######## decoder_rx_flat ########
==> decoder_rx_flat/met1.png <==
The bar under the picture is 20 um long. Supply wires on this layer in gray.
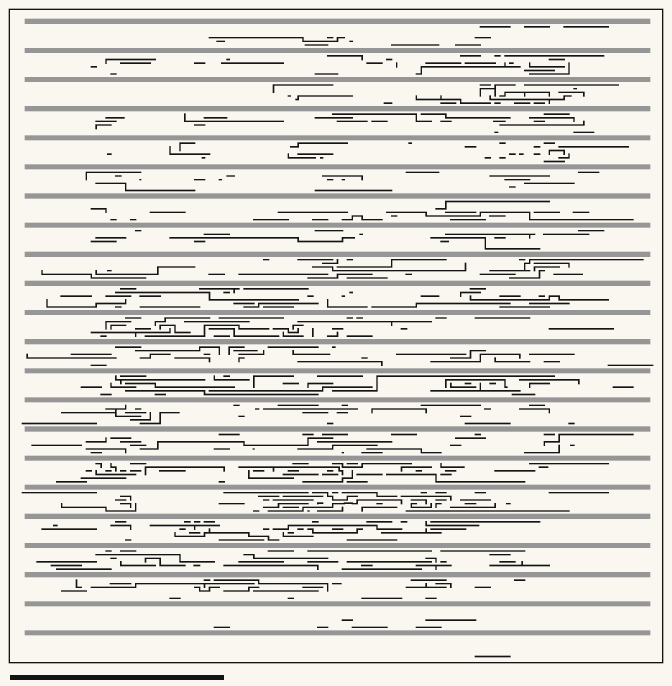
==> decoder_rx_flat/met2.png <==
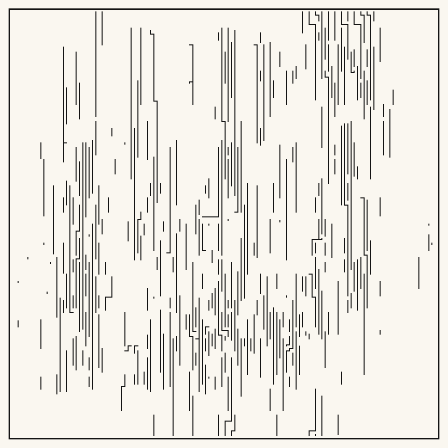
## config.mk

```make
export PLATFORM = sky130hd
export DESIGN_NAME = decoder_rx_flat
export DESIGN_NICKNAME = d
export VERILOG_FILES = /design/src/rtl/decoder_rx_if.sv /design/src/rtl/decoder_rx.sv /design/src/flat_wrapper.sv
export SDC_FILE = /design/constraint.sdc
export NUM_CORES = 1
export LEC_CHECK = 0
export CAP_MARGIN = 20
export CORE_UTILIZATION = 54
export CTS_CLUSTER_SIZE = 10
export DETAILED_ROUTE_END_ITERATION = 8
export HOLD_SLACK_MARGIN = 0.1
export PLACE_DENSITY = 0.84
export SLEW_MARGIN = 0
export SYNTH_ARGS = -nofsm -noshare
export SYNTH_HDL_FRONTEND = slang
export SYNTH_SLANG_ARGS = --single-unit
```

## constraint.sdc

```tcl
create_clock -name clk -period 3.8 [get_ports clk]
set_input_delay 0.76 -clock clk [delete_from_list [all_inputs] [get_ports clk]]
set_output_delay 0.76 -clock clk [all_outputs]
set_load 0.02 [all_outputs]
```

## src/rtl/decoder_rx_if.sv

```systemverilog
// decoder_rx_if: downstream valid/ready handshake carrying decoded symbols.
//   dec_y     - one-hot decoded word at the FIFO head (8'h00 when idle)
//   dec_code  - binary index of the FIFO head entry (3'd0 when idle)
//   out_valid - head entry present
//   out_ready - consumer accepts the head when out_valid & out_ready
// master: the decoder (drives data/valid); slave: the consumer (drives ready).
interface decoder_rx_if;
    logic [7:0] dec_y;
    logic [2:0] dec_code;
    logic       out_valid;
    logic       out_ready;

    modport master (
        output dec_y,
        output dec_code,
        output out_valid,
        input  out_ready
    );

    modport slave (
        input  dec_y,
        input  dec_code,
        input  out_valid,
        output out_ready
    );
endinterface

```

## src/rtl/decoder_rx.sv

```systemverilog
// decoder_rx: receive end of the 4-line encoded link.
// Captures a3 (symbol present) and a2..a0 (index) every cycle, writes valid
// symbols into a first-word-fall-through FIFO and presents them one-hot over
// a valid/ready handshake. Keeps accepted and dropped symbol counters.
// Ports:
//   clk, rst_n      - clock, synchronous active-low reset
//   in_a3value..a0  - encoded symbol lines
//   bus (master)    - dec_y / dec_code / out_valid / out_ready handshake
//   fifo_level      - current entry count 0..FIFO_DEPTH
//   sym_cnt         - symbols written to the FIFO (wrapping)
//   ovf_cnt         - symbols dropped on a full FIFO (saturating)
//   clr_cnt         - synchronous clear of both counters
module decoder_rx #(
    parameter int unsigned FIFO_DEPTH = 4,
    parameter int unsigned CNT_W      = 8
) (
    input  logic                          clk,
    input  logic                          rst_n,
    input  logic                          in_a3value,
    input  logic                          in_a2value,
    input  logic                          in_a1value,
    input  logic                          in_a0value,
    decoder_rx_if.master                  bus,
    output logic [$clog2(FIFO_DEPTH):0]   fifo_level,
    output logic [CNT_W-1:0]              sym_cnt,
    output logic [CNT_W-1:0]              ovf_cnt,
    input  logic                          clr_cnt
);
    localparam int unsigned PTR_W = $clog2(FIFO_DEPTH);
    localparam int unsigned LVL_W = PTR_W + 1;

    logic             cap_a3;
    logic [2:0]       cap_code;
    logic [2:0]       mem [FIFO_DEPTH];
    logic [PTR_W-1:0] wr_ptr;
    logic [PTR_W-1:0] rd_ptr;

    logic empty;
    logic full;
    logic pop;
    logic push;
    logic drop;
    logic [2:0] head_code;

    // Stage 1: unconditional capture of the link lines.
    always_ff @(posedge clk) begin
        if (!rst_n) begin
            cap_a3   <= 1'b0;
            cap_code <= '0;
        end else begin
            cap_a3   <= in_a3value;
            cap_code <= {in_a2value, in_a1value, in_a0value};
        end
    end

    assign empty = (fifo_level == '0);
    assign full  = (fifo_level == LVL_W'(FIFO_DEPTH));
    assign pop   = !empty && bus.out_ready;
    // A full FIFO still accepts a write when the head leaves in the same cycle.
    assign push  = cap_a3 && (!full || pop);
    assign drop  = cap_a3 && full && !pop;

    // Storage has no reset; validity is tracked solely by fifo_level.
    always_ff @(posedge clk) begin
        if (push) begin
            mem[wr_ptr] <= cap_code;
        end
    end

    always_ff @(posedge clk) begin
        if (!rst_n) begin
            wr_ptr     <= '0;
            rd_ptr     <= '0;
            fifo_level <= '0;
        end else begin
            if (push) begin
                wr_ptr <= wr_ptr + PTR_W'(1);
            end
            if (pop) begin
                rd_ptr <= rd_ptr + PTR_W'(1);
            end
            if (push && !pop) begin
                fifo_level <= fifo_level + LVL_W'(1);
            end else if (pop && !push) begin
                fifo_level <= fifo_level - LVL_W'(1);
            end
        end
    end

    // Clear takes priority over a same-cycle increment.
    always_ff @(posedge clk) begin
        if (!rst_n || clr_cnt) begin
            sym_cnt <= '0;
            ovf_cnt <= '0;
        end else begin
            if (push) begin
                sym_cnt <= sym_cnt + CNT_W'(1);
            end
            if (drop && (ovf_cnt != '1)) begin
                ovf_cnt <= ovf_cnt + CNT_W'(1);
            end
        end
    end

    // Outputs depend only on registered state (level, read pointer, memory).
    always_comb begin
        head_code     = '0;
        bus.out_valid = 1'b0;
        bus.dec_code  = '0;
        bus.dec_y     = '0;
        if (!empty) begin
            head_code     = mem[rd_ptr];
            bus.out_valid = 1'b1;
            bus.dec_code  = head_code;
            bus.dec_y     = 8'd1 << head_code;
        end
    end
endmodule

```

## src/flat_wrapper.sv

```systemverilog
// flat-port wrapper written by rule: the top's interface ports become plain ports
module decoder_rx_flat 
#(
    parameter int unsigned FIFO_DEPTH = 4,
    parameter int unsigned CNT_W      = 8
)
  (clk, rst_n, in_a3value, in_a2value, in_a1value, in_a0value, fifo_level, sym_cnt, ovf_cnt, clr_cnt, bus_dec_y, bus_dec_code, bus_out_valid, bus_out_ready);
  decoder_rx_if bus_i ();
  input  logic clk;
  input  logic rst_n;
  input  logic in_a3value;
  input  logic in_a2value;
  input  logic in_a1value;
  input  logic in_a0value;
  output logic [$clog2(FIFO_DEPTH):0] fifo_level;
  output logic [CNT_W-1:0] sym_cnt;
  output logic [CNT_W-1:0] ovf_cnt;
  input  logic clr_cnt;
  output wire logic [$bits(bus_i.dec_y)-1:0] bus_dec_y;
  output wire logic [$bits(bus_i.dec_code)-1:0] bus_dec_code;
  output wire logic [$bits(bus_i.out_valid)-1:0] bus_out_valid;
  input wire logic [$bits(bus_i.out_ready)-1:0] bus_out_ready;
  assign bus_dec_y = bus_i.dec_y;
  assign bus_dec_code = bus_i.dec_code;
  assign bus_out_valid = bus_i.out_valid;
  assign bus_i.out_ready = bus_out_ready;
  decoder_rx #(.FIFO_DEPTH(FIFO_DEPTH), .CNT_W(CNT_W)) u_core (.clk(clk), .rst_n(rst_n), .in_a3value(in_a3value), .in_a2value(in_a2value), .in_a1value(in_a1value), .in_a0value(in_a0value), .bus(bus_i), .fifo_level(fifo_level), .sym_cnt(sym_cnt), .ovf_cnt(ovf_cnt), .clr_cnt(clr_cnt));
endmodule
```

==> changes_impl.md <==
### Physical design

* Power Combinational at 0.500 mW
* Cts repair resizes at 0
* GR peak layer: met2
* CTS sink count at 41
* Initial DRC Count at 42
* Flops out of synthesis at 41
* Core Density at Floorplan at 56.1%
* Setup repair bufs after CTS at 0
* Non-clk invs at 5
* Most frequent logic cell in the layout: clkdlybuf4s50_1
* Status: finished clean
* Worst Hold Launch: u_core.sym_cnt[7]
* Die span in y at 60.9 um
* Post-synthesis cell count at 178
* Total of max-cap violations at 0
* Net Sw Frac at 35.6%
* Int Pwr at 0.808 mW
* Distinct lib cells at 38
* Largest power group: sequential cells
## Picture notes: decoder_rx_flat/met1.png
longest straight run: 16.6 um
share of all routed wire: 45%
main direction: horizontal
nets with wire on the layer: 212
wire length on this layer: 1,620 um
met1 Use GR: 25.5%
Total Routed Length: 3570 um
total number of vias: 1,444

## Picture notes: decoder_rx_flat/met2.png
nets with wire on the layer: 201
share of all routed wire: 48%

worst reg2reg max path, stage by stage, from the launching register on:
cell	delay (ns)
dfxtp_1	0.41
or4b_1	0.74
and2_4	0.27
ha_1	0.22
inv_1	0.07
fa_1	0.18
xor2_1	0.07
or3_1	0.30
a21boi_0	0.15
worst paths after layout:
path,endpoint,slack (ns),depth (start not counted)
worst max-delay path,bus_dec_y[0],0.64,4
worst min-delay path,u_core.sym_cnt[7],0.49,2
worst max register to register,u_core.fifo_level[2],1.33,8
worst min register to register,u_core.sym_cnt[7],0.49,2

######## control_unit ########
==> control_unit/met1.png <==
The bar under the picture is 20 um long. Supply wires on this layer in gray.
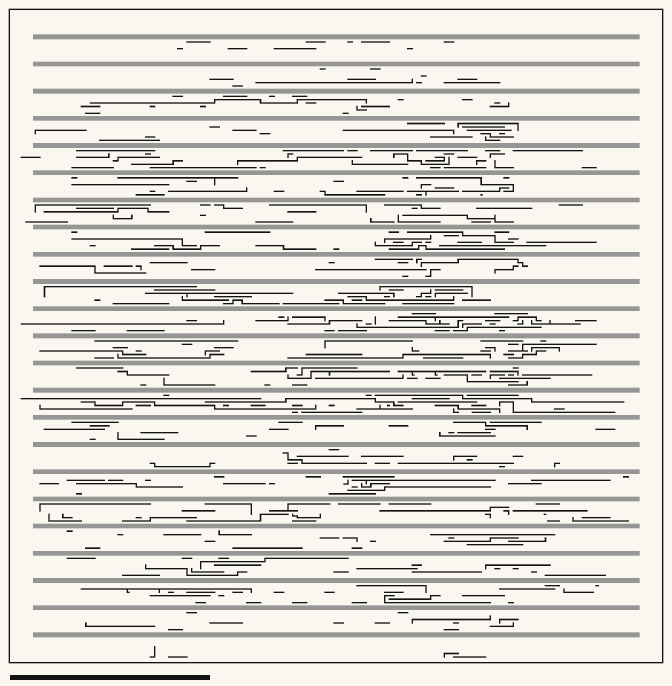
==> control_unit/met2.png <==
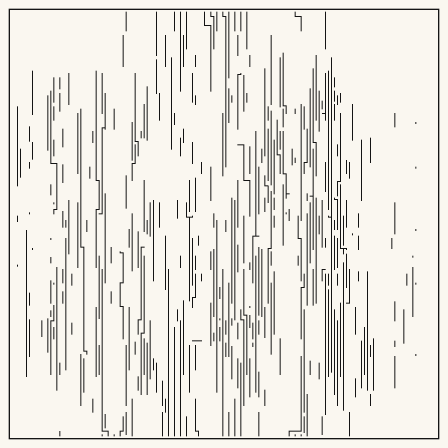
## config.mk

```make
export PLATFORM = sky130hd
export DESIGN_NAME = control_unit
export DESIGN_NICKNAME = d
export VERILOG_FILES = /design/src/rtl/control_unit.sv
export SDC_FILE = /design/constraint.sdc
export NUM_CORES = 1
export LEC_CHECK = 0
export CORE_MARGIN = 2
export CORE_UTILIZATION = 50
export CTS_BUF_LIST = sky130_fd_sc_hd__clkbuf_4 sky130_fd_sc_hd__clkbuf_8
export DETAILED_ROUTE_END_ITERATION = 7
export GPL_ROUTABILITY_DRIVEN = 0
export MAX_ROUTING_LAYER = met4
export PLACE_DENSITY = 0.91
export SLEW_MARGIN = 20
export SYNTH_ARGS = -nofsm -noshare
export SYNTH_HDL_FRONTEND = slang
export SYNTH_SLANG_ARGS = --single-unit
```

## constraint.sdc

```tcl
create_clock -name clk -period 2.7 [get_ports clk]
set_input_delay 0.405 -clock clk [delete_from_list [all_inputs] [get_ports clk]]
set_output_delay 0.405 -clock clk [all_outputs]
set_load 0.01 [all_outputs]
```

## src/rtl/control_unit.sv

```systemverilog
// Fetch/decode sequencer for the register-file/ALU datapath: fetch, one-cycle execute, halt.
// Optional single-step pause between instructions when CU_SINGLE_STEP_EN is defined.
module control_unit #(
    parameter int              PC_W     = 8,
    parameter logic [PC_W-1:0] RESET_PC = '0
) (
    input  logic            clk,
    input  logic            rst_n,
`ifdef CU_SINGLE_STEP_EN
    input  logic            step,
`endif
    output logic [PC_W-1:0] imem_addr,
    output logic            imem_rd,
    input  logic [23:0]     imem_data,
    input  logic            imem_valid,
    output logic            alu_en,
    output logic [3:0]      alu_opcode,
    output logic [7:0]      imm_value,
    output logic [3:0]      write_addr,
    output logic [3:0]      ra_addr,
    output logic [3:0]      rb_addr,
    output logic            write_en,
    output logic            imm_flag,
    input  logic            alu_zero,
    input  logic            alu_carry,
    output logic            halted,
    output logic            illegal
);

    localparam logic [3:0] CLS_NOP  = 4'd0;
    localparam logic [3:0] CLS_ALUR = 4'd1;
    localparam logic [3:0] CLS_ALUI = 4'd2;
    localparam logic [3:0] CLS_LDI  = 4'd3;
    localparam logic [3:0] CLS_JMP  = 4'd4;
    localparam logic [3:0] CLS_BZ   = 4'd5;
    localparam logic [3:0] CLS_BC   = 4'd6;
    localparam logic [3:0] CLS_HALT = 4'd7;

`ifdef CU_SINGLE_STEP_EN
    typedef enum logic [1:0] {S_FETCH, S_EXEC, S_HALT, S_PAUSE} state_t;
`else
    typedef enum logic [1:0] {S_FETCH, S_EXEC, S_HALT} state_t;
`endif

    state_t          state_reg;
    logic [PC_W-1:0] pc_reg;
    logic [23:0]     ir_reg;
    logic            z_reg;
    logic            c_reg;
    logic            illegal_reg;

    logic [3:0]      cls;
    logic            is_exec;
    logic            is_alu;
    logic            branch_taken;
    logic [PC_W-1:0] target_pc;

    assign cls       = ir_reg[23:20];
    assign is_exec   = (state_reg == S_EXEC);
    assign is_alu    = (cls == CLS_ALUR) || (cls == CLS_ALUI);
    assign target_pc = PC_W'(ir_reg[7:0]);

    // Branches look only at the flags captured by the last ALU instruction.
    assign branch_taken = (cls == CLS_JMP) ||
                          ((cls == CLS_BZ) && z_reg) ||
                          ((cls == CLS_BC) && c_reg);

    always_ff @(posedge clk or negedge rst_n) begin
        if (!rst_n) begin
            state_reg   <= S_FETCH;
            pc_reg      <= RESET_PC;
            ir_reg      <= '0;
            z_reg       <= 1'b0;
            c_reg       <= 1'b0;
            illegal_reg <= 1'b0;
        end else begin
            case (state_reg)
                S_FETCH: begin
                    if (imem_valid) begin
                        ir_reg    <= imem_data;
                        state_reg <= S_EXEC;
                    end
                end
                S_EXEC: begin
                    if (is_alu) begin
                        z_reg <= alu_zero;
                        c_reg <= alu_carry;
                    end
                    if (cls[3]) begin
                        illegal_reg <= 1'b1;
                    end
                    if (cls == CLS_HALT) begin
                        state_reg <= S_HALT;
                    end else begin
                        pc_reg <= branch_taken ? target_pc : pc_reg + PC_W'(1);
`ifdef CU_SINGLE_STEP_EN
                        state_reg <= S_PAUSE;
`else
                        state_reg <= S_FETCH;
`endif
                    end
                end
`ifdef CU_SINGLE_STEP_EN
                S_PAUSE: begin
                    if (step) begin
                        state_reg <= S_FETCH;
                    end
                end
`endif
                default: begin
                    state_reg <= S_HALT;
                end
            endcase
        end
    end

    // Gating imem_rd with rst_n keeps the fetch request low for the whole reset.
    assign imem_addr  = pc_reg;
    assign imem_rd    = rst_n && (state_reg == S_FETCH);
    assign halted     = (state_reg == S_HALT);
    assign illegal    = illegal_reg;

    assign alu_opcode = is_exec ? ir_reg[19:16] : 4'd0;
    assign write_addr = is_exec ? ir_reg[15:12] : 4'd0;
    assign ra_addr    = is_exec ? ir_reg[11:8]  : 4'd0;
    assign rb_addr    = is_exec ? ir_reg[7:4]   : 4'd0;
    assign imm_value  = is_exec ? ir_reg[7:0]   : 8'd0;
    assign alu_en     = is_exec && is_alu;
    assign imm_flag   = is_exec && (cls == CLS_ALUI);
    assign write_en   = is_exec && (is_alu || (cls == CLS_LDI));

    logic unused_nop;
    assign unused_nop = (cls == CLS_NOP);

endmodule

```

==> changes_impl.md <==
### Physical design

* Synth top cell by count: dfrtp_1
* Wire length on met2 at 2050 um
* Synth Cell Area at 1880 um^2
* First-pass GRT wire length at 6900 um
* CTS clk-pin slew, worst paths at 0.07 ns
* Sw Pwr at 0.876 mW
* Worst setup EP type: output pin
* LEAKAGE at 1.10 nW
* # setup viols final at 0
* Most frequent logic cell in the layout: clkdlybuf4s50_1
* Vias in the first global route at 1,454
* WL met3 at 211 um
* CP startpoint: state_reg[1]
* Reg-to-reg setup timing slack at 1.00 ns
* Final worst path period share at 89.0%
* Status: finished clean
* Log Warnings at 26
## Picture notes: control_unit/met1.png
main direction: horizontal
share of all routed wire: 42%
wire length on this layer: 1,700 um
Total Routed Length: 4020 um
total number of vias: 1,418
met1 Use GR: 27.5%

## Picture notes: control_unit/met2.png
nets with wire on the layer: 229
longest straight run: 47.9 um
share of all routed wire: 51%

==> stage by stage <==
step,utilization (%),hold slack (ns)
6_report,72.9,0.187
5_1_grt,72.9,0.223
4_1_cts,72.9,0.191
3_5_place_dp,69.6,0.470
3_3_place_gp,69.6,0.441
2_1_floorplan,-,0.109
==> layout make-up <==
| type | instances | share of cell area (%) |
|---|---|---|
| Clock buffer | 7 | 3.40 |
| Inverter | 4 | 0.567 |
| Timing Repair Buffer | 69 | 25.6 |
| Sequential cell | 37 | 35.0 |
| Multi-Input combinational cell | 106 | 32.0 |
| Clock inverter | 1 | 1.13 |
| Tap cell | 48 | 2.27 |

######## fp_align_prep_flat ########
==> fp_align_prep_flat/met1.png <==
The bar under the picture is 50 um long. Supply wires on this layer in gray.
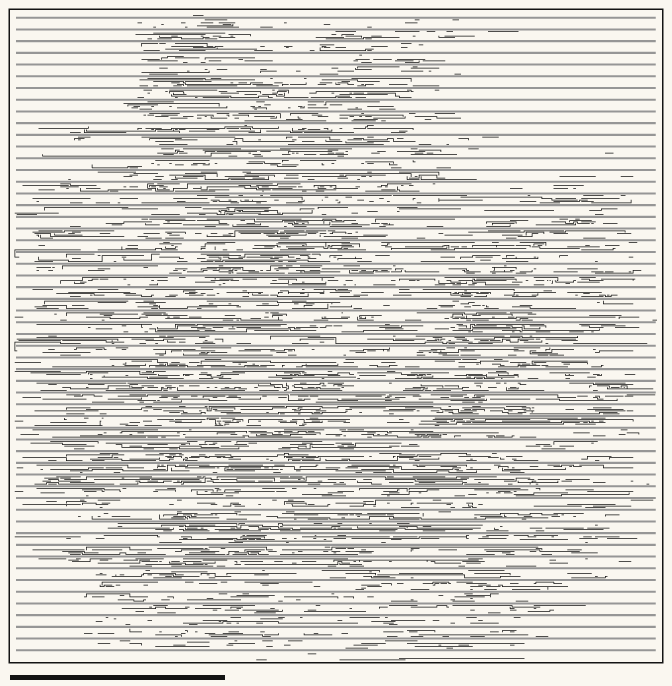
==> fp_align_prep_flat/met2.png <==
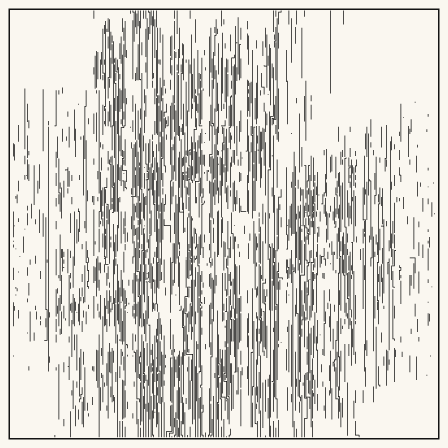
--- src/rtl/fp32_pkg.sv ---
// Shared binary32 field widths, the unpacked-operand view and the stage
// bundles of the add/sub alignment front end.
package fp32_pkg;

  localparam int EXP_W   = 8;
  localparam int FRAC_W  = 23;
  localparam int MAN_W   = 24;
  localparam int SHAMT_W = 5;

  localparam logic [EXP_W-1:0] EXP_SPECIAL = 8'hFF;

  typedef struct packed {
    logic             sign;
    logic [EXP_W-1:0] exp_eff;
    logic [MAN_W-1:0] man;
  } fp_unp_t;

  typedef struct packed {
    logic [MAN_W-1:0]   man_big;
    logic [MAN_W-1:0]   man_small;
    logic [SHAMT_W-1:0] shamt;
    logic [EXP_W-1:0]   exp;
    logic               sign;
    logic               eff_sub;
    logic               nan;
    logic               inf;
  } fp_align_t;

  typedef struct packed {
    fp_align_t f;
    logic      sticky;
  } fp_out_t;

  // Denormals take exponent 1 with no hidden bit so they line up with the smallest normals.
  function automatic fp_unp_t fp_unpack(input logic sign, input logic [EXP_W+FRAC_W-1:0] mag);
    fp_unp_t u;
    u.sign    = sign;
    u.exp_eff = (mag[EXP_W+FRAC_W-1:FRAC_W] == 8'h00) ? 8'h01 : mag[EXP_W+FRAC_W-1:FRAC_W];
    u.man     = {(mag[EXP_W+FRAC_W-1:FRAC_W] != 8'h00), mag[FRAC_W-1:0]};
    return u;
  endfunction

endpackage

--- src/rtl/fp_align_prep_if.sv ---
// Operand-in / aligned-bundle-out handshake bundle of fp_align_prep.
interface fp_align_prep_if;

  logic        in_valid;
  logic        in_ready;
  logic [31:0] in_a;
  logic [31:0] in_b;
  logic        in_op;
  logic        out_valid;
  logic        out_ready;
  logic [23:0] out_man_big;
  logic [23:0] out_man_small;
  logic [4:0]  out_shamt;
  logic        out_sticky;
  logic [7:0]  out_exp;
  logic        out_sign;
  logic        out_eff_sub;
  logic        out_nan;
  logic        out_inf;

  modport slave (
    input  in_valid, in_a, in_b, in_op, out_ready,
    output in_ready, out_valid, out_man_big, out_man_small, out_shamt, out_sticky,
           out_exp, out_sign, out_eff_sub, out_nan, out_inf
  );

  modport master (
    output in_valid, in_a, in_b, in_op, out_ready,
    input  in_ready, out_valid, out_man_big, out_man_small, out_shamt, out_sticky,
           out_exp, out_sign, out_eff_sub, out_nan, out_inf
  );

endinterface

--- src/rtl/fp_align_prep_sticky24.sv ---
// Sticky bit for a 24-bit right shift: OR of the bits shifted out.
module fp_sticky24
  import fp32_pkg::*;
(
  input  logic [MAN_W-1:0]   man,
  input  logic [SHAMT_W-1:0] shamt,
  output logic               sticky
);

  logic [MAN_W-1:0] mask;

  // Shifts of 24 or more discard the whole mantissa.
  always_comb begin
    mask = {MAN_W{1'b0}};
    if (shamt >= SHAMT_W'(MAN_W)) begin
      mask = {MAN_W{1'b1}};
    end else begin
      mask = (MAN_W'(1) << shamt) - MAN_W'(1);
    end
  end

  assign sticky = |(man & mask);

endmodule

--- src/rtl/fp_align_prep.sv ---
// Two-stage add/sub alignment front end: unpack and order by magnitude,
// then compute the sticky bit for the downstream 24-bit right shifter.
module fp_align_prep
  import fp32_pkg::*;
#(
  parameter int SHAMT_MAX = 31
) (
  input  logic           clk,
  input  logic           rst_n,
  fp_align_prep_if.slave bus
);

  localparam logic [EXP_W-1:0]   SHAMT_LIM = EXP_W'(SHAMT_MAX);
  localparam logic [SHAMT_W-1:0] SHAMT_SAT = SHAMT_W'(SHAMT_MAX);

  fp_unp_t    a_u, b_u, big_u, small_u;
  logic       a_big, a_nan, b_nan, a_inf, b_inf;
  logic [EXP_W-1:0] diff;
  fp_align_t  s1_calc;
  logic       s1_load, s2_load, sticky;

  logic      s1_valid_d, s1_valid_q, s2_valid_d, s2_valid_q;
  fp_align_t s1_data_d, s1_data_q;
  fp_out_t   s2_data_d, s2_data_q;

  // Stage 1: B's sign is folded with the opcode so A-B is handled as A+(-B).
  always_comb begin
    a_u     = fp_unpack(bus.in_a[31], bus.in_a[30:0]);
    b_u     = fp_unpack(bus.in_b[31] ^ bus.in_op, bus.in_b[30:0]);
    a_big   = (bus.in_a[30:0] >= bus.in_b[30:0]);
    big_u   = a_u;
    small_u = b_u;
    if (a_big) begin
      big_u   = a_u;
      small_u = b_u;
    end else begin
      big_u   = b_u;
      small_u = a_u;
    end
    diff  = big_u.exp_eff - small_u.exp_eff;
    a_nan = (bus.in_a[30:23] == EXP_SPECIAL) && (bus.in_a[22:0] != 23'd0);
    b_nan = (bus.in_b[30:23] == EXP_SPECIAL) && (bus.in_b[22:0] != 23'd0);
    a_inf = (bus.in_a[30:23] == EXP_SPECIAL) && (bus.in_a[22:0] == 23'd0);
    b_inf = (bus.in_b[30:23] == EXP_SPECIAL) && (bus.in_b[22:0] == 23'd0);

    s1_calc.man_big   = big_u.man;
    s1_calc.man_small = small_u.man;
    s1_calc.shamt     = (diff > SHAMT_LIM) ? SHAMT_SAT : diff[SHAMT_W-1:0];
    s1_calc.exp       = big_u.exp_eff;
    s1_calc.sign      = big_u.sign;
    s1_calc.eff_sub   = a_u.sign ^ b_u.sign;
    s1_calc.nan       = a_nan | b_nan | (a_inf & b_inf & s1_calc.eff_sub);
    s1_calc.inf       = ~s1_calc.nan & (a_inf | b_inf);
  end

  fp_sticky24 u_sticky (
    .man    (s1_data_q.man_small),
    .shamt  (s1_data_q.shamt),
    .sticky (sticky)
  );

  // Pipeline control: each stage advances when it is empty or its consumer takes its contents.
  always_comb begin
    s2_load    = ~s2_valid_q | bus.out_ready;
    s1_load    = ~s1_valid_q | s2_load;
    s1_valid_d = s1_valid_q;
    s1_data_d  = s1_data_q;
    s2_valid_d = s2_valid_q;
    s2_data_d  = s2_data_q;
    if (s1_load) begin
      s1_valid_d = bus.in_valid;
    end else begin
      s1_valid_d = s1_valid_q;
    end
    if (s1_load && bus.in_valid) begin
      s1_data_d = s1_calc;
    end else begin
      s1_data_d = s1_data_q;
    end
    if (s2_load) begin
      s2_valid_d = s1_valid_q;
    end else begin
      s2_valid_d = s2_valid_q;
    end
    if (s2_load && s1_valid_q) begin
      s2_data_d = {s1_data_q, sticky};
    end else begin
      s2_data_d = s2_data_q;
    end
  end

  // Stage registers; reset drops everything in flight.
  always_ff @(posedge clk or negedge rst_n) begin
    if (!rst_n) begin
      s1_valid_q <= 1'b0;
      s2_valid_q <= 1'b0;
      s1_data_q  <= '0;
      s2_data_q  <= '0;
    end else begin
      s1_valid_q <= s1_valid_d;
      s2_valid_q <= s2_valid_d;
      s1_data_q  <= s1_data_d;
      s2_data_q  <= s2_data_d;
    end
  end

  assign bus.in_ready      = s1_load;
  assign bus.out_valid     = s2_valid_q;
  assign bus.out_man_big   = s2_data_q.f.man_big;
  assign bus.out_man_small = s2_data_q.f.man_small;
  assign bus.out_shamt     = s2_data_q.f.shamt;
  assign bus.out_sticky    = s2_data_q.sticky;
  assign bus.out_exp       = s2_data_q.f.exp;
  assign bus.out_sign      = s2_data_q.f.sign;
  assign bus.out_eff_sub   = s2_data_q.f.eff_sub;
  assign bus.out_nan       = s2_data_q.f.nan;
  assign bus.out_inf       = s2_data_q.f.inf;

endmodule
--- src/flat_wrapper.sv ---
// flat-port wrapper written by rule: the top's interface ports become plain ports
module fp_align_prep_flat import fp32_pkg::*;
#(
  parameter int SHAMT_MAX = 31
)
  (clk, rst_n, bus_in_valid, bus_in_a, bus_in_b, bus_in_op, bus_out_ready, bus_in_ready, bus_out_valid, bus_out_man_big, bus_out_man_small, bus_out_shamt, bus_out_sticky, bus_out_exp, bus_out_sign, bus_out_eff_sub, bus_out_nan, bus_out_inf);
  fp_align_prep_if bus_i ();
  input  logic clk;
  input  logic rst_n;
  input wire logic [$bits(bus_i.in_valid)-1:0] bus_in_valid;
  input wire logic [$bits(bus_i.in_a)-1:0] bus_in_a;
  input wire logic [$bits(bus_i.in_b)-1:0] bus_in_b;
  input wire logic [$bits(bus_i.in_op)-1:0] bus_in_op;
  input wire logic [$bits(bus_i.out_ready)-1:0] bus_out_ready;
  output wire logic [$bits(bus_i.in_ready)-1:0] bus_in_ready;
  output wire logic [$bits(bus_i.out_valid)-1:0] bus_out_valid;
  output wire logic [$bits(bus_i.out_man_big)-1:0] bus_out_man_big;
  output wire logic [$bits(bus_i.out_man_small)-1:0] bus_out_man_small;
  output wire logic [$bits(bus_i.out_shamt)-1:0] bus_out_shamt;
  output wire logic [$bits(bus_i.out_sticky)-1:0] bus_out_sticky;
  output wire logic [$bits(bus_i.out_exp)-1:0] bus_out_exp;
  output wire logic [$bits(bus_i.out_sign)-1:0] bus_out_sign;
  output wire logic [$bits(bus_i.out_eff_sub)-1:0] bus_out_eff_sub;
  output wire logic [$bits(bus_i.out_nan)-1:0] bus_out_nan;
  output wire logic [$bits(bus_i.out_inf)-1:0] bus_out_inf;
  assign bus_i.in_valid = bus_in_valid;
  assign bus_i.in_a = bus_in_a;
  assign bus_i.in_b = bus_in_b;
  assign bus_i.in_op = bus_in_op;
  assign bus_i.out_ready = bus_out_ready;
  assign bus_in_ready = bus_i.in_ready;
  assign bus_out_valid = bus_i.out_valid;
  assign bus_out_man_big = bus_i.out_man_big;
  assign bus_out_man_small = bus_i.out_man_small;
  assign bus_out_shamt = bus_i.out_shamt;
  assign bus_out_sticky = bus_i.out_sticky;
  assign bus_out_exp = bus_i.out_exp;
  assign bus_out_sign = bus_i.out_sign;
  assign bus_out_eff_sub = bus_i.out_eff_sub;
  assign bus_out_nan = bus_i.out_nan;
  assign bus_out_inf = bus_i.out_inf;
  fp_align_prep #(.SHAMT_MAX(SHAMT_MAX)) u_core (.clk(clk), .rst_n(rst_n), .bus(bus_i));
endmodule
--- config.mk ---
export PLATFORM = sky130hd
export DESIGN_NAME = fp_align_prep_flat
export DESIGN_NICKNAME = d
export VERILOG_FILES = /design/src/rtl/fp32_pkg.sv /design/src/rtl/fp_align_prep_if.sv /design/src/rtl/fp_align_prep_sticky24.sv /design/src/rtl/fp_align_prep.sv /design/src/flat_wrapper.sv
export SDC_FILE = /design/constraint.sdc
export NUM_CORES = 1
export LEC_CHECK = 0
export CELL_PAD_IN_SITES_DETAIL_PLACEMENT = 1
export CELL_PAD_IN_SITES_GLOBAL_PLACEMENT = 1
export CORE_UTILIZATION = 34
export CTS_CLUSTER_DIAMETER = 100
export DETAILED_ROUTE_END_ITERATION = 16
export MAX_ROUTING_LAYER = met4
export PLACE_DENSITY = 0.71
export SYNTH_ARGS = -nofsm -noshare
export SYNTH_HDL_FRONTEND = slang
export SYNTH_SLANG_ARGS = --single-unit
--- constraint.sdc ---
create_clock -name clk -period 3.42 [get_ports clk]
set_clock_uncertainty 0.2 [all_clocks]
set_input_delay 0.513 -clock clk [delete_from_list [all_inputs] [get_ports clk]]
set_output_delay 0.513 -clock clk [all_outputs]
set_load 0.02 [all_outputs]
==> changes_impl.md <==
### Physical design

* Comb area leader: multiplexers
* # setup viols final at 5
* Asr flop ratio synth at 100%
* Xor+xnor area frac at 0.808%
* Failing checks: negative setup slack
* Total of max-cap violations at 0
* Distinct lib cells at 65
* Log Warnings at 32
* FILL cells at 2,399
* Final worst path period share at 129%
* Buf/Inv on CP at 8
* Initial DRC Count at 323
* Status: finished with violations
* Via density at 5.29
* WL met3 at 925 um
* Top class by area: multi-input combinational cells
* Worst setup margin at -0.995 ns
Notes on fp_align_prep_flat/met1.png above:
share of all routed wire: 45%
main direction: horizontal
nets with wire on the layer: 1,044
longest straight run: 47.8 um
met1 Use GR: 31.5%
total number of vias: 6,934
Total Routed Length: 26,800 um

Notes on fp_align_prep_flat/met2.png above:
nets with wire on the layer: 1,028
main direction: vertical
longest straight run: 86.4 um
share of all routed wire: 50%
wire length on this layer: 13,400 um

==> worst min-delay path: cells and delay by family, from the launching register on <==
kind | cells | cell delay [ns]
AOI/OAI and AO/OA | 1 | 0.06
and+or+nand+nor | 1 | 0.05
DFF | 1 | 0.34

######## maze_query_arbiter ########
==> maze_query_arbiter/met1.png <==
The bar under the picture is 20 um long. Supply wires on this layer in gray.
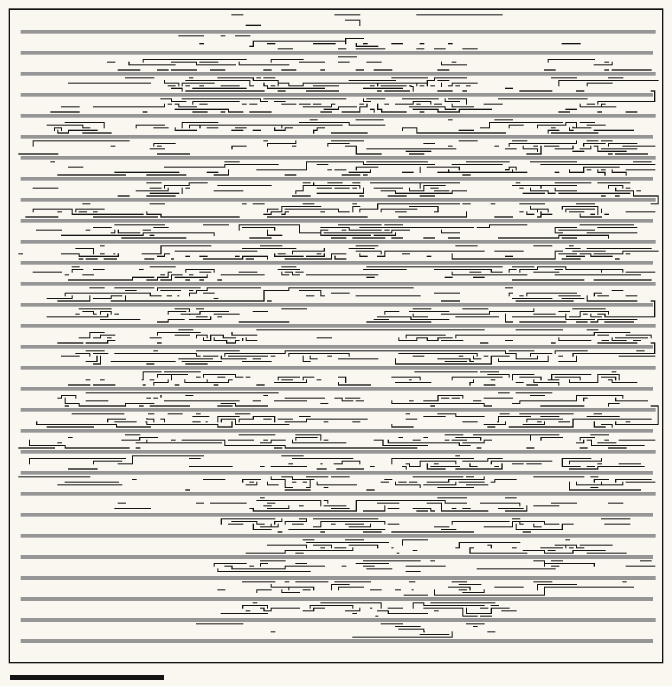
==> maze_query_arbiter/met3.png <==
The bar under the picture is 20 um long. Cells faint in the background.
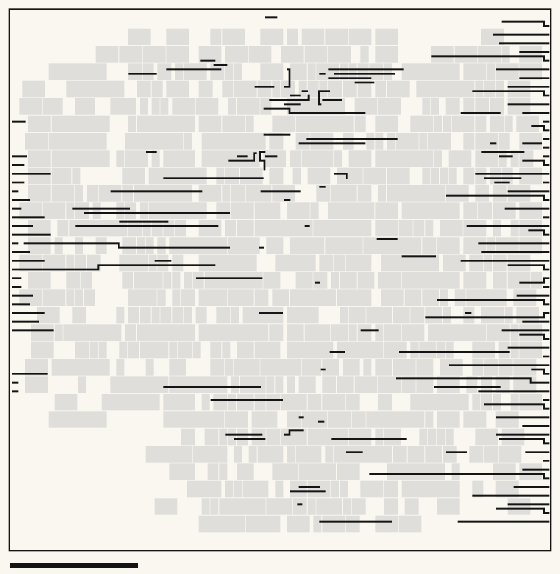
==> maze_query_arbiter/met4.png <==
Supply wires on this layer in gray.
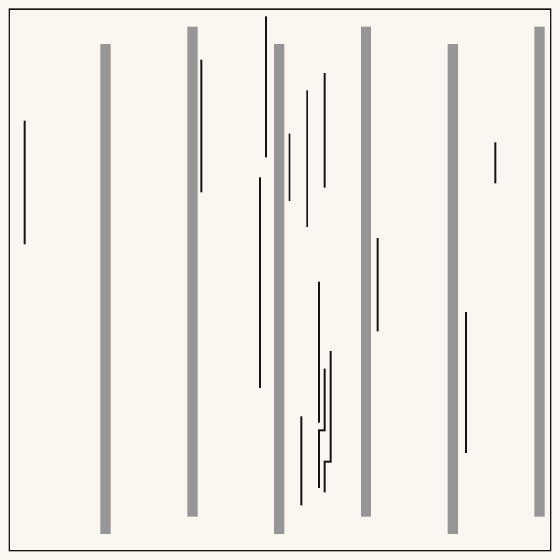
**src/rtl/maze_query_arbiter.sv**
```systemverilog
// maze_query_arbiter: shares one maze lookup port among NUM_REQ movers.
// Movers are picked round-robin (index 0 = pacman). Each grant issues one
// lookup, waits LOOKUP_LAT cycles and returns the result with a one-cycle ack.
// Optional feature: define MAZE_QUERY_CACHE_EN for a one-entry result cache
// that answers a repeated query without touching the maze port.
module maze_query_arbiter #(
   parameter int NUM_REQ    = 4,
   parameter int COORD_W    = 9,
   parameter int LOOKUP_LAT = 2
) (
   input  logic                       clk,
   input  logic                       rst_n,
   input  logic [NUM_REQ-1:0]         req,
   input  logic [NUM_REQ*COORD_W-1:0] req_x,
   input  logic [NUM_REQ*COORD_W-1:0] req_y,
   input  logic [NUM_REQ*4-1:0]       req_dir,
   output logic [NUM_REQ-1:0]         ack,
   output logic                       rsp_collide,
   output logic [2:0]                 rsp_flag,
   output logic                       maze_valid,
   output logic [COORD_W-1:0]         maze_x,
   output logic [COORD_W-1:0]         maze_y,
   output logic [3:0]                 maze_dir,
   input  logic                       maze_collide,
   input  logic [2:0]                 maze_flag,
   output logic                       busy
);

   localparam int IDX_W = (NUM_REQ > 1) ? $clog2(NUM_REQ) : 1;
   localparam int CNT_W = (LOOKUP_LAT > 1) ? $clog2(LOOKUP_LAT) : 1;

   typedef enum logic [1:0] {IDLE, ISSUE, WAIT, RESP} state_t;

   typedef struct packed {
      logic [COORD_W-1:0] x;
      logic [COORD_W-1:0] y;
      logic [3:0]         dir;
   } query_t;

   state_t                  state;
   logic [IDX_W-1:0]        ptr;
   logic [IDX_W-1:0]        gnt;
   logic                    bad_dir;
   logic [CNT_W-1:0]        cnt;

   query_t [NUM_REQ-1:0]    lane_q;
   query_t                  sel_q;
   logic                    sel_ok;
   logic                    any_req;
   logic [IDX_W-1:0]        gnt_idx;

   // unpack the flat per-requester buses into one query struct per lane
   for (genvar i = 0; i < NUM_REQ; i++) begin : g_lane
      assign lane_q[i] = {req_x[i*COORD_W +: COORD_W],
                          req_y[i*COORD_W +: COORD_W],
                          req_dir[i*4 +: 4]};
   end

   // round-robin pick: first set req bit after the last served requester
   always_comb begin
      int               c;
      logic [IDX_W-1:0] c_idx;
      any_req = 1'b0;
      gnt_idx = '0;
      c       = 0;
      c_idx   = '0;
      for (int k = 1; k <= NUM_REQ; k++) begin
         c = int'(ptr) + k;
         if (c >= NUM_REQ) c = c - NUM_REQ;
         c_idx = IDX_W'(c);
         if (!any_req && req[c_idx]) begin
            any_req = 1'b1;
            gnt_idx = c_idx;
         end
      end
   end

   assign sel_q  = lane_q[gnt_idx];
   assign sel_ok = $onehot(sel_q.dir);

`ifdef MAZE_QUERY_CACHE_EN
   logic       cache_vld;
   logic       cache_collide;
   logic [2:0] cache_flag;
   logic       cache_hit;

   // maze_x/y/dir always hold the last issued lookup, so they double as the cache key
   assign cache_hit = cache_vld && ({maze_x, maze_y, maze_dir} == sel_q);
`endif

   // main FSM; every output is registered and set on entry to the state that shows it
   always_ff @(posedge clk or negedge rst_n) begin
      if (!rst_n) begin
         state       <= IDLE;
         ptr         <= IDX_W'(NUM_REQ - 1);
         gnt         <= '0;
         bad_dir     <= 1'b0;
         cnt         <= '0;
         ack         <= '0;
         rsp_collide <= 1'b0;
         rsp_flag    <= 3'b000;
         maze_valid  <= 1'b0;
         maze_x      <= '0;
         maze_y      <= '0;
         maze_dir    <= 4'b0000;
         busy        <= 1'b0;
`ifdef MAZE_QUERY_CACHE_EN
         cache_vld     <= 1'b0;
         cache_collide <= 1'b0;
         cache_flag    <= 3'b000;
`endif
      end else begin
         ack        <= '0;
         maze_valid <= 1'b0;
         case (state)
            IDLE: begin
               if (any_req) begin
                  gnt  <= gnt_idx;
                  busy <= 1'b1;
                  if (!sel_ok) begin
                     // malformed direction: burn the ISSUE slot without a lookup
                     bad_dir <= 1'b1;
                     state   <= ISSUE;
`ifdef MAZE_QUERY_CACHE_EN
                  end else if (cache_hit) begin
                     ack[gnt_idx] <= 1'b1;
                     rsp_collide  <= cache_collide;
                     rsp_flag     <= cache_flag;
                     state        <= RESP;
`endif
                  end else begin
                     bad_dir    <= 1'b0;
                     maze_valid <= 1'b1;
                     maze_x     <= sel_q.x;
                     maze_y     <= sel_q.y;
                     maze_dir   <= sel_q.dir;
                     state      <= ISSUE;
                  end
               end
            end
            ISSUE: begin
               if (bad_dir) begin
                  ack[gnt]    <= 1'b1;
                  rsp_collide <= 1'b1;
                  rsp_flag    <= 3'b000;
                  state       <= RESP;
               end else begin
                  cnt   <= CNT_W'(LOOKUP_LAT - 1);
                  state <= WAIT;
               end
            end
            WAIT: begin
               if (cnt == '0) begin
                  ack[gnt]    <= 1'b1;
                  rsp_collide <= maze_collide;
                  rsp_flag    <= maze_flag;
`ifdef MAZE_QUERY_CACHE_EN
                  cache_vld     <= 1'b1;
                  cache_collide <= maze_collide;
                  cache_flag    <= maze_flag;
`endif
                  state <= RESP;
               end else begin
                  cnt <= cnt - 1'b1;
               end
            end
            RESP: begin
               ptr   <= gnt;
               busy  <= 1'b0;
               state <= IDLE;
            end
            default: state <= IDLE;
         endcase
      end
   end

endmodule

```
**config.mk**
```make
export PLATFORM = sky130hd
export DESIGN_NAME = maze_query_arbiter
export DESIGN_NICKNAME = d
export VERILOG_FILES = /design/src/rtl/maze_query_arbiter.sv
export SDC_FILE = /design/constraint.sdc
export NUM_CORES = 1
export LEC_CHECK = 0
export ABC_AREA = 1
export CAP_MARGIN = 20
export CORE_UTILIZATION = 42
export DETAILED_ROUTE_END_ITERATION = 10
export HOLD_SLACK_MARGIN = 0.15
export PLACE_DENSITY = 0.93
export SETUP_SLACK_MARGIN = 0.5
export SLEW_MARGIN = 20
export SYNTH_ARGS = -nofsm -noshare
export SYNTH_HDL_FRONTEND = slang
export SYNTH_SLANG_ARGS = --single-unit
```
**constraint.sdc**
```tcl
create_clock -name clk -period 4.25 [get_ports clk]
set_input_delay 1.275 -clock clk [delete_from_list [all_inputs] [get_ports clk]]
set_output_delay 1.275 -clock clk [all_outputs]
set_load 0.05 [all_outputs]
```
==> changes_impl.md <==
### Physical design

* Met1 Use GR at 33.9%
* Failing checks: design-rule violations
* Critical path data arrival time at 4.15 ns
* Initial antenna violation count at 0
* Placed cells at 601
* Area Growth Syn to Fin at 73.9%
* Design area at 4960 um^2
* # diodes at 0
* Clock Skews at 0.0125 ns
* Cts repair resizes at 100
* Setup WS pre-CTS at -0.417 ns
* IO buf count at 129
* Status: finished with violations
* Chip Area at 7130 um^2
* DRC Markers at 15
* Worst setup EP type: flip-flop
* Layout net count at 655
About maze_query_arbiter/met1.png:
nets with wire on the layer: 563
wire length on this layer: 3,990 um
main direction: horizontal

About maze_query_arbiter/met3.png:
main direction: horizontal
wire length on this layer: 969 um
total number of vias: 3,582
met3 usage: 6.19%
Total Routed Length: 10,800 um

About maze_query_arbiter/met4.png:
longest straight run: 32.6 um
main direction: vertical
share of all routed wire: 2.4%
wire length on this layer: 262 um

cell type report:
class,instances,area share (%)
Inverter,30,2.57
Sequential cell,40,20.3
Timing Repair Buffer,171,34.5
Clock buffer,5,1.39
Clock inverter,3,0.479
Tap cell,77,1.94
Multi-Input combinational cell,301,38.8
worst paths after layout:
kind                            cells past startpoint          end       from
worst max-delay path                               26    maze_y[1]     req[1]
worst min-delay path                                2    maze_y[4]  maze_y[4]
worst max register to register                     26    maze_y[1]     ptr[0]
worst min register to register                      2    maze_y[4]  maze_y[4]
max in group asynchronous                           1       ack[1]      rst_n
min in group asynchronous                           1  maze_dir[2]      rst_n

######## uart_rx_fifo ########
==> uart_rx_fifo/met1.png <==
The bar under the picture is 50 um long. Supply wires on this layer in gray.
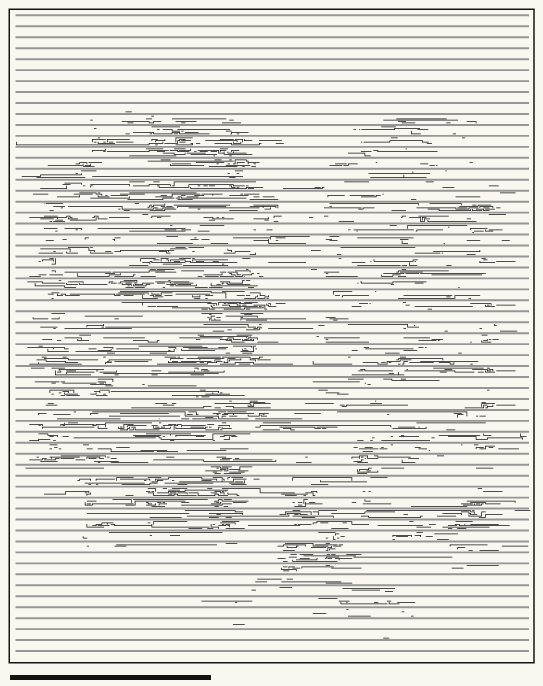
==> uart_rx_fifo/met2.png <==
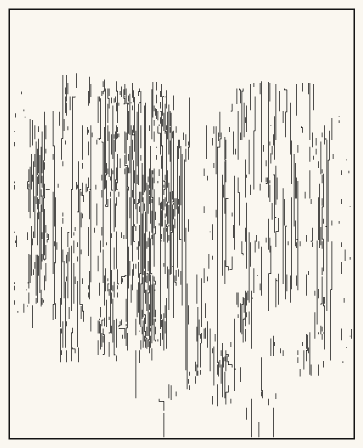
==> uart_rx_fifo/met3.png <==
The bar under the picture is 50 um long. Cells faint in the background.
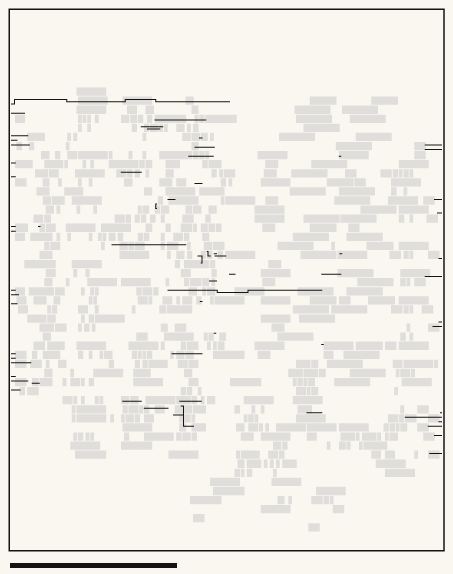
<file path="src/rtl/uart_pkg.sv">
// Shared UART definitions: receiver FSM states and framing constants.
package uart_pkg;
    localparam int UART_DATA_BITS = 8;
    localparam int UART_MIN_DIV   = 4;

    typedef enum logic [1:0] {IDLE, START, DATA, STOP} uart_rx_state_t;
endpackage

</file>
<file path="src/rtl/sync_fifo.sv">
// Synchronous first-word-fall-through FIFO with occupancy count.
// A pop and a push in the same cycle on a full FIFO both succeed; a pop on an empty FIFO is ignored.
module sync_fifo #(
    parameter int WIDTH = 8,
    parameter int DEPTH = 4
) (
    input  logic                       clk,
    input  logic                       rst_n,
    input  logic                       i_push,
    input  logic [WIDTH-1:0]           i_data,
    input  logic                       i_pop,
    output logic [WIDTH-1:0]           o_data,
    output logic [$clog2(DEPTH):0]     o_count,
    output logic                       o_drop
);
    localparam int AW = $clog2(DEPTH);

    logic [WIDTH-1:0] r_mem [DEPTH];
    logic [AW-1:0]    r_rd_ptr, r_wr_ptr;
    logic [AW:0]      r_count;
    logic [WIDTH-1:0] r_data, w_head_nxt;
    logic [AW-1:0]    w_rd_nxt;
    logic             w_empty, w_full, w_do_pop, w_do_push;

    assign w_empty   = (r_count == '0);
    assign w_full    = (r_count == (AW+1)'(DEPTH));
    assign w_do_pop  = i_pop && !w_empty;
    assign w_do_push = i_push && (!w_full || w_do_pop);
    assign w_rd_nxt  = r_rd_ptr + AW'(1);
    assign o_drop    = i_push && w_full && !i_pop;
    assign o_data    = r_data;
    assign o_count   = r_count;

    // Registered head so the output holds its last value once the FIFO drains
    always_comb begin
        w_head_nxt = r_data;
        if (w_do_pop) begin
            if (r_count == (AW+1)'(1)) begin
                if (w_do_push) w_head_nxt = i_data;
            end else begin
                w_head_nxt = r_mem[w_rd_nxt];
            end
        end else if (w_empty && w_do_push) begin
            w_head_nxt = i_data;
        end
    end

    always_ff @(posedge clk) begin
        if (w_do_push) r_mem[r_wr_ptr] <= i_data;
    end

    always_ff @(posedge clk or negedge rst_n) begin
        if (!rst_n) begin
            r_rd_ptr <= '0;
            r_wr_ptr <= '0;
            r_count  <= '0;
            r_data   <= '0;
        end else begin
            if (w_do_pop)  r_rd_ptr <= w_rd_nxt;
            if (w_do_push) r_wr_ptr <= r_wr_ptr + AW'(1);
            r_count <= r_count + {{AW{1'b0}}, w_do_push} - {{AW{1'b0}}, w_do_pop};
            r_data  <= w_head_nxt;
        end
    end
endmodule

</file>
<file path="src/rtl/uart_rx_fifo.sv">
// 8N1 UART receiver with input synchroniser, mid-bit sampling FSM and byte FIFO.
// Reports sticky framing and overrun errors.
module uart_rx_fifo
    import uart_pkg::*;
#(
    parameter int FIFO_DEPTH = 4,
    parameter int DIV_WIDTH  = 16
) (
    input  logic                          clk,
    input  logic                          rst_n,
    input  logic                          rx_in,
    input  logic [DIV_WIDTH-1:0]          divisor,
    input  logic                          rd_en,
    input  logic                          err_clr,
    output logic [7:0]                    rd_data,
    output logic                          rx_valid,
    output logic [$clog2(FIFO_DEPTH):0]   fifo_count,
    output logic                          frame_err,
    output logic                          overrun_err,
    output logic                          busy
);
    uart_rx_state_t r_state, w_state_nxt;
    logic                      r_sync1, r_sync2, r_line_prev;
    logic [DIV_WIDTH-1:0]      r_cnt, w_cnt_nxt, r_div, w_div_nxt, w_div_eff;
    logic [2:0]                r_bit, w_bit_nxt;
    logic [UART_DATA_BITS-1:0] r_shift, w_shift_nxt;
    logic                      r_push, w_push_nxt;
    logic                      r_frame_err, r_overrun_err;
    logic                      w_fe_set, w_drop, w_sample, w_fall, w_line;

    assign w_line    = r_sync2;
    assign w_fall    = r_line_prev && !r_sync2;
    assign w_sample  = (r_cnt == '0);
    assign w_div_eff = (divisor < DIV_WIDTH'(UART_MIN_DIV)) ? DIV_WIDTH'(UART_MIN_DIV) : divisor;

    always_ff @(posedge clk or negedge rst_n) begin
        if (!rst_n) begin
            r_sync1     <= 1'b1;
            r_sync2     <= 1'b1;
            r_line_prev <= 1'b1;
        end else begin
            r_sync1     <= rx_in;
            r_sync2     <= r_sync1;
            r_line_prev <= r_sync2;
        end
    end

    always_comb begin
        w_state_nxt = r_state;
        w_cnt_nxt   = r_cnt;
        w_div_nxt   = r_div;
        w_bit_nxt   = r_bit;
        w_shift_nxt = r_shift;
        w_push_nxt  = 1'b0;
        w_fe_set    = 1'b0;
        if (r_state != IDLE) w_cnt_nxt = w_sample ? (r_div - DIV_WIDTH'(1)) : (r_cnt - DIV_WIDTH'(1));
        case (r_state)
            IDLE: begin
                // Half-bit preload puts the first sample in the middle of the start bit
                if (w_fall) begin
                    w_div_nxt   = w_div_eff;
                    w_cnt_nxt   = (w_div_eff >> 1) - DIV_WIDTH'(1);
                    w_state_nxt = START;
                end
            end
            START: begin
                if (w_sample) begin
                    if (w_line) begin
                        w_state_nxt = IDLE;
                    end else begin
                        w_state_nxt = DATA;
                        w_bit_nxt   = '0;
                    end
                end
            end
            DATA: begin
                if (w_sample) begin
                    w_shift_nxt = {w_line, r_shift[UART_DATA_BITS-1:1]};
                    w_bit_nxt   = r_bit + 3'(1);
                    if (r_bit == 3'(UART_DATA_BITS-1)) w_state_nxt = STOP;
                end
            end
            STOP: begin
                if (w_sample) begin
                    w_state_nxt = IDLE;
                    if (w_line) w_push_nxt = 1'b1;
                    else        w_fe_set   = 1'b1;
                end
            end
            default: w_state_nxt = IDLE;
        endcase
    end

    always_ff @(posedge clk or negedge rst_n) begin
        if (!rst_n) begin
            r_state       <= IDLE;
            r_cnt         <= '0;
            r_div         <= DIV_WIDTH'(UART_MIN_DIV);
            r_bit         <= '0;
            r_shift       <= '0;
            r_push        <= 1'b0;
            r_frame_err   <= 1'b0;
            r_overrun_err <= 1'b0;
        end else begin
            r_state       <= w_state_nxt;
            r_cnt         <= w_cnt_nxt;
            r_div         <= w_div_nxt;
            r_bit         <= w_bit_nxt;
            r_shift       <= w_shift_nxt;
            r_push        <= w_push_nxt;
            r_frame_err   <= w_fe_set | (r_frame_err & ~err_clr);
            r_overrun_err <= w_drop   | (r_overrun_err & ~err_clr);
        end
    end

    // The shift register stays stable in IDLE, so it feeds the FIFO directly on the push cycle
    sync_fifo #(.WIDTH(UART_DATA_BITS), .DEPTH(FIFO_DEPTH)) u_fifo (
        .clk     (clk),
        .rst_n   (rst_n),
        .i_push  (r_push),
        .i_data  (r_shift),
        .i_pop   (rd_en),
        .o_data  (rd_data),
        .o_count (fifo_count),
        .o_drop  (w_drop)
    );

    assign rx_valid    = (fifo_count != '0);
    assign frame_err   = r_frame_err;
    assign overrun_err = r_overrun_err;
    assign busy        = (r_state != IDLE);
endmodule

</file>
<file path="config.mk">
export PLATFORM = sky130hd
export DESIGN_NAME = uart_rx_fifo
export DESIGN_NICKNAME = d
export VERILOG_FILES = /design/src/rtl/uart_pkg.sv /design/src/rtl/sync_fifo.sv /design/src/rtl/uart_rx_fifo.sv
export SDC_FILE = /design/constraint.sdc
export NUM_CORES = 1
export LEC_CHECK = 0
export CAP_MARGIN = 20
export CORE_ASPECT_RATIO = 1.25
export CORE_UTILIZATION = 25
export CTS_CLUSTER_DIAMETER = 200
export DETAILED_ROUTE_END_ITERATION = 6
export GPL_TIMING_DRIVEN = 0
export PLACE_DENSITY_LB_ADDON = 0.15
export RECOVER_POWER = 100
export SLEW_MARGIN = 20
export SYNTH_ARGS = -nofsm -noshare
export SYNTH_HDL_FRONTEND = slang
export SYNTH_SLANG_ARGS = --single-unit
</file>
<file path="constraint.sdc">
create_clock -name clk -period 2.5 [get_ports clk]
set_input_delay 0.5 -clock clk [delete_from_list [all_inputs] [get_ports clk]]
set_output_delay 0.5 -clock clk [all_outputs]
set_load 0.03 [all_outputs]
</file>
==> changes_impl.md <==
### Physical design

* Status: finished clean
* CP required at 2.74 ns
* Layout net count at 569
* LEAKAGE at 2.46 nW
* Worst Reg-to-Reg Cells at 10
* Worst Hold End: r_div[12]
* Max_slew headroom at 46.8%
* Area Growth Syn to Fin at 23.2%
* Vias in the first global route at 3,888
* Hold Buf Count CTS at 1
* Asr flop ratio synth at 67.3%
* Clock power frac at 26.6%
* Final antenna-violating net count at 0
* # setup viols final at 0
* CP startpoint kind: input pin
* Synth Net Count at 508
* Most frequent logic cell in the layout: nand2_1
* Worst setup EP type: flip-flop
* Sw Pwr at 1.89 mW
* Fin Hold WS at 0.359 ns
* Non-clk invs at 13
* Measured slew at the worst slew-check pin at 0.798 ns
* Seq pwr at 2.30 mW
* Chip area in the Yosys report at 5110 um^2
* CP max stage delay at 0.37 ns
* Synth top cell by count: dfrtp_1
* Final Non-Filler Cells at 811
* Biggest regs: u_fifo.r_mem (32), r_cnt (16), r_div (16)
* Mux area share at 7.47%
## Picture notes: uart_rx_fifo/met1.png
share of all routed wire: 43%
longest straight run: 37.3 um
main direction: horizontal
nets with wire on the layer: 500
met1 Use GR: 15.7%
total number of vias: 3,809
Total Routed Length: 13,000 um

## Picture notes: uart_rx_fifo/met2.png
wire length on this layer: 6,640 um
share of all routed wire: 51%
main direction: vertical
GR Util met2: 23.2%

## Picture notes: uart_rx_fifo/met3.png
share of all routed wire: 2.6%
nets with wire on the layer: 48

[layer usage]
| metal | track usage, % | up-vias | wire length [um] |
|---|---|---|---|
| met1 | 15.7 | 1839 | 5600 |
| met4 | 7.03 | 0 | 389 |
| li1 | - | 1868 | - |
| met2 | 23.2 | 80 | 6640 |
| met5 | 0 | - | 0 |
| met3 | 2.11 | 22 | 340 |

######## instr_sequencer_flat ########
`src/rtl/instr_sequencer_if.sv`:
```
// Instruction sequencer bus bundle.
// Carries the instruction-memory read port (im_req/im_addr/im_ack/im_data)
// and the decoded-instruction issue port (issue_valid/issue_ready plus the
// op_code/rd/rs1/rs2 fields) between the sequencer and its neighbours.
//   master : the sequencer (drives requests, addresses, issue fields)
//   slave  : memory/datapath side (drives ack, data, ready)
interface instr_sequencer_if #(
    parameter int ADDR_W = 5
);
    logic              im_req;
    logic [ADDR_W-1:0] im_addr;
    logic              im_ack;
    logic [31:0]       im_data;
    logic              issue_valid;
    logic              issue_ready;
    logic [6:0]        op_code;
    logic [4:0]        rd;
    logic [4:0]        rs1;
    logic [4:0]        rs2;

    modport master (
        output im_req, im_addr, issue_valid, op_code, rd, rs1, rs2,
        input  im_ack, im_data, issue_ready
    );

    modport slave (
        input  im_req, im_addr, issue_valid, op_code, rd, rs1, rs2,
        output im_ack, im_data, issue_ready
    );
endinterface

```
`src/rtl/instr_sequencer.sv`:
```
// instr_sequencer: fetches 32-bit instruction words from instruction memory,
// decodes them and issues rs1/rs2/rd/op_code to the datapath, one instruction
// per valid/ready handshake. Runs PROG_LEN words starting at pc=0 per start.
// Ports:
//   clk      clock, all state changes on posedge
//   reset    synchronous active-high reset
//   start    one-cycle pulse, starts a run when not busy
//   bus      instr_sequencer_if.master (memory read port + issue port)
//   busy     run in progress (FETCH/DECODE/ISSUE)
//   done     sticky: run completed normally
//   illegal  sticky: unsupported op_code fetched
//   pc       current program counter
module instr_sequencer #(
    parameter int ADDR_W   = 5,
    parameter int PROG_LEN = 32
) (
    input  logic               clk,
    input  logic               reset,
    input  logic               start,
    instr_sequencer_if.master  bus,
    output logic               busy,
    output logic               done,
    output logic               illegal,
    output logic [ADDR_W-1:0]  pc
);
    typedef enum logic [2:0] {
        IDLE,
        FETCH,
        DECODE,
        ISSUE,
        DONE,
        ERROR
    } state_t;

    localparam logic [6:0]        OP_NOP   = 7'h00;
    localparam logic [6:0]        OP_STORE = 7'h01;
    localparam logic [6:0]        OP_ADD   = 7'h02;
    localparam logic [6:0]        OP_SUB   = 7'h03;
    localparam logic [ADDR_W-1:0] LAST_PC  = ADDR_W'(PROG_LEN - 1);

    state_t     state;
    logic [6:0] instr_op;
    logic [4:0] instr_rd;
    logic [4:0] instr_rs1;
    logic [4:0] instr_rs2;
    logic       last_word;

    assign bus.im_addr = pc;
    assign busy        = (state == FETCH) || (state == DECODE) || (state == ISSUE);
    assign last_word   = (pc == LAST_PC);

    // Main sequencer. Only the decoded fields are kept from the fetched word;
    // the remaining instruction bits carry nothing this sequencer uses.
    // Retiring (a NOP in DECODE or an accepted issue) either finishes the run
    // on the last word or advances pc and goes straight back to FETCH with
    // the request already raised, which gives the 3-cycle issue / 2-cycle NOP
    // minimum.
    always_ff @(posedge clk) begin
        if (reset) begin
            state           <= IDLE;
            pc              <= '0;
            bus.im_req      <= 1'b0;
            bus.issue_valid <= 1'b0;
            bus.op_code     <= '0;
            bus.rd          <= '0;
            bus.rs1         <= '0;
            bus.rs2         <= '0;
            done            <= 1'b0;
            illegal         <= 1'b0;
            instr_op        <= '0;
            instr_rd        <= '0;
            instr_rs1       <= '0;
            instr_rs2       <= '0;
        end else begin
            case (state)
                IDLE, DONE, ERROR: begin
                    if (start) begin
                        pc         <= '0;
                        done       <= 1'b0;
                        illegal    <= 1'b0;
                        bus.im_req <= 1'b1;
                        state      <= FETCH;
                    end
                end
                FETCH: begin
                    if (bus.im_ack) begin
                        instr_op   <= bus.im_data[6:0];
                        instr_rd   <= bus.im_data[11:7];
                        instr_rs1  <= bus.im_data[19:15];
                        instr_rs2  <= bus.im_data[24:20];
                        bus.im_req <= 1'b0;
                        state      <= DECODE;
                    end
                end
                DECODE: begin
                    bus.op_code <= instr_op;
                    bus.rd      <= instr_rd;
                    bus.rs1     <= instr_rs1;
                    bus.rs2     <= instr_rs2;
                    case (instr_op)
                        OP_NOP: begin
                            if (last_word) begin
                                done  <= 1'b1;
                                state <= DONE;
                            end else begin
                                pc         <= pc + ADDR_W'(1);
                                bus.im_req <= 1'b1;
                                state      <= FETCH;
                            end
                        end
                        OP_STORE, OP_ADD, OP_SUB: begin
                            bus.issue_valid <= 1'b1;
                            state           <= ISSUE;
                        end
                        default: begin
                            // pc is left on the offending word for diagnosis
                            illegal <= 1'b1;
                            state   <= ERROR;
                        end
                    endcase
                end
                ISSUE: begin
                    if (bus.issue_ready) begin
                        bus.issue_valid <= 1'b0;
                        if (last_word) begin
                            done  <= 1'b1;
                            state <= DONE;
                        end else begin
                            pc         <= pc + ADDR_W'(1);
                            bus.im_req <= 1'b1;
                            state      <= FETCH;
                        end
                    end
                end
                default: begin
                    state <= IDLE;
                end
            endcase
        end
    end
endmodule

```
`src/flat_wrapper.sv`:
```
// flat-port wrapper written by rule: the top's interface ports become plain ports
module instr_sequencer_flat 
#(
    parameter int ADDR_W   = 5,
    parameter int PROG_LEN = 32
)
  (clk, reset, start, busy, done, illegal, pc, bus_im_req, bus_im_addr, bus_issue_valid, bus_op_code, bus_rd, bus_rs1, bus_rs2, bus_im_ack, bus_im_data, bus_issue_ready);
  instr_sequencer_if #(.ADDR_W(ADDR_W)) bus_i ();
  input  logic clk;
  input  logic reset;
  input  logic start;
  output logic busy;
  output logic done;
  output logic illegal;
  output logic [ADDR_W-1:0] pc;
  output wire logic [$bits(bus_i.im_req)-1:0] bus_im_req;
  output wire logic [$bits(bus_i.im_addr)-1:0] bus_im_addr;
  output wire logic [$bits(bus_i.issue_valid)-1:0] bus_issue_valid;
  output wire logic [$bits(bus_i.op_code)-1:0] bus_op_code;
  output wire logic [$bits(bus_i.rd)-1:0] bus_rd;
  output wire logic [$bits(bus_i.rs1)-1:0] bus_rs1;
  output wire logic [$bits(bus_i.rs2)-1:0] bus_rs2;
  input wire logic [$bits(bus_i.im_ack)-1:0] bus_im_ack;
  input wire logic [$bits(bus_i.im_data)-1:0] bus_im_data;
  input wire logic [$bits(bus_i.issue_ready)-1:0] bus_issue_ready;
  assign bus_im_req = bus_i.im_req;
  assign bus_im_addr = bus_i.im_addr;
  assign bus_issue_valid = bus_i.issue_valid;
  assign bus_op_code = bus_i.op_code;
  assign bus_rd = bus_i.rd;
  assign bus_rs1 = bus_i.rs1;
  assign bus_rs2 = bus_i.rs2;
  assign bus_i.im_ack = bus_im_ack;
  assign bus_i.im_data = bus_im_data;
  assign bus_i.issue_ready = bus_issue_ready;
  instr_sequencer #(.ADDR_W(ADDR_W), .PROG_LEN(PROG_LEN)) u_core (.clk(clk), .reset(reset), .start(start), .bus(bus_i), .busy(busy), .done(done), .illegal(illegal), .pc(pc));
endmodule
```
`config.mk`:
```
export PLATFORM = sky130hd
export DESIGN_NAME = instr_sequencer_flat
export DESIGN_NICKNAME = d
export VERILOG_FILES = /design/src/rtl/instr_sequencer_if.sv /design/src/rtl/instr_sequencer.sv /design/src/flat_wrapper.sv
export SDC_FILE = /design/constraint.sdc
export NUM_CORES = 1
export LEC_CHECK = 0
export CAP_MARGIN = 30
export CORE_AREA = 2 2 104 56
export DETAILED_ROUTE_END_ITERATION = 8
export DIE_AREA = 0 0 106 58
export PLACE_DENSITY = 0.76
export SETUP_SLACK_MARGIN = 0.3
export SYNTH_ARGS = -nofsm -noshare
export SYNTH_HDL_FRONTEND = slang
export SYNTH_SLANG_ARGS = --single-unit
```
`constraint.sdc`:
```
create_clock -name clk -period 4.1 [get_ports clk]
set_input_delay 0.41 -clock clk [delete_from_list [all_inputs] [get_ports clk]]
set_output_delay 0.41 -clock clk [all_outputs]
set_load 0.01 [all_outputs]
```
==> instr_sequencer_flat/met1.png <==
The bar under the picture is 20 um long. Supply wires on this layer in gray.
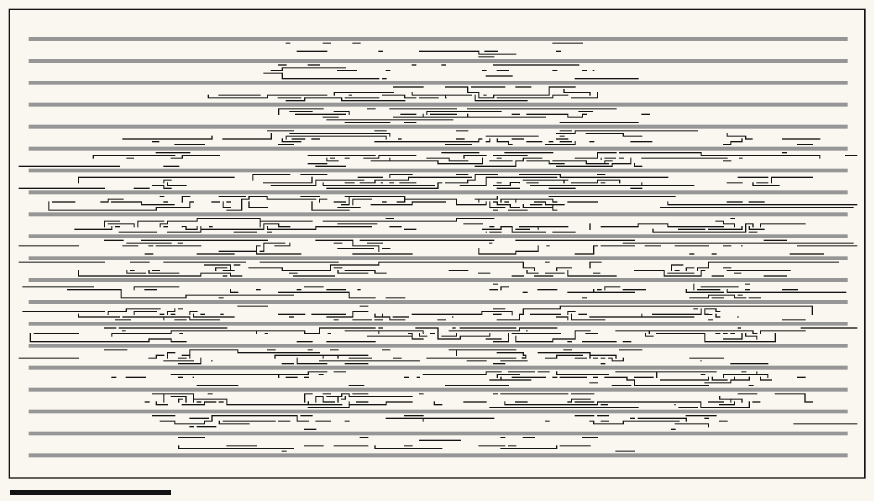
nets with wire on the layer: 325
longest straight run: 31.3 um
Total Routed Length: 5350 um
total number of vias: 2,038
met1 Use GR: 28.7%

==> instr_sequencer_flat/met2.png <==
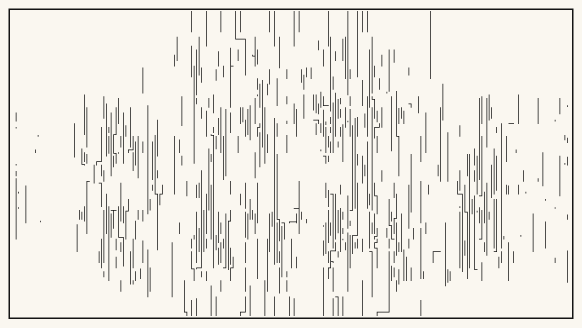
main direction: vertical
nets with wire on the layer: 287
share of all routed wire: 41%
wire length on this layer: 2,180 um
longest straight run: 27.5 um

==> instr_sequencer_flat/met3.png <==
The bar under the picture is 20 um long. Cells faint in the background.
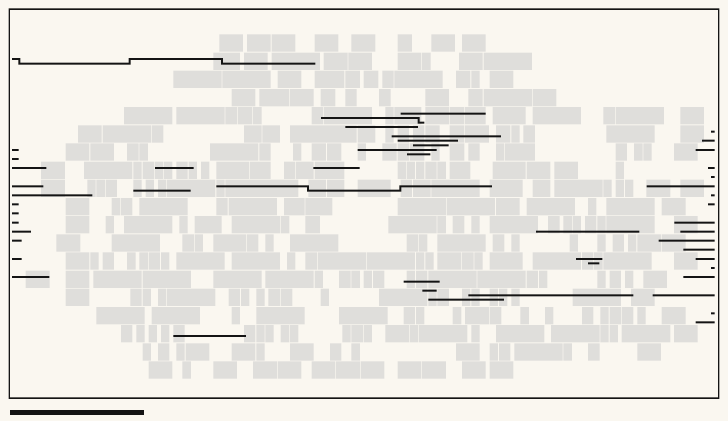
share of all routed wire: 6.7%
nets with wire on the layer: 48
met3 usage: 4.95%

==> changes_impl.md <==
### Physical design

* Status: finished clean
* Clock buffer depth at 2
* Max Clock Freq at 382 MHz
* CP startpoint: u_core.state[1]
* I/O Pins at 74
* Final antenna-violating net count at 0
* CP max FO at 23
* Design area at 3030 um^2
* Non-clock buffer share at 21.2%
* Placed cells at 397
* CP max stage delay at 0.85 ns
* RR Endpoint: u_core.state[1]
* Seq cells at 56
* Wire length on met2 at 2180 um
* IO buf count at 63
* Chip Area at 6150 um^2
* Initial antenna violation count at 0
* Distinct lib cells at 36
* Number of enable flip-flop cells at 0
* Routability congestion estimate from global placement at 0.898
* Synth Cell Area at 2260 um^2
* Asr flop ratio synth at 0%
* Log Warnings at 36
* Worst vdd ir at 0.236 mV
* Setup WS pre-CTS at 1.52 ns
[cell families after synthesis]
| group | count (synthesis) | share of synthesized area [%] |
|---|---|---|
| muxes | 5 | 2.27 |
| and+or+nand+nor | 126 | 24.2 |
| AOI/OAI and AO/OA | 69 | 18.0 |
| DFF | 56 | 49.5 |
| adders and majority gates | 2 | 1.10 |
| buffers and inverters | 24 | 4.92 |
[power by group through the flow]
stage	Clock, mW	Combinational [mW]	Sequential (mW)
floorplan	0	0.132	0.598
finish	0.387	0.201	0.596
global route	0.418	0.223	0.601
detailed placement	0	0.200	0.608
CTS	0.391	0.202	0.596
global placement	0	0.198	0.607

######## ip_rgb2yuv_seq ########
==> ip_rgb2yuv_seq/met1.png <==
The bar under the picture is 50 um long. Supply wires on this layer in gray.
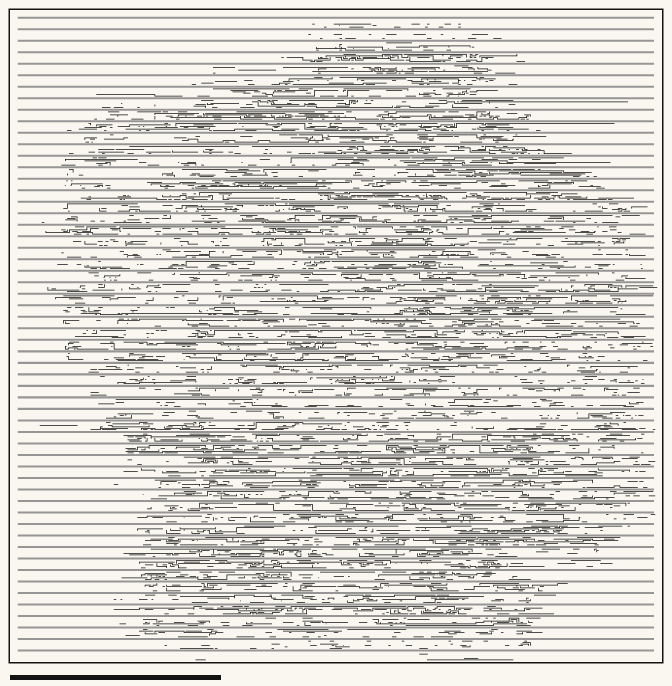
==> ip_rgb2yuv_seq/met2.png <==
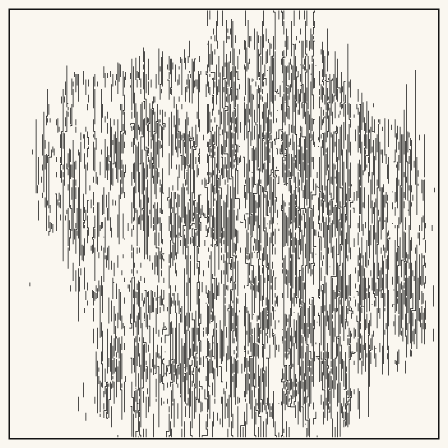
### config.mk
export PLATFORM = sky130hd
export DESIGN_NAME = ip_rgb2yuv_seq
export DESIGN_NICKNAME = d
export VERILOG_FILES = /design/src/rtl/ip_rgb2yuv_seq.sv
export SDC_FILE = /design/constraint.sdc
export NUM_CORES = 1
export LEC_CHECK = 0
export CAP_MARGIN = 30
export CORE_MARGIN = 1.5
export CORE_UTILIZATION = 55
export CTS_CLUSTER_DIAMETER = 200
export CTS_CLUSTER_SIZE = 10
export DETAILED_ROUTE_END_ITERATION = 8
export GPL_TIMING_DRIVEN = 0
export PLACE_DENSITY = 0.78
export SETUP_SLACK_MARGIN = 0.1
export SLEW_MARGIN = 20
export SYNTH_ARGS = -nofsm -noshare
export SYNTH_HDL_FRONTEND = slang
export SYNTH_SLANG_ARGS = --single-unit
### constraint.sdc
create_clock -name clk -period 8.35 [get_ports clk]
set_input_delay 1.67 -clock clk [delete_from_list [all_inputs] [get_ports clk]]
set_output_delay 1.67 -clock clk [all_outputs]
set_load 0.01 [all_outputs]
### src/rtl/ip_rgb2yuv_seq.sv
`default_nettype none
// ============================================================================
//  Module   : ip_rgb2yuv_seq
//  Purpose  : Resource-shared RGB -> YCbCr (8-bit) converter. One three-term
//             constant-coefficient MAC is time-multiplexed over the Y, Cb and
//             Cr terms by a small FSM, yielding one pixel every 4 cycles.
//  Ports    : clk, rst                     - clock, synchronous active-high reset
//             i_vld / o_rdy                - upstream handshake
//             i_data_r/_g/_b [DAT_SZ]      - unsigned RGB pixel
//             i_byp                        - bypass select (IP_RGB2YUV_BYPASS_EN only)
//             o_vld / i_rdy                - downstream handshake
//             o_data_y/_cb/_cr [8]         - YCbCr result
//             o_busy                       - FSM not idle
//  Options  : IP_RGB2YUV_BYPASS_EN - adds i_byp; when set with a pixel the MSBs
//             of R/G/B are passed through as Y/Cb/Cr with unchanged timing.
//  Revision : 1.0 - initial release
// ============================================================================
module ip_rgb2yuv_seq #(
    parameter int DAT_SZ = 10,
    parameter int ACC_SZ = DAT_SZ + 10
) (
    input  logic              clk,
    input  logic              rst,
    input  logic              i_vld,
    output logic              o_rdy,
    input  logic [DAT_SZ-1:0] i_data_r,
    input  logic [DAT_SZ-1:0] i_data_g,
    input  logic [DAT_SZ-1:0] i_data_b,
`ifdef IP_RGB2YUV_BYPASS_EN
    input  logic              i_byp,
`endif
    output logic              o_vld,
    input  logic              i_rdy,
    output logic [7:0]        o_data_y,
    output logic [7:0]        o_data_cb,
    output logic [7:0]        o_data_cr,
    output logic              o_busy
);

    localparam logic [2:0] c_idle = 3'd0;
    localparam logic [2:0] c_s_y  = 3'd1;
    localparam logic [2:0] c_s_cb = 3'd2;
    localparam logic [2:0] c_s_cr = 3'd3;
    localparam logic [2:0] c_s_out = 3'd4;

    // Rounding constant: coefficients are /256 and the input is DAT_SZ wide,
    // so the combined scale is 2^DAT_SZ.
    localparam logic signed [ACC_SZ-1:0] c_half   = ACC_SZ'(2 ** (DAT_SZ - 1));
    localparam logic signed [ACC_SZ-1:0] c_uv_ofs = ACC_SZ'(128);
    localparam logic signed [ACC_SZ-1:0] c_max    = ACC_SZ'(255);

    logic [2:0]              r_state;
    logic [2:0]              w_state_nxt;
    logic                    w_accept;

    logic [DAT_SZ-1:0]       r_r;
    logic [DAT_SZ-1:0]       r_g;
    logic [DAT_SZ-1:0]       r_b;
    logic [7:0]              r_y;
    logic [7:0]              r_cb;

    logic signed [ACC_SZ-1:0] w_k_r;
    logic signed [ACC_SZ-1:0] w_k_g;
    logic signed [ACC_SZ-1:0] w_k_b;
    logic signed [ACC_SZ-1:0] w_ext_r;
    logic signed [ACC_SZ-1:0] w_ext_g;
    logic signed [ACC_SZ-1:0] w_ext_b;
    logic signed [ACC_SZ-1:0] w_sum;
    logic signed [ACC_SZ-1:0] w_rnd;
    logic signed [ACC_SZ-1:0] w_off;
    logic [7:0]               w_mac8;
    logic [7:0]               w_res;

`ifdef IP_RGB2YUV_BYPASS_EN
    logic                    r_byp;
`endif

    // ------------------------------------------------------------------
    // Handshake and FSM
    // ------------------------------------------------------------------
    assign o_rdy    = (r_state == c_idle) | ((r_state == c_s_out) & i_rdy);
    assign w_accept = i_vld & o_rdy;
    assign o_vld    = (r_state == c_s_out);
    assign o_busy   = (r_state != c_idle);

    always_ff @(posedge clk) begin
        if (rst) begin
            r_state <= c_idle;
        end else begin
            r_state <= w_state_nxt;
        end
    end

    always_comb begin
        w_state_nxt = r_state;
        case (r_state)
            c_idle:  if (w_accept) w_state_nxt = c_s_y;
            c_s_y:   w_state_nxt = c_s_cb;
            c_s_cb:  w_state_nxt = c_s_cr;
            c_s_cr:  w_state_nxt = c_s_out;
            c_s_out: if (i_rdy) w_state_nxt = i_vld ? c_s_y : c_idle;
            default: w_state_nxt = c_idle;
        endcase
    end

    // ------------------------------------------------------------------
    // Shared MAC: coefficient set follows the state
    // ------------------------------------------------------------------
    always_comb begin
        w_k_r = ACC_SZ'(127);
        w_k_g = ACC_SZ'(-106);
        w_k_b = ACC_SZ'(-21);
        case (r_state)
            c_s_y: begin
                w_k_r = ACC_SZ'(77);
                w_k_g = ACC_SZ'(150);
                w_k_b = ACC_SZ'(29);
            end
            c_s_cb: begin
                w_k_r = ACC_SZ'(-43);
                w_k_g = ACC_SZ'(-84);
                w_k_b = ACC_SZ'(127);
            end
            default: ;
        endcase
    end

    assign w_ext_r = signed'({{(ACC_SZ - DAT_SZ){1'b0}}, r_r});
    assign w_ext_g = signed'({{(ACC_SZ - DAT_SZ){1'b0}}, r_g});
    assign w_ext_b = signed'({{(ACC_SZ - DAT_SZ){1'b0}}, r_b});

    assign w_sum = w_k_r * w_ext_r + w_k_g * w_ext_g + w_k_b * w_ext_b;
    assign w_rnd = (w_sum + c_half) >>> DAT_SZ;
    assign w_off = w_rnd + ((r_state == c_s_y) ? '0 : c_uv_ofs);

    always_comb begin
        w_mac8 = w_off[7:0];
        if (w_off[ACC_SZ-1]) begin
            w_mac8 = 8'h00;
        end else if (w_off > c_max) begin
            w_mac8 = 8'hFF;
        end
    end

`ifdef IP_RGB2YUV_BYPASS_EN
    always_comb begin
        w_res = w_mac8;
        if (r_byp) begin
            case (r_state)
                c_s_y:   w_res = r_r[DAT_SZ-1 -: 8];
                c_s_cb:  w_res = r_g[DAT_SZ-1 -: 8];
                default: w_res = r_b[DAT_SZ-1 -: 8];
            endcase
        end
    end
`else
    assign w_res = w_mac8;
`endif

    // ------------------------------------------------------------------
    // Datapath registers. Y and Cb are staged internally so the three
    // outputs change together on the S_CR -> S_OUT edge.
    // ------------------------------------------------------------------
    always_ff @(posedge clk) begin
        if (rst) begin
            r_r       <= '0;
            r_g       <= '0;
            r_b       <= '0;
            r_y       <= '0;
            r_cb      <= '0;
            o_data_y  <= '0;
            o_data_cb <= '0;
            o_data_cr <= '0;
        end else begin
            if (w_accept) begin
                r_r <= i_data_r;
                r_g <= i_data_g;
                r_b <= i_data_b;
            end
            case (r_state)
                c_s_y:  r_y  <= w_res;
                c_s_cb: r_cb <= w_res;
                c_s_cr: begin
                    o_data_y  <= r_y;
                    o_data_cb <= r_cb;
                    o_data_cr <= w_res;
                end
                default: ;
            endcase
        end
    end

`ifdef IP_RGB2YUV_BYPASS_EN
    always_ff @(posedge clk) begin
        if (rst) begin
            r_byp <= 1'b0;
        end else if (w_accept) begin
            r_byp <= i_byp;
        end
    end
`endif

endmodule
`default_nettype wire

==> changes_impl.md <==
### Physical design

* Logic cell area at 9800 um^2
* CP max FO at 8
* Log Warnings at 31
* Most frequent logic cell in the layout: inv_1
* Asr flop ratio synth at 0%
* # setup viols final at 24
* Worst setup margin at -0.222 ns
* Failing checks: negative setup slack
* Status: finished with violations
* Post-DP HPWL at 24,300 um
* Adder Area Share at 57.3%
* # diodes at 0
* CP required at 8.59 ns
* Vias in the first global route at 10,000
* Synth Cell Area at 12,600 um^2
* GR Util met2 at 48.3%
* Chip area in the Yosys report at 12,600 um^2
* Flops out of synthesis at 73
* GR peak layer: met2
* Total GRT Usage at 27.6%
* Tapcell Cnt at 285
* Worst Hold End: r_cb[3]
* Initial antenna violation count at 0
* Critical path data arrival time at 8.81 ns
* MI comb cells at 820
About ip_rgb2yuv_seq/met1.png:
wire length on this layer: 11,700 um
share of all routed wire: 38%

About ip_rgb2yuv_seq/met2.png:
share of all routed wire: 52%
longest straight run: 48.3 um

## through the flow
step,setup slack (ns),setup TNS [ns],std cells
2_1_floorplan,0.125,0,1337
3_3_place_gp,-1.29,-30.34,1682
3_5_place_dp,-1.43,-33.88,1682
4_1_cts,-0.0270,-0.273,1736
5_1_grt,-0.424,-8.99,1746
6_report,-0.222,-4.08,1746
## kinds of logic (layout without fill, tap and decap cells)
family                     Yosys count  in the layout
DFF                                 73             73
adders and majority gates          409            409
other                                1              1
and+or+nand+nor                    273            273
xor gates and xnor gates            33             33
muxes                                1              1
AOI/OAI and AO/OA                  103            103
buffers and inverters              444            568

######## sig_stim_gen_flat ########
==> sig_stim_gen_flat/met1.png <==
The bar under the picture is 50 um long. Supply wires on this layer in gray.
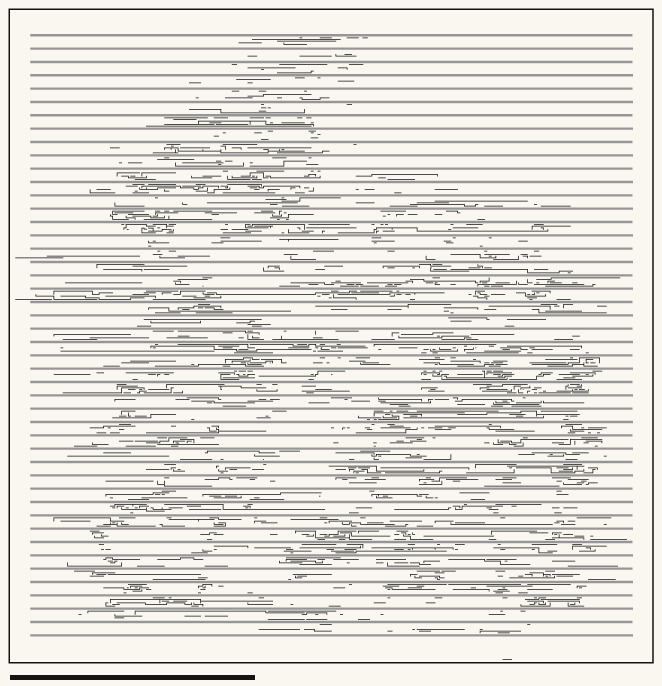
==> sig_stim_gen_flat/met2.png <==
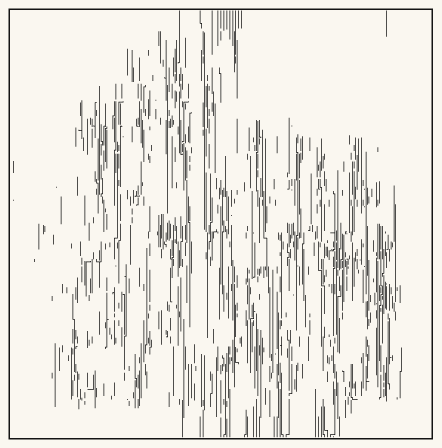
==> sig_stim_gen_flat/met3.png <==
The bar under the picture is 50 um long. Cells faint in the background.
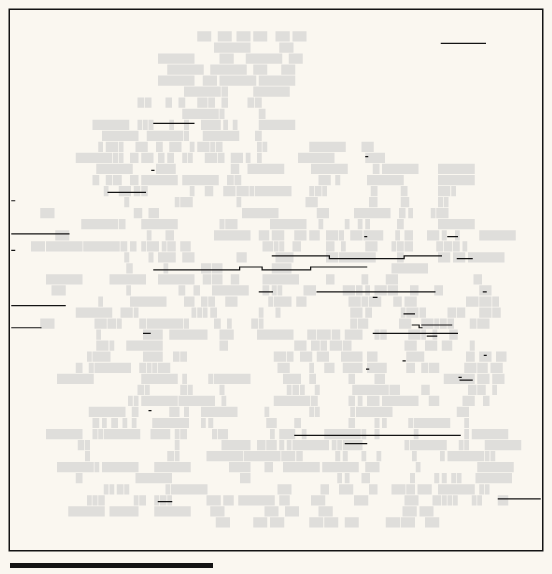
### src/rtl/sig_stim_gen_pkg.sv
// Shared types and constants for the sig_stim_gen stimulus transmitter.
package sig_stim_pkg;

  // Waveform selects; codes 6 and 7 are reserved and produce zero samples.
  typedef enum logic [2:0] {
    MODE_IMP  = 3'd0,
    MODE_STEP = 3'd1,
    MODE_RAMP = 3'd2,
    MODE_SQR  = 3'd3,
    MODE_PRBS = 3'd4,
    MODE_NYQ  = 3'd5
  } mode_e;

  typedef enum logic [1:0] {
    ST_IDLE = 2'd0,
    ST_RUN  = 2'd1,
    ST_DONE = 2'd2
  } state_e;

  // 15-bit Fibonacci LFSR, x^15 + x^14 + 1.
  localparam int LFSR_LEN   = 15;
  localparam int LFSR_TAP_A = 14;
  localparam int LFSR_TAP_B = 13;

  // Largest positive code of a w-bit signed sample.
  function automatic int sat_max(input int w);
    return (1 << (w - 1)) - 1;
  endfunction

  // Symmetric negative full scale; the most-negative code is avoided.
  function automatic int sat_nmax(input int w);
    return -sat_max(w);
  endfunction

endpackage

### src/rtl/sig_stim_gen_if.sv
// Control/status and sample-stream bundle of sig_stim_gen.
// master: the generator; slave: the host controller and the filter input.
interface sig_stim_gen_if #(
  parameter int gp_data_width = 16,
  parameter int gp_cnt_width  = 16
);
  logic                     i_ena;
  logic                     i_start;
  logic                     i_abort;
  logic [2:0]               i_mode;
  logic [gp_cnt_width-1:0]  i_nr_samples;
  logic [gp_data_width-1:0] o_data;
  logic                     o_valid;
  logic                     o_busy;
  logic                     o_done;

  modport master (
    input  i_ena, i_start, i_abort, i_mode, i_nr_samples,
    output o_data, o_valid, o_busy, o_done
  );

  modport slave (
    output i_ena, i_start, i_abort, i_mode, i_nr_samples,
    input  o_data, o_valid, o_busy, o_done
  );
endinterface

### src/rtl/sig_stim_gen_lfsr15.sv
// 15-bit PRBS generator: reloads the seed on load, steps once per advance.
module sig_lfsr15
  import sig_stim_pkg::*;
#(
  parameter logic [LFSR_LEN-1:0] gp_seed = 15'h0001
) (
  input  logic                i_clk,
  input  logic                i_rst_an,
  input  logic                i_load,
  input  logic                i_adv,
  output logic [LFSR_LEN-1:0] o_state
);

  // Shift register: seed on reset/load, shift in the feedback on advance.
  // NOTE: sequential state uses <= so every register samples pre-edge values.
  always_ff @(posedge i_clk or negedge i_rst_an) begin
    if (!i_rst_an) begin
      o_state <= gp_seed;
    end else if (i_load) begin
      o_state <= gp_seed;
    end else if (i_adv) begin
      o_state <= {o_state[LFSR_LEN-2:0], o_state[LFSR_TAP_A] ^ o_state[LFSR_TAP_B]};
    end
  end

endmodule

### src/rtl/sig_stim_gen.sv
// Burst stimulus generator feeding the filt_* sample input (data + enable).
module sig_stim_gen
  import sig_stim_pkg::*;
#(
  parameter int                  gp_data_width   = 16,
  parameter int                  gp_cnt_width    = 16,
  parameter int                  gp_sq_half_log2 = 3,
  parameter logic [LFSR_LEN-1:0] gp_lfsr_seed    = 15'h0001
) (
  input  logic           i_clk,
  input  logic           i_rst_an,
  sig_stim_gen_if.master bus
);

  localparam int DW  = gp_data_width;
  localparam int CW  = gp_cnt_width;
  localparam int SQW = gp_sq_half_log2 + 1;

  localparam logic [DW-1:0] MAX_CODE  = DW'(sat_max(DW));
  localparam logic [DW-1:0] NMAX_CODE = DW'(sat_nmax(DW));
  localparam logic [LFSR_LEN-1:0] LFSR_OUT_MASK = LFSR_LEN'(1);

  state_e            state_q, state_d;
  logic [2:0]        mode_q;
  logic [CW-1:0]     nr_q;
  logic [CW-1:0]     cnt_q;
  logic [DW-1:0]     ramp_q;
  logic [SQW-1:0]    sq_phase_q;
  logic [LFSR_LEN-1:0] lfsr_state;
  logic              gen_load;
  logic              gen_adv;
  logic [DW-1:0]     sample_d;
  logic [DW-1:0]     data_q;
  logic              valid_q;
  logic              done_q;
  logic              prbs_pos;

  sig_lfsr15 #(.gp_seed(gp_lfsr_seed)) u_lfsr (
    .i_clk    (i_clk),
    .i_rst_an (i_rst_an),
    .i_load   (gen_load),
    .i_adv    (gen_adv),
    .o_state  (lfsr_state)
  );

  assign prbs_pos = (lfsr_state & LFSR_OUT_MASK) != '0;

  // FSM state register.
  always_ff @(posedge i_clk or negedge i_rst_an) begin
    if (!i_rst_an) state_q <= ST_IDLE;
    else           state_q <= state_d;
  end

  // Next state plus generator load/advance strobes; abort outranks everything.
  // NOTE: every output of a combinational block gets a default first, so no path leaves a latch.
  always_comb begin
    state_d  = state_q;
    gen_load = 1'b0;
    gen_adv  = 1'b0;
    if (bus.i_abort) begin
      state_d = ST_IDLE;
    end else begin
      unique case (state_q)
        ST_IDLE: begin
          if (bus.i_start) begin
            gen_load = 1'b1;
            state_d  = (bus.i_nr_samples == '0) ? ST_DONE : ST_RUN;
          end
        end
        ST_RUN: begin
          if (bus.i_ena) begin
            gen_adv = 1'b1;
            if (cnt_q == nr_q - CW'(1)) state_d = ST_DONE;
          end
        end
        ST_DONE: state_d = ST_IDLE;
        default: state_d = ST_IDLE;
      endcase
    end
  end

  // Waveform select for the sample about to be registered (index n = cnt_q).
  always_comb begin
    sample_d = '0;
    case (mode_q)
      MODE_IMP:  sample_d = (cnt_q == '0) ? MAX_CODE : '0;
      MODE_STEP: sample_d = MAX_CODE;
      MODE_RAMP: sample_d = ramp_q;
      MODE_SQR:  sample_d = sq_phase_q[SQW-1] ? NMAX_CODE : MAX_CODE;
      MODE_PRBS: sample_d = prbs_pos ? MAX_CODE : NMAX_CODE;
      MODE_NYQ:  sample_d = cnt_q[0] ? NMAX_CODE : MAX_CODE;
      default:   sample_d = '0;
    endcase
  end

  // Burst parameters, generator state and registered outputs.
  always_ff @(posedge i_clk or negedge i_rst_an) begin
    if (!i_rst_an) begin
      mode_q     <= '0;
      nr_q       <= '0;
      cnt_q      <= '0;
      ramp_q     <= '0;
      sq_phase_q <= '0;
      data_q     <= '0;
      valid_q    <= 1'b0;
      done_q     <= 1'b0;
    end else begin
      if (gen_load) begin
        mode_q     <= bus.i_mode;
        nr_q       <= bus.i_nr_samples;
        cnt_q      <= '0;
        ramp_q     <= '0;
        sq_phase_q <= '0;
      end else if (gen_adv) begin
        cnt_q      <= cnt_q + CW'(1);
        ramp_q     <= ramp_q + DW'(1);
        sq_phase_q <= sq_phase_q + SQW'(1);
      end
      valid_q <= gen_adv;
      data_q  <= gen_adv ? sample_d : '0;
      // Done trails the DONE state by one edge so it follows the last sample.
      done_q  <= (state_q == ST_DONE) && !bus.i_abort;
    end
  end

  assign bus.o_data  = data_q;
  assign bus.o_valid = valid_q;
  assign bus.o_busy  = (state_q == ST_RUN);
  assign bus.o_done  = done_q;

endmodule

### src/flat_wrapper.sv
// flat-port wrapper written by rule: the top's interface ports become plain ports
module sig_stim_gen_flat import sig_stim_pkg::*;
#(
  parameter int                  gp_data_width   = 16,
  parameter int                  gp_cnt_width    = 16,
  parameter int                  gp_sq_half_log2 = 3,
  parameter logic [LFSR_LEN-1:0] gp_lfsr_seed    = 15'h0001
)
  (i_clk, i_rst_an, bus_i_ena, bus_i_start, bus_i_abort, bus_i_mode, bus_i_nr_samples, bus_o_data, bus_o_valid, bus_o_busy, bus_o_done);
  sig_stim_gen_if #(.gp_data_width(gp_data_width), .gp_cnt_width(gp_cnt_width)) bus_i ();
  input  logic i_clk;
  input  logic i_rst_an;
  input wire logic [$bits(bus_i.i_ena)-1:0] bus_i_ena;
  input wire logic [$bits(bus_i.i_start)-1:0] bus_i_start;
  input wire logic [$bits(bus_i.i_abort)-1:0] bus_i_abort;
  input wire logic [$bits(bus_i.i_mode)-1:0] bus_i_mode;
  input wire logic [$bits(bus_i.i_nr_samples)-1:0] bus_i_nr_samples;
  output wire logic [$bits(bus_i.o_data)-1:0] bus_o_data;
  output wire logic [$bits(bus_i.o_valid)-1:0] bus_o_valid;
  output wire logic [$bits(bus_i.o_busy)-1:0] bus_o_busy;
  output wire logic [$bits(bus_i.o_done)-1:0] bus_o_done;
  assign bus_i.i_ena = bus_i_ena;
  assign bus_i.i_start = bus_i_start;
  assign bus_i.i_abort = bus_i_abort;
  assign bus_i.i_mode = bus_i_mode;
  assign bus_i.i_nr_samples = bus_i_nr_samples;
  assign bus_o_data = bus_i.o_data;
  assign bus_o_valid = bus_i.o_valid;
  assign bus_o_busy = bus_i.o_busy;
  assign bus_o_done = bus_i.o_done;
  sig_stim_gen #(.gp_data_width(gp_data_width), .gp_cnt_width(gp_cnt_width), .gp_sq_half_log2(gp_sq_half_log2), .gp_lfsr_seed(gp_lfsr_seed)) u_core (.i_clk(i_clk), .i_rst_an(i_rst_an), .bus(bus_i));
endmodule
### config.mk
export PLATFORM = sky130hd
export DESIGN_NAME = sig_stim_gen_flat
export DESIGN_NICKNAME = d
export VERILOG_FILES = /design/src/rtl/sig_stim_gen_pkg.sv /design/src/rtl/sig_stim_gen_if.sv /design/src/rtl/sig_stim_gen_lfsr15.sv /design/src/rtl/sig_stim_gen.sv /design/src/flat_wrapper.sv
export SDC_FILE = /design/constraint.sdc
export NUM_CORES = 1
export LEC_CHECK = 0
export CORE_AREA = 4 4 127 129
export CTS_BUF_LIST = sky130_fd_sc_hd__clkbuf_4 sky130_fd_sc_hd__clkbuf_8
export CTS_CLUSTER_SIZE = 30
export DETAILED_ROUTE_END_ITERATION = 8
export DIE_AREA = 0 0 131 133
export GPL_TIMING_DRIVEN = 1
export HOLD_SLACK_MARGIN = 0.02
export PLACE_DENSITY = 0.46
export SYNTH_ARGS = -nofsm -noshare
export SYNTH_HDL_FRONTEND = slang
export SYNTH_SLANG_ARGS = --single-unit
### constraint.sdc
create_clock -name i_clk -period 2.8 [get_ports i_clk]
set_input_delay 0.7 -clock i_clk [delete_from_list [all_inputs] [get_ports i_clk]]
set_output_delay 0.7 -clock i_clk [all_outputs]
set_load 0.02 [all_outputs]
==> changes_impl.md <==
### Physical design

* Status: finished clean
* # clk buffers at 11
* Tapcell Cnt at 188
* CP required at 3.12 ns
* Clock buffer depth at 2
* Largest power group: sequential cells
* Clock Skews at 0.0143 ns
* Layout cells sized above 1 at 9.09%
* Critical path data arrival time at 2.93 ns
* Routability congestion estimate from global placement at 0.786
* Most frequent logic cell in the layout: nand2_1
* Worst Reg-to-Reg Cells at 9
* CP max FO at 6
* # setup viols final at 0
* Post-synth top area cell: dfrtp_1
## Picture notes: sig_stim_gen_flat/met1.png
longest straight run: 33.6 um
main direction: horizontal
wire length on this layer: 5,030 um

## Picture notes: sig_stim_gen_flat/met2.png
share of all routed wire: 48%
main direction: vertical
nets with wire on the layer: 482
longest straight run: 61.2 um
wire length on this layer: 5,200 um
Total Routed Length: 10,800 um
GR Util met2: 20.5%
total number of vias: 3,600

## Picture notes: sig_stim_gen_flat/met3.png
nets with wire on the layer: 22
wire length on this layer: 305 um
longest straight run: 40.7 um
met3 usage: 2.46%

[metal layers]
metal	global-route usage [%]	share of wire, %	up-vias
met5	0	0	-
met4	6.06	2.4	0
met2	20.5	48	47
met1	16.7	47	1751
met3	2.46	2.8	20
li1	-	-	1782
[sequential cells by signal, indices dropped and copies added (netlist names)]
signal / cells
u_core.bus.o_data: 16
u_core.bus.o_done: 1
u_core.bus.o_valid: 1
u_core.cnt_q: 16
u_core.mode_q: 3
u_core.nr_q: 16
u_core.ramp_q: 16
u_core.sq_phase_q: 4
u_core.state_q: 2
u_core.u_lfsr.o_state: 15

######## ora ########
==> ora/met1.png <==
The bar under the picture is 10 um long. Supply wires on this layer in gray.
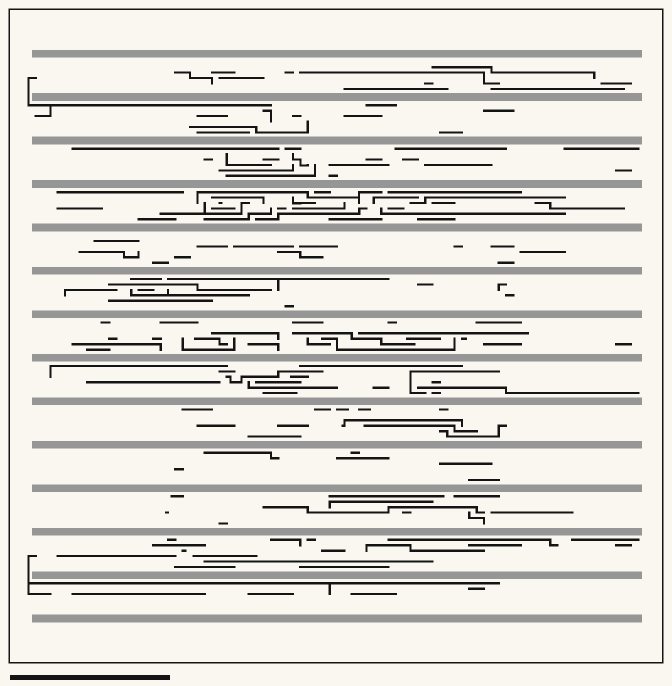
==> ora/met2.png <==
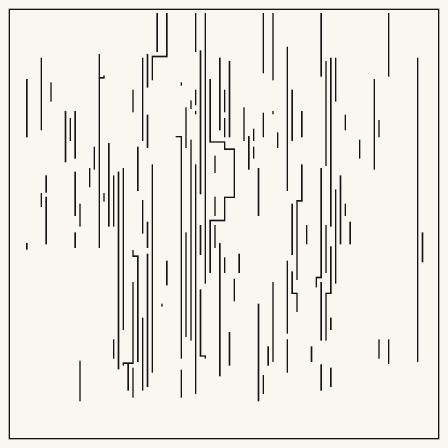
### src/rtl/ora.sv
`default_nettype none
// ============================================================================
//  Module   : ora
//  Purpose  : LBIST output response analyzer. Compacts CUT response words
//             into a MISR and compares the final signature to a golden value.
//  Revision : 1.0  initial release
// ============================================================================
module ora #(
    parameter int                 IN_BITS  = 4,
    parameter int                 PATTERNS = 16,
    parameter int                 DISCARD  = 1,
    parameter logic [IN_BITS-1:0] TAPS     = 4'b0010,
    parameter logic [IN_BITS-1:0] GOLDEN   = '0
) (
    input  logic               clk,
    input  logic               rst,
    input  logic               start,
    input  logic [IN_BITS-1:0] RESPONSE,
    output logic               BUSY,
    output logic               DONE,
    output logic               PASS,
    output logic [IN_BITS-1:0] SIGNATURE
);

    localparam int c_CNT_MAX   = (PATTERNS > DISCARD) ? PATTERNS : DISCARD;
    localparam int c_CW        = $clog2(c_CNT_MAX + 1);
    localparam int c_FILL_LAST = (DISCARD > 0) ? DISCARD - 1 : 0;
    localparam int c_PAT_LAST  = PATTERNS - 1;

    typedef enum logic [1:0] {
        S_IDLE    = 2'd0,
        S_FILL    = 2'd1,
        S_COMPACT = 2'd2,
        S_DONE    = 2'd3
    } state_t;

    state_t             r_state;
    logic [c_CW-1:0]    r_cnt;
    logic [IN_BITS-1:0] r_sig;
    logic               r_busy;
    logic               r_done;
    logic               r_pass;
    logic [IN_BITS-1:0] w_next;
    logic               w_fb;

    assign w_fb = r_sig[IN_BITS-1];

    // Stage 0 always takes the feedback, so TAPS[0] is never consulted.
    always_comb begin
        w_next    = '0;
        w_next[0] = w_fb ^ RESPONSE[0];
        for (int i = 1; i < IN_BITS; i++) begin
            w_next[i] = r_sig[i-1] ^ RESPONSE[i] ^ (TAPS[i] & w_fb);
        end
    end

    always_ff @(posedge clk or negedge rst) begin
        if (!rst) begin
            r_state <= S_IDLE;
            r_cnt   <= '0;
            r_sig   <= '0;
            r_busy  <= 1'b0;
            r_done  <= 1'b0;
            r_pass  <= 1'b0;
        end else begin
            case (r_state)
                S_IDLE, S_DONE: begin
                    if (start) begin
                        r_sig   <= '0;
                        r_cnt   <= '0;
                        r_done  <= 1'b0;
                        r_pass  <= 1'b0;
                        r_busy  <= 1'b1;
                        r_state <= (DISCARD > 0) ? S_FILL : S_COMPACT;
                    end
                end
                S_FILL: begin
                    if (r_cnt == c_CW'(c_FILL_LAST)) begin
                        r_cnt   <= '0;
                        r_state <= S_COMPACT;
                    end else begin
                        r_cnt <= r_cnt + 1'b1;
                    end
                end
                S_COMPACT: begin
                    r_sig <= w_next;
                    r_cnt <= r_cnt + 1'b1;
                    if (r_cnt == c_CW'(c_PAT_LAST)) begin
                        r_state <= S_DONE;
                        r_busy  <= 1'b0;
                        r_done  <= 1'b1;
                        r_pass  <= (w_next == GOLDEN);
                    end
                end
                default: begin
                    r_state <= S_IDLE;
                    r_busy  <= 1'b0;
                    r_done  <= 1'b0;
                    r_pass  <= 1'b0;
                end
            endcase
        end
    end

    assign BUSY      = r_busy;
    assign DONE      = r_done;
    assign PASS      = r_pass;
    assign SIGNATURE = r_sig;

endmodule
`default_nettype wire
### config.mk
export PLATFORM = sky130hd
export DESIGN_NAME = ora
export DESIGN_NICKNAME = d
export VERILOG_FILES = /design/src/rtl/ora.sv
export SDC_FILE = /design/constraint.sdc
export NUM_CORES = 1
export LEC_CHECK = 0
export CORE_UTILIZATION = 50
export CTS_BUF_LIST = sky130_fd_sc_hd__clkbuf_4
export CTS_CLUSTER_DIAMETER = 50
export DETAILED_ROUTE_END_ITERATION = 16
export PLACE_DENSITY = 0.78
export RECOVER_POWER = 50
export SLEW_MARGIN = 20
export SYNTH_ARGS = -nofsm -noshare
export SYNTH_HDL_FRONTEND = slang
export SYNTH_SLANG_ARGS = --single-unit
### constraint.sdc
create_clock -name clk -period 2.3 [get_ports clk]
set_input_delay 0.46 -clock clk [delete_from_list [all_inputs] [get_ports clk]]
set_output_delay 0.46 -clock clk [all_outputs]
set_load 0.1 [all_outputs]
==> changes_impl.md <==
### Physical design

* Status: finished clean
* Area Growth Syn to Fin at 18.9%
* Die width at 40.8 um
* Synth top cells by count: dfrtp_1 (14), nand2_1 (11), ha_1 (6), inv_1 (6), xnor2_1 (6)
* Design area at 896 um^2
* Critical path data arrival time at 1.53 ns
* Crit path to: BUSY
* Chip area in the Yosys report at 753 um^2
* Sequential share of cell area at 39.1%
* CP required at 1.84 ns
* Measured slew at the worst slew-check pin at 1.16 ns
* Placed Area at 881 um^2
* Uppermost routed layer: met4
* Seq/Total Area, Yosys at 46.5%
* Reg area at 350 um^2
## Picture notes: ora/met1.png
longest straight run: 29.4 um
nets with wire on the layer: 84
Total Routed Length: 1420 um
met1 Use GR: 26.1%
total number of vias: 558

## Picture notes: ora/met2.png
share of all routed wire: 47%
nets with wire on the layer: 83
longest straight run: 28.9 um
GR Util met2: 31.3%

==> metal layers <==
layer	up-vias	track usage, %
met5	-	0
met3	5	3.26
met1	255	26.1
met4	0	12.5
li1	284	-
met2	14	31.3
==> kinds of logic after synthesis <==
kind of cell               count (synthesis)  synth area share (%)
and+or+nand+nor                           18                  12.0
AOI/OAI and AO/OA                         17                  15.9
DFF                                       14                  46.5
xor gates and xnor gates                   7                  8.14
buffers and inverters                      7                  3.49
adders and majority gates                  6                  9.97
muxes                                      3                  3.99

######## tile_load_ex_ctrl_flat ########
===== config.mk =====
export PLATFORM = sky130hd
export DESIGN_NAME = tile_load_ex_ctrl_flat
export DESIGN_NICKNAME = d
export VERILOG_FILES = /design/src/rtl/lex_pkg.sv /design/src/rtl/tile_load_ex_ctrl_if.sv /design/src/rtl/lex_row_agen.sv /design/src/rtl/tile_load_ex_ctrl.sv /design/src/flat_wrapper.sv
export SDC_FILE = /design/constraint.sdc
export NUM_CORES = 1
export LEC_CHECK = 0
export ABC_AREA = 1
export CORE_ASPECT_RATIO = 0.9
export CORE_MARGIN = 2
export CORE_UTILIZATION = 50
export CTS_CLUSTER_DIAMETER = 80
export DETAILED_ROUTE_END_ITERATION = 6
export GPL_TIMING_DRIVEN = 0
export PLACE_DENSITY = 0.91
export SYNTH_ARGS = -nofsm -noshare
export SYNTH_HDL_FRONTEND = slang
export SYNTH_SLANG_ARGS = --single-unit

===== constraint.sdc =====
create_clock -name clk -period 3.7 [get_ports clk]
set_input_delay 0.74 -clock clk [delete_from_list [all_inputs] [get_ports clk]]
set_output_delay 0.74 -clock clk [all_outputs]
set_load 0.005 [all_outputs]

===== src/rtl/lex_pkg.sv =====
// lex_pkg: shared types for the tile load/execute sequencer.
// Holds the descriptor mode and FSM state enums, the latched descriptor
// struct (sized by the package default widths) and small helper functions.
package lex_pkg;

    localparam int LEX_ADDR_W = 32;
    localparam int LEX_SIZE_W = 5;

    typedef enum logic [1:0] {
        LEX_FW = 2'd0,
        LEX_VW = 2'd1,
        LEX_HW = 2'd2,
        LEX_IW = 2'd3
    } lex_mode_e;

    typedef enum logic [1:0] {
        LEX_IDLE   = 2'd0,
        LEX_LOAD_B = 2'd1,
        LEX_LOAD_A = 2'd2,
        LEX_STORE  = 2'd3
    } lex_state_e;

    // Only the fields still needed after launch are kept; the B base and
    // stride go straight into the address generator in the launch cycle.
    typedef struct packed {
        logic [LEX_ADDR_W-1:0] a_addr;
        logic [LEX_ADDR_W-1:0] a_stride;
        logic [LEX_SIZE_W-1:0] m;
        logic [LEX_SIZE_W-1:0] k;
        logic [LEX_SIZE_W-1:0] n;
        logic                  store;
    } lex_desc_t;

    // A tile dimension is legal when it is nonzero and fits the array.
    function automatic logic lex_size_ok(input logic [LEX_SIZE_W-1:0] size,
                                         input logic [31:0] max_dim);
        return (size != '0) && (32'(size) <= max_dim);
    endfunction

    // High-importance modes may only launch while hi_ready is asserted.
    function automatic logic lex_needs_hi(input lex_mode_e mode);
        return (mode == LEX_HW) || (mode == LEX_IW);
    endfunction

endpackage


===== src/rtl/tile_load_ex_ctrl_if.sv =====
// tile_load_ex_ctrl_if: shared memory request bus between the sequencer
// (master) and the memory port (slave). mem_ready is the slave's acceptance.
interface tile_load_ex_ctrl_if #(
    parameter int ADDR_W = 32,
    parameter int SIZE_W = 5
);
    logic              mem_en;
    logic              mem_we;
    logic [SIZE_W-1:0] mem_len;
    logic [ADDR_W-1:0] mem_addr;
    logic              mem_ready;

    modport master (
        output mem_en,
        output mem_we,
        output mem_len,
        output mem_addr,
        input  mem_ready
    );

    modport slave (
        input  mem_en,
        input  mem_we,
        input  mem_len,
        input  mem_addr,
        output mem_ready
    );
endinterface


===== src/rtl/lex_row_agen.sv =====
// lex_row_agen: row address generator shared by the B and A load phases.
// A load captures base, stride, direction and row count; each step moves the
// address by one stride (up or down, modulo 2^ADDR_W) and consumes one row.
// 'last' is high while the current row is the final one of the run.
module lex_row_agen #(
    parameter int ADDR_W = 32,
    parameter int SIZE_W = 5
) (
    input  logic              clk,
    input  logic              rst,
    input  logic              load,
    input  logic [ADDR_W-1:0] load_base,
    input  logic [ADDR_W-1:0] load_stride,
    input  logic              load_down,
    input  logic [SIZE_W-1:0] load_rows,
    input  logic              step,
    output logic [ADDR_W-1:0] addr,
    output logic              last
);

    logic [ADDR_W-1:0] addr_q, addr_d;
    logic [ADDR_W-1:0] stride_q, stride_d;
    logic              down_q, down_d;
    logic [SIZE_W-1:0] rem_q, rem_d;

    // Next-state: a load wins over a step so a phase change can reseed in the
    // same cycle as the final beat of the previous phase.
    always_comb begin
        addr_d   = addr_q;
        stride_d = stride_q;
        down_d   = down_q;
        rem_d    = rem_q;
        if (load) begin
            addr_d   = load_base;
            stride_d = load_stride;
            down_d   = load_down;
            rem_d    = load_rows;
        end else if (step && (rem_q != '0)) begin
            addr_d = down_q ? (addr_q - stride_q) : (addr_q + stride_q);
            rem_d  = rem_q - SIZE_W'(1);
        end
    end

    // Register the generator state; synchronous reset clears everything.
    always_ff @(posedge clk) begin
        if (rst) begin
            addr_q   <= '0;
            stride_q <= '0;
            down_q   <= 1'b0;
            rem_q    <= '0;
        end else begin
            addr_q   <= addr_d;
            stride_q <= stride_d;
            down_q   <= down_d;
            rem_q    <= rem_d;
        end
    end

    assign addr = addr_q;
    assign last = (rem_q == SIZE_W'(1));

endmodule


===== src/rtl/tile_load_ex_ctrl.sv =====
// tile_load_ex_ctrl: load/execute sequencer for the systolic-array datapath.
// Pops tile descriptors, streams B rows (descending addresses) then A rows
// (ascending addresses) onto the shared memory bus, and optionally hands the
// bus to the store unit. Optional feature macro: LEX_PERF_CNT_EN enables the
// saturating busy/stall performance counters; without it both ports read 0.
// ADDR_W/SIZE_W must not exceed the lex_pkg default widths.
module tile_load_ex_ctrl
    import lex_pkg::*;
#(
    parameter int ADDR_W    = 32,
    parameter int SIZE_W    = 5,
    parameter int ARRAY_DIM = 16
) (
    input  logic                      clk,
    input  logic                      rst,
    input  logic                      cfg_valid,
    output logic                      cfg_rd,
    input  logic [1:0]                cfg_mode,
    input  logic [ADDR_W-1:0]         cfg_a_addr,
    input  logic [ADDR_W-1:0]         cfg_b_addr,
    input  logic [ADDR_W-1:0]         cfg_a_stride,
    input  logic [ADDR_W-1:0]         cfg_b_stride,
    input  logic [SIZE_W-1:0]         cfg_m,
    input  logic [SIZE_W-1:0]         cfg_k,
    input  logic [SIZE_W-1:0]         cfg_n,
    input  logic                      cfg_store,
    input  logic                      hi_ready,
    tile_load_ex_ctrl_if.master       mem,
    output logic                      wfetch,
    output logic                      if_en,
    output logic                      prefetch_done,
    output logic                      can_store,
    input  logic                      st_mem_en,
    input  logic                      st_mem_we,
    input  logic [SIZE_W-1:0]         st_mem_len,
    input  logic [ADDR_W-1:0]         st_mem_addr,
    input  logic                      st_done,
    output logic                      busy,
    output logic                      tile_done,
    output logic                      cfg_err,
    output logic [31:0]               perf_busy_cyc,
    output logic [31:0]               perf_stall_cyc
);

    lex_state_e state_q, state_d;
    lex_desc_t  desc_q, desc_d;

    logic              mem_en_c, mem_we_c;
    logic [SIZE_W-1:0] mem_len_c;
    logic [ADDR_W-1:0] mem_addr_c;
    logic              accept;
    logic              live;
    logic              launch_ok;
    logic              desc_ok;
    lex_mode_e         mode_in;

    logic              agen_load, agen_down, agen_step, agen_last;
    logic [ADDR_W-1:0] agen_base, agen_stride, agen_addr;
    logic [SIZE_W-1:0] agen_rows;

    assign live      = !rst;
    assign mode_in   = lex_mode_e'(cfg_mode);
    assign launch_ok = cfg_valid && (!lex_needs_hi(mode_in) || hi_ready);
    assign desc_ok   = lex_size_ok(LEX_SIZE_W'(cfg_m), 32'(ARRAY_DIM)) &&
                       lex_size_ok(LEX_SIZE_W'(cfg_k), 32'(ARRAY_DIM)) &&
                       lex_size_ok(LEX_SIZE_W'(cfg_n), 32'(ARRAY_DIM));
    assign accept    = mem_en_c && mem.mem_ready;
    assign busy      = (state_q != LEX_IDLE);

    lex_row_agen #(
        .ADDR_W (ADDR_W),
        .SIZE_W (SIZE_W)
    ) u_agen (
        .clk         (clk),
        .rst         (rst),
        .load        (agen_load),
        .load_base   (agen_base),
        .load_stride (agen_stride),
        .load_down   (agen_down),
        .load_rows   (agen_rows),
        .step        (agen_step),
        .addr        (agen_addr),
        .last        (agen_last)
    );

    // Sequencer decode: launch/validation in IDLE, beat bookkeeping in the
    // load phases, store pass-through; pulses are suppressed during reset.
    always_comb begin
        state_d       = state_q;
        desc_d        = desc_q;
        cfg_rd        = 1'b0;
        cfg_err       = 1'b0;
        tile_done     = 1'b0;
        wfetch        = 1'b0;
        if_en         = 1'b0;
        prefetch_done = 1'b0;
        can_store     = 1'b0;
        mem_en_c      = 1'b0;
        mem_we_c      = 1'b0;
        mem_len_c     = '0;
        mem_addr_c    = '0;
        agen_load     = 1'b0;
        agen_base     = '0;
        agen_stride   = '0;
        agen_down     = 1'b0;
        agen_rows     = '0;
        agen_step     = 1'b0;
        case (state_q)
            LEX_IDLE: begin
                if (live && launch_ok) begin
                    cfg_rd = 1'b1;
                    if (!desc_ok) begin
                        cfg_err = 1'b1;
                    end else begin
                        desc_d.a_addr   = LEX_ADDR_W'(cfg_a_addr);
                        desc_d.a_stride = LEX_ADDR_W'(cfg_a_stride);
                        desc_d.m        = LEX_SIZE_W'(cfg_m);
                        desc_d.k        = LEX_SIZE_W'(cfg_k);
                        desc_d.n        = LEX_SIZE_W'(cfg_n);
                        desc_d.store    = cfg_store;
                        agen_load       = 1'b1;
                        agen_base       = cfg_b_addr;
                        agen_stride     = cfg_b_stride;
                        agen_down       = 1'b1;
                        agen_rows       = cfg_k;
                        state_d         = LEX_LOAD_B;
                    end
                end
            end
            LEX_LOAD_B: begin
                mem_en_c   = 1'b1;
                mem_len_c  = desc_q.n[SIZE_W-1:0];
                mem_addr_c = agen_addr;
                if (live && accept) begin
                    wfetch    = 1'b1;
                    agen_step = 1'b1;
                    if (agen_last) begin
                        prefetch_done = 1'b1;
                        agen_load     = 1'b1;
                        agen_base     = desc_q.a_addr[ADDR_W-1:0];
                        agen_stride   = desc_q.a_stride[ADDR_W-1:0];
                        agen_down     = 1'b0;
                        agen_rows     = desc_q.m[SIZE_W-1:0];
                        state_d       = LEX_LOAD_A;
                    end
                end
            end
            LEX_LOAD_A: begin
                mem_en_c   = 1'b1;
                mem_len_c  = desc_q.k[SIZE_W-1:0];
                mem_addr_c = agen_addr;
                if (live && accept) begin
                    if_en     = 1'b1;
                    agen_step = 1'b1;
                    if (agen_last) begin
                        if (desc_q.store) begin
                            state_d = LEX_STORE;
                        end else begin
                            tile_done = 1'b1;
                            state_d   = LEX_IDLE;
                        end
                    end
                end
            end
            LEX_STORE: begin
                can_store  = 1'b1;
                mem_en_c   = st_mem_en;
                mem_we_c   = st_mem_we;
                mem_len_c  = st_mem_len;
                mem_addr_c = st_mem_addr;
                if (live && st_done) begin
                    tile_done = 1'b1;
                    state_d   = LEX_IDLE;
                end
            end
            default: begin
                state_d = LEX_IDLE;
            end
        endcase
    end

    // FSM and latched descriptor; reset drops any in-flight tile.
    always_ff @(posedge clk) begin
        if (rst) begin
            state_q <= LEX_IDLE;
            desc_q  <= '0;
        end else begin
            state_q <= state_d;
            desc_q  <= desc_d;
        end
    end

    assign mem.mem_en   = mem_en_c;
    assign mem.mem_we   = mem_we_c;
    assign mem.mem_len  = mem_len_c;
    assign mem.mem_addr = mem_addr_c;

`ifdef LEX_PERF_CNT_EN
    logic [31:0] busy_cyc_q, busy_cyc_d;
    logic [31:0] stall_cyc_q, stall_cyc_d;
    logic        stalled;

    assign stalled = ((state_q == LEX_LOAD_B) || (state_q == LEX_LOAD_A)) &&
                     mem_en_c && !mem.mem_ready;

    // Saturating increments for the busy and memory-stall counters.
    always_comb begin
        busy_cyc_d  = busy_cyc_q;
        stall_cyc_d = stall_cyc_q;
        if (busy && (busy_cyc_q != '1)) begin
            busy_cyc_d = busy_cyc_q + 32'd1;
        end
        if (stalled && (stall_cyc_q != '1)) begin
            stall_cyc_d = stall_cyc_q + 32'd1;
        end
    end

    // Counter registers, cleared by reset.
    always_ff @(posedge clk) begin
        if (rst) begin
            busy_cyc_q  <= '0;
            stall_cyc_q <= '0;
        end else begin
            busy_cyc_q  <= busy_cyc_d;
            stall_cyc_q <= stall_cyc_d;
        end
    end

    assign perf_busy_cyc  = busy_cyc_q;
    assign perf_stall_cyc = stall_cyc_q;
`else
    assign perf_busy_cyc  = '0;
    assign perf_stall_cyc = '0;
`endif

endmodule


===== src/flat_wrapper.sv =====
// flat-port wrapper written by rule: the top's interface ports become plain ports
module tile_load_ex_ctrl_flat import lex_pkg::*;
#(
    parameter int ADDR_W    = 32,
    parameter int SIZE_W    = 5,
    parameter int ARRAY_DIM = 16
)
  (clk, rst, cfg_valid, cfg_rd, cfg_mode, cfg_a_addr, cfg_b_addr, cfg_a_stride, cfg_b_stride, cfg_m, cfg_k, cfg_n, cfg_store, hi_ready, wfetch, if_en, prefetch_done, can_store, st_mem_en, st_mem_we, st_mem_len, st_mem_addr, st_done, busy, tile_done, cfg_err, perf_busy_cyc, perf_stall_cyc, mem_mem_en, mem_mem_we, mem_mem_len, mem_mem_addr, mem_mem_ready);
  tile_load_ex_ctrl_if #(.ADDR_W(ADDR_W), .SIZE_W(SIZE_W)) mem_i ();
  input  logic clk;
  input  logic rst;
  input  logic cfg_valid;
  output logic cfg_rd;
  input  logic [1:0] cfg_mode;
  input  logic [ADDR_W-1:0] cfg_a_addr;
  input  logic [ADDR_W-1:0] cfg_b_addr;
  input  logic [ADDR_W-1:0] cfg_a_stride;
  input  logic [ADDR_W-1:0] cfg_b_stride;
  input  logic [SIZE_W-1:0] cfg_m;
  input  logic [SIZE_W-1:0] cfg_k;
  input  logic [SIZE_W-1:0] cfg_n;
  input  logic cfg_store;
  input  logic hi_ready;
  output logic wfetch;
  output logic if_en;
  output logic prefetch_done;
  output logic can_store;
  input  logic st_mem_en;
  input  logic st_mem_we;
  input  logic [SIZE_W-1:0] st_mem_len;
  input  logic [ADDR_W-1:0] st_mem_addr;
  input  logic st_done;
  output logic busy;
  output logic tile_done;
  output logic cfg_err;
  output logic [31:0] perf_busy_cyc;
  output logic [31:0] perf_stall_cyc;
  output wire logic [$bits(mem_i.mem_en)-1:0] mem_mem_en;
  output wire logic [$bits(mem_i.mem_we)-1:0] mem_mem_we;
  output wire logic [$bits(mem_i.mem_len)-1:0] mem_mem_len;
  output wire logic [$bits(mem_i.mem_addr)-1:0] mem_mem_addr;
  input wire logic [$bits(mem_i.mem_ready)-1:0] mem_mem_ready;
  assign mem_mem_en = mem_i.mem_en;
  assign mem_mem_we = mem_i.mem_we;
  assign mem_mem_len = mem_i.mem_len;
  assign mem_mem_addr = mem_i.mem_addr;
  assign mem_i.mem_ready = mem_mem_ready;
  tile_load_ex_ctrl #(.ADDR_W(ADDR_W), .SIZE_W(SIZE_W), .ARRAY_DIM(ARRAY_DIM)) u_core (.clk(clk), .rst(rst), .cfg_valid(cfg_valid), .cfg_rd(cfg_rd), .cfg_mode(cfg_mode), .cfg_a_addr(cfg_a_addr), .cfg_b_addr(cfg_b_addr), .cfg_a_stride(cfg_a_stride), .cfg_b_stride(cfg_b_stride), .cfg_m(cfg_m), .cfg_k(cfg_k), .cfg_n(cfg_n), .cfg_store(cfg_store), .hi_ready(hi_ready), .mem(mem_i), .wfetch(wfetch), .if_en(if_en), .prefetch_done(prefetch_done), .can_store(can_store), .st_mem_en(st_mem_en), .st_mem_we(st_mem_we), .st_mem_len(st_mem_len), .st_mem_addr(st_mem_addr), .st_done(st_done), .busy(busy), .tile_done(tile_done), .cfg_err(cfg_err), .perf_busy_cyc(perf_busy_cyc), .perf_stall_cyc(perf_stall_cyc));
endmodule

==> tile_load_ex_ctrl_flat/met1.png <==
The bar under the picture is 50 um long. Supply wires on this layer in gray.
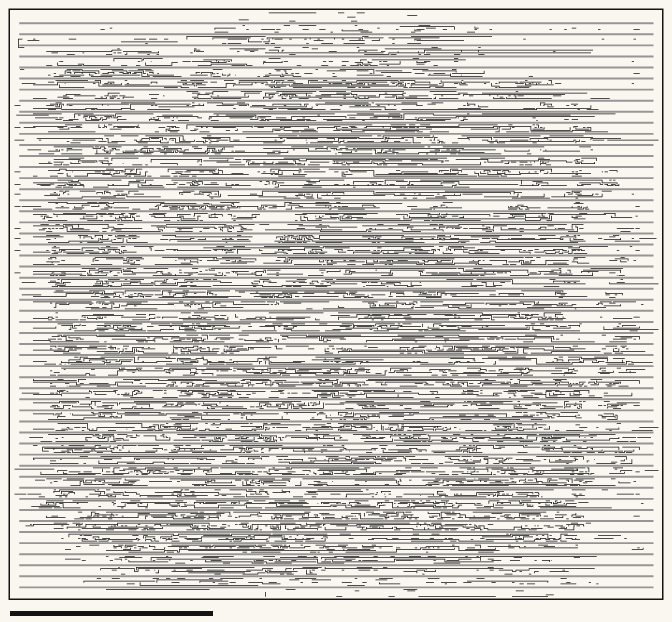
share of all routed wire: 41%
wire length on this layer: 17,500 um
nets with wire on the layer: 2,145
main direction: horizontal
longest straight run: 63.9 um

==> changes_impl.md <==
### Physical design

* Drt pass-1 iters at 7
* GR Util met2 at 58.2%
* Synth Cell Area at 11,000 um^2
* FILL cells at 1,930
* Status: finished with violations
* Post-synthesis cell count at 1,805
* Buf/Inv on CP at 4
* Comb area leader: simple AND/OR/NAND/NOR gates
* Clock network area share at 3.99%
* IO buf count at 236
* Fin Hold WS at 0.457 ns
* Critical path cell sequence: clkdlybuf4s50_1 > nor2_1 > nand2_1 > xor2_4 > nand2_2 > inv_8 > buf_4 > nor3_1 > clkdlybuf4s50_1
* CP startpoint kind: input pin
* R2R Path Start: u_core.u_agen.stride_q[0]
* CP required at 2.96 ns
* Failing checks: negative setup slack
* Total GRT Usage at 35.2%
* Total Routed Length at 42,400 um
* Yosys aoi share at 14.4%
* RR Endpoint: u_core.u_agen.addr[29]
* Worst setup margin at -0.00201 ns
* Asr flop ratio synth at 0%
* WL met1 at 17,500 um
* Met3 usage at 6.24%
* Sequential share of cell area at 20.8%
* # setup viols final at 1
==> tile_load_ex_ctrl_flat/met2.png <==
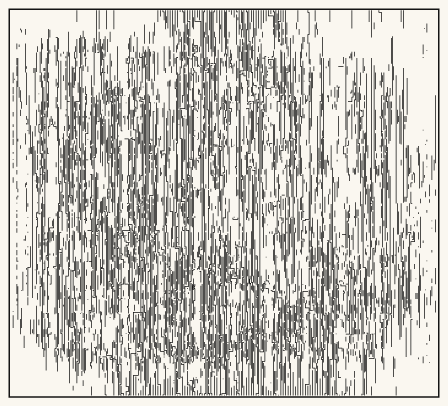
longest straight run: 91.5 um
share of all routed wire: 45%
nets with wire on the layer: 1,892

==> Yosys cell counts (10+ instances only) <==
master / n / area share, %
ha_1: 39 / 4.4
xnor2_1: 14 / 1.1
nand3_1: 162 / 7.4
clkbuf_1: 63 / 2.2
nor2_1: 127 / 4.3
buf_2: 19 / 0.86
buf_4: 69 / 4.7
nand2_1: 545 / 19
o21ai_1: 33 / 1.5
xor2_1: 31 / 2.5
nand4_1: 41 / 2.3
o21ai_0: 49 / 2.2
a31oi_1: 33 / 1.9
inv_1: 202 / 6.9
a21oi_1: 168 / 7.6
nor3_1: 10 / 0.46
dfxtp_1: 152 / 28


==> layout pictures side by side <==
Selected gate families.
picture 1
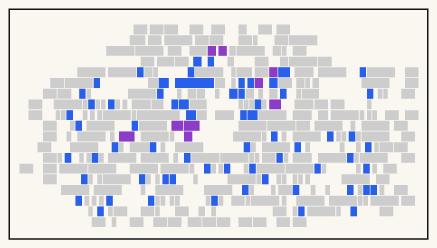
picture 2
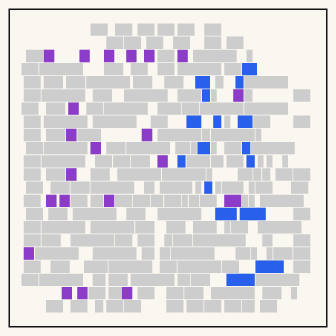
picture 3
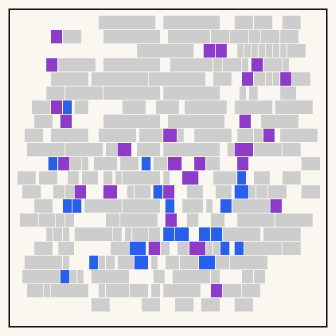
picture 4
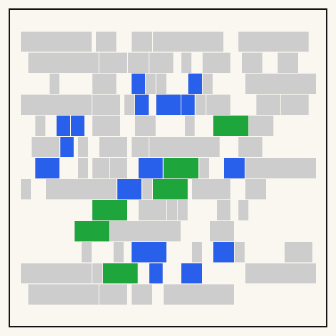
ora -> picture 4
decoder_rx_flat -> picture 3
control_unit -> picture 2
instr_sequencer_flat -> picture 1

Key to picture 1:
| color | family | cells |
|---|---|---|
| purple | AND and OR gates | 9 |
| blue | inverting AOI/OAI gates | 64 |


==> notes/layouts.md <==
Pictures saved along the way, in no particular order.

The metal 3 layer.
panel A
The bar under the picture is 20 um long. Cells faint in the background.
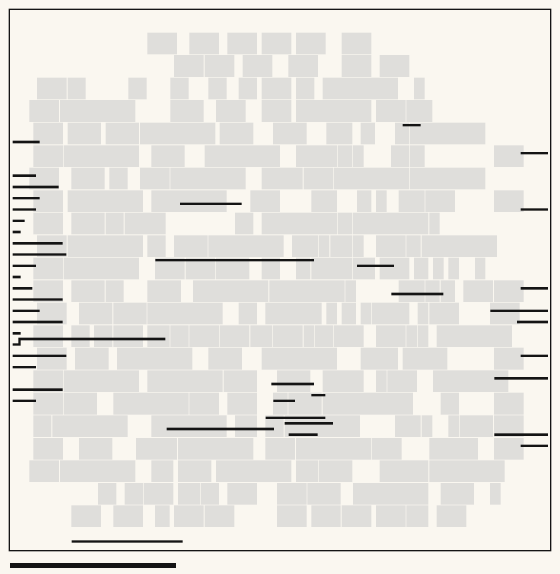
panel B
The bar under the picture is 50 um long. Cells faint in the background.
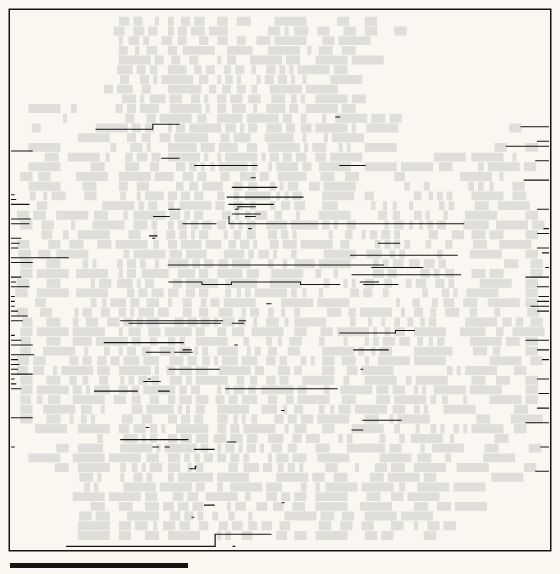
panel C
The bar under the picture is 50 um long. Cells faint in the background.
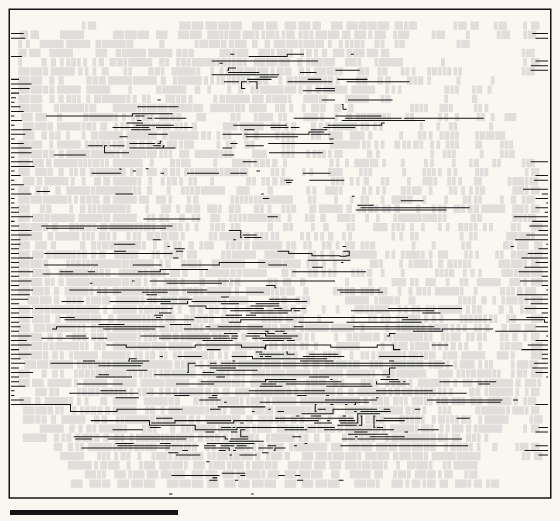
panel D
The bar under the picture is 10 um long. Cells faint in the background.
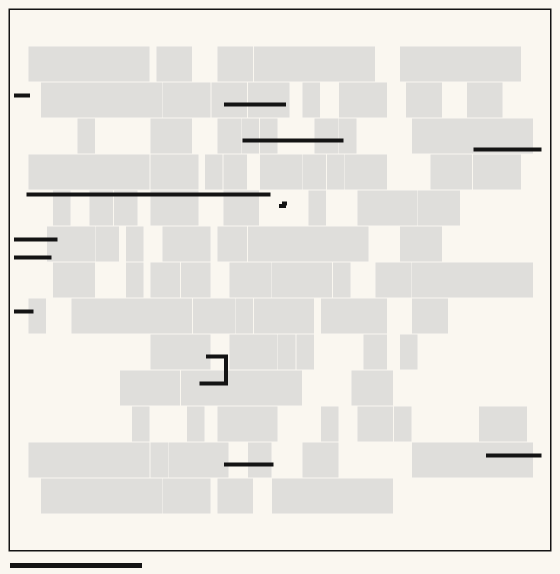
panel E
The bar under the picture is 20 um long. Cells faint in the background.
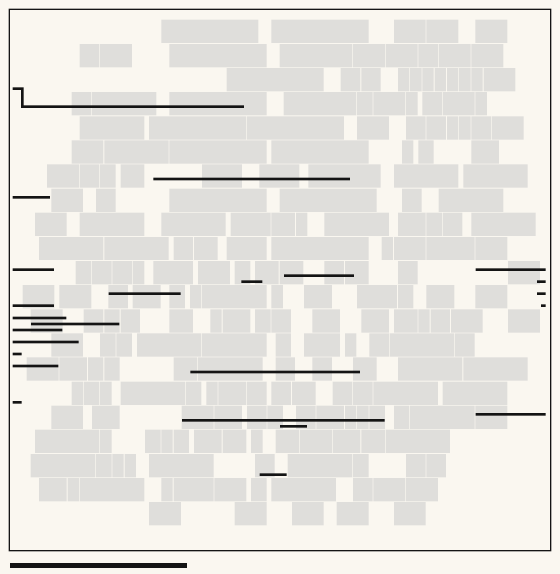
panel F
The bar under the picture is 50 um long. Cells faint in the background.
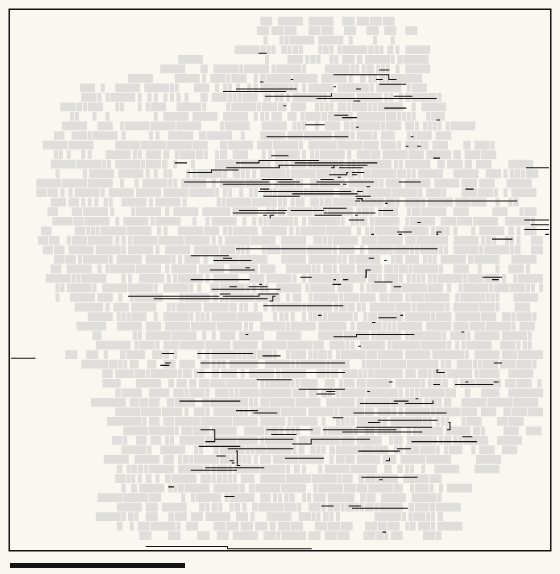
- panel C = tile_load_ex_ctrl_flat
- panel A = control_unit
- panel B = fp_align_prep_flat
- panel F = ip_rgb2yuv_seq
- panel E = decoder_rx_flat
- panel D = ora
- smallest die: panel D

Key to panel D:
main direction: horizontal
wire length on this layer: 55.3 um
longest straight run: 18.2 um
nets with wire on the layer: 9

Power and IR drop assume default switching activity.
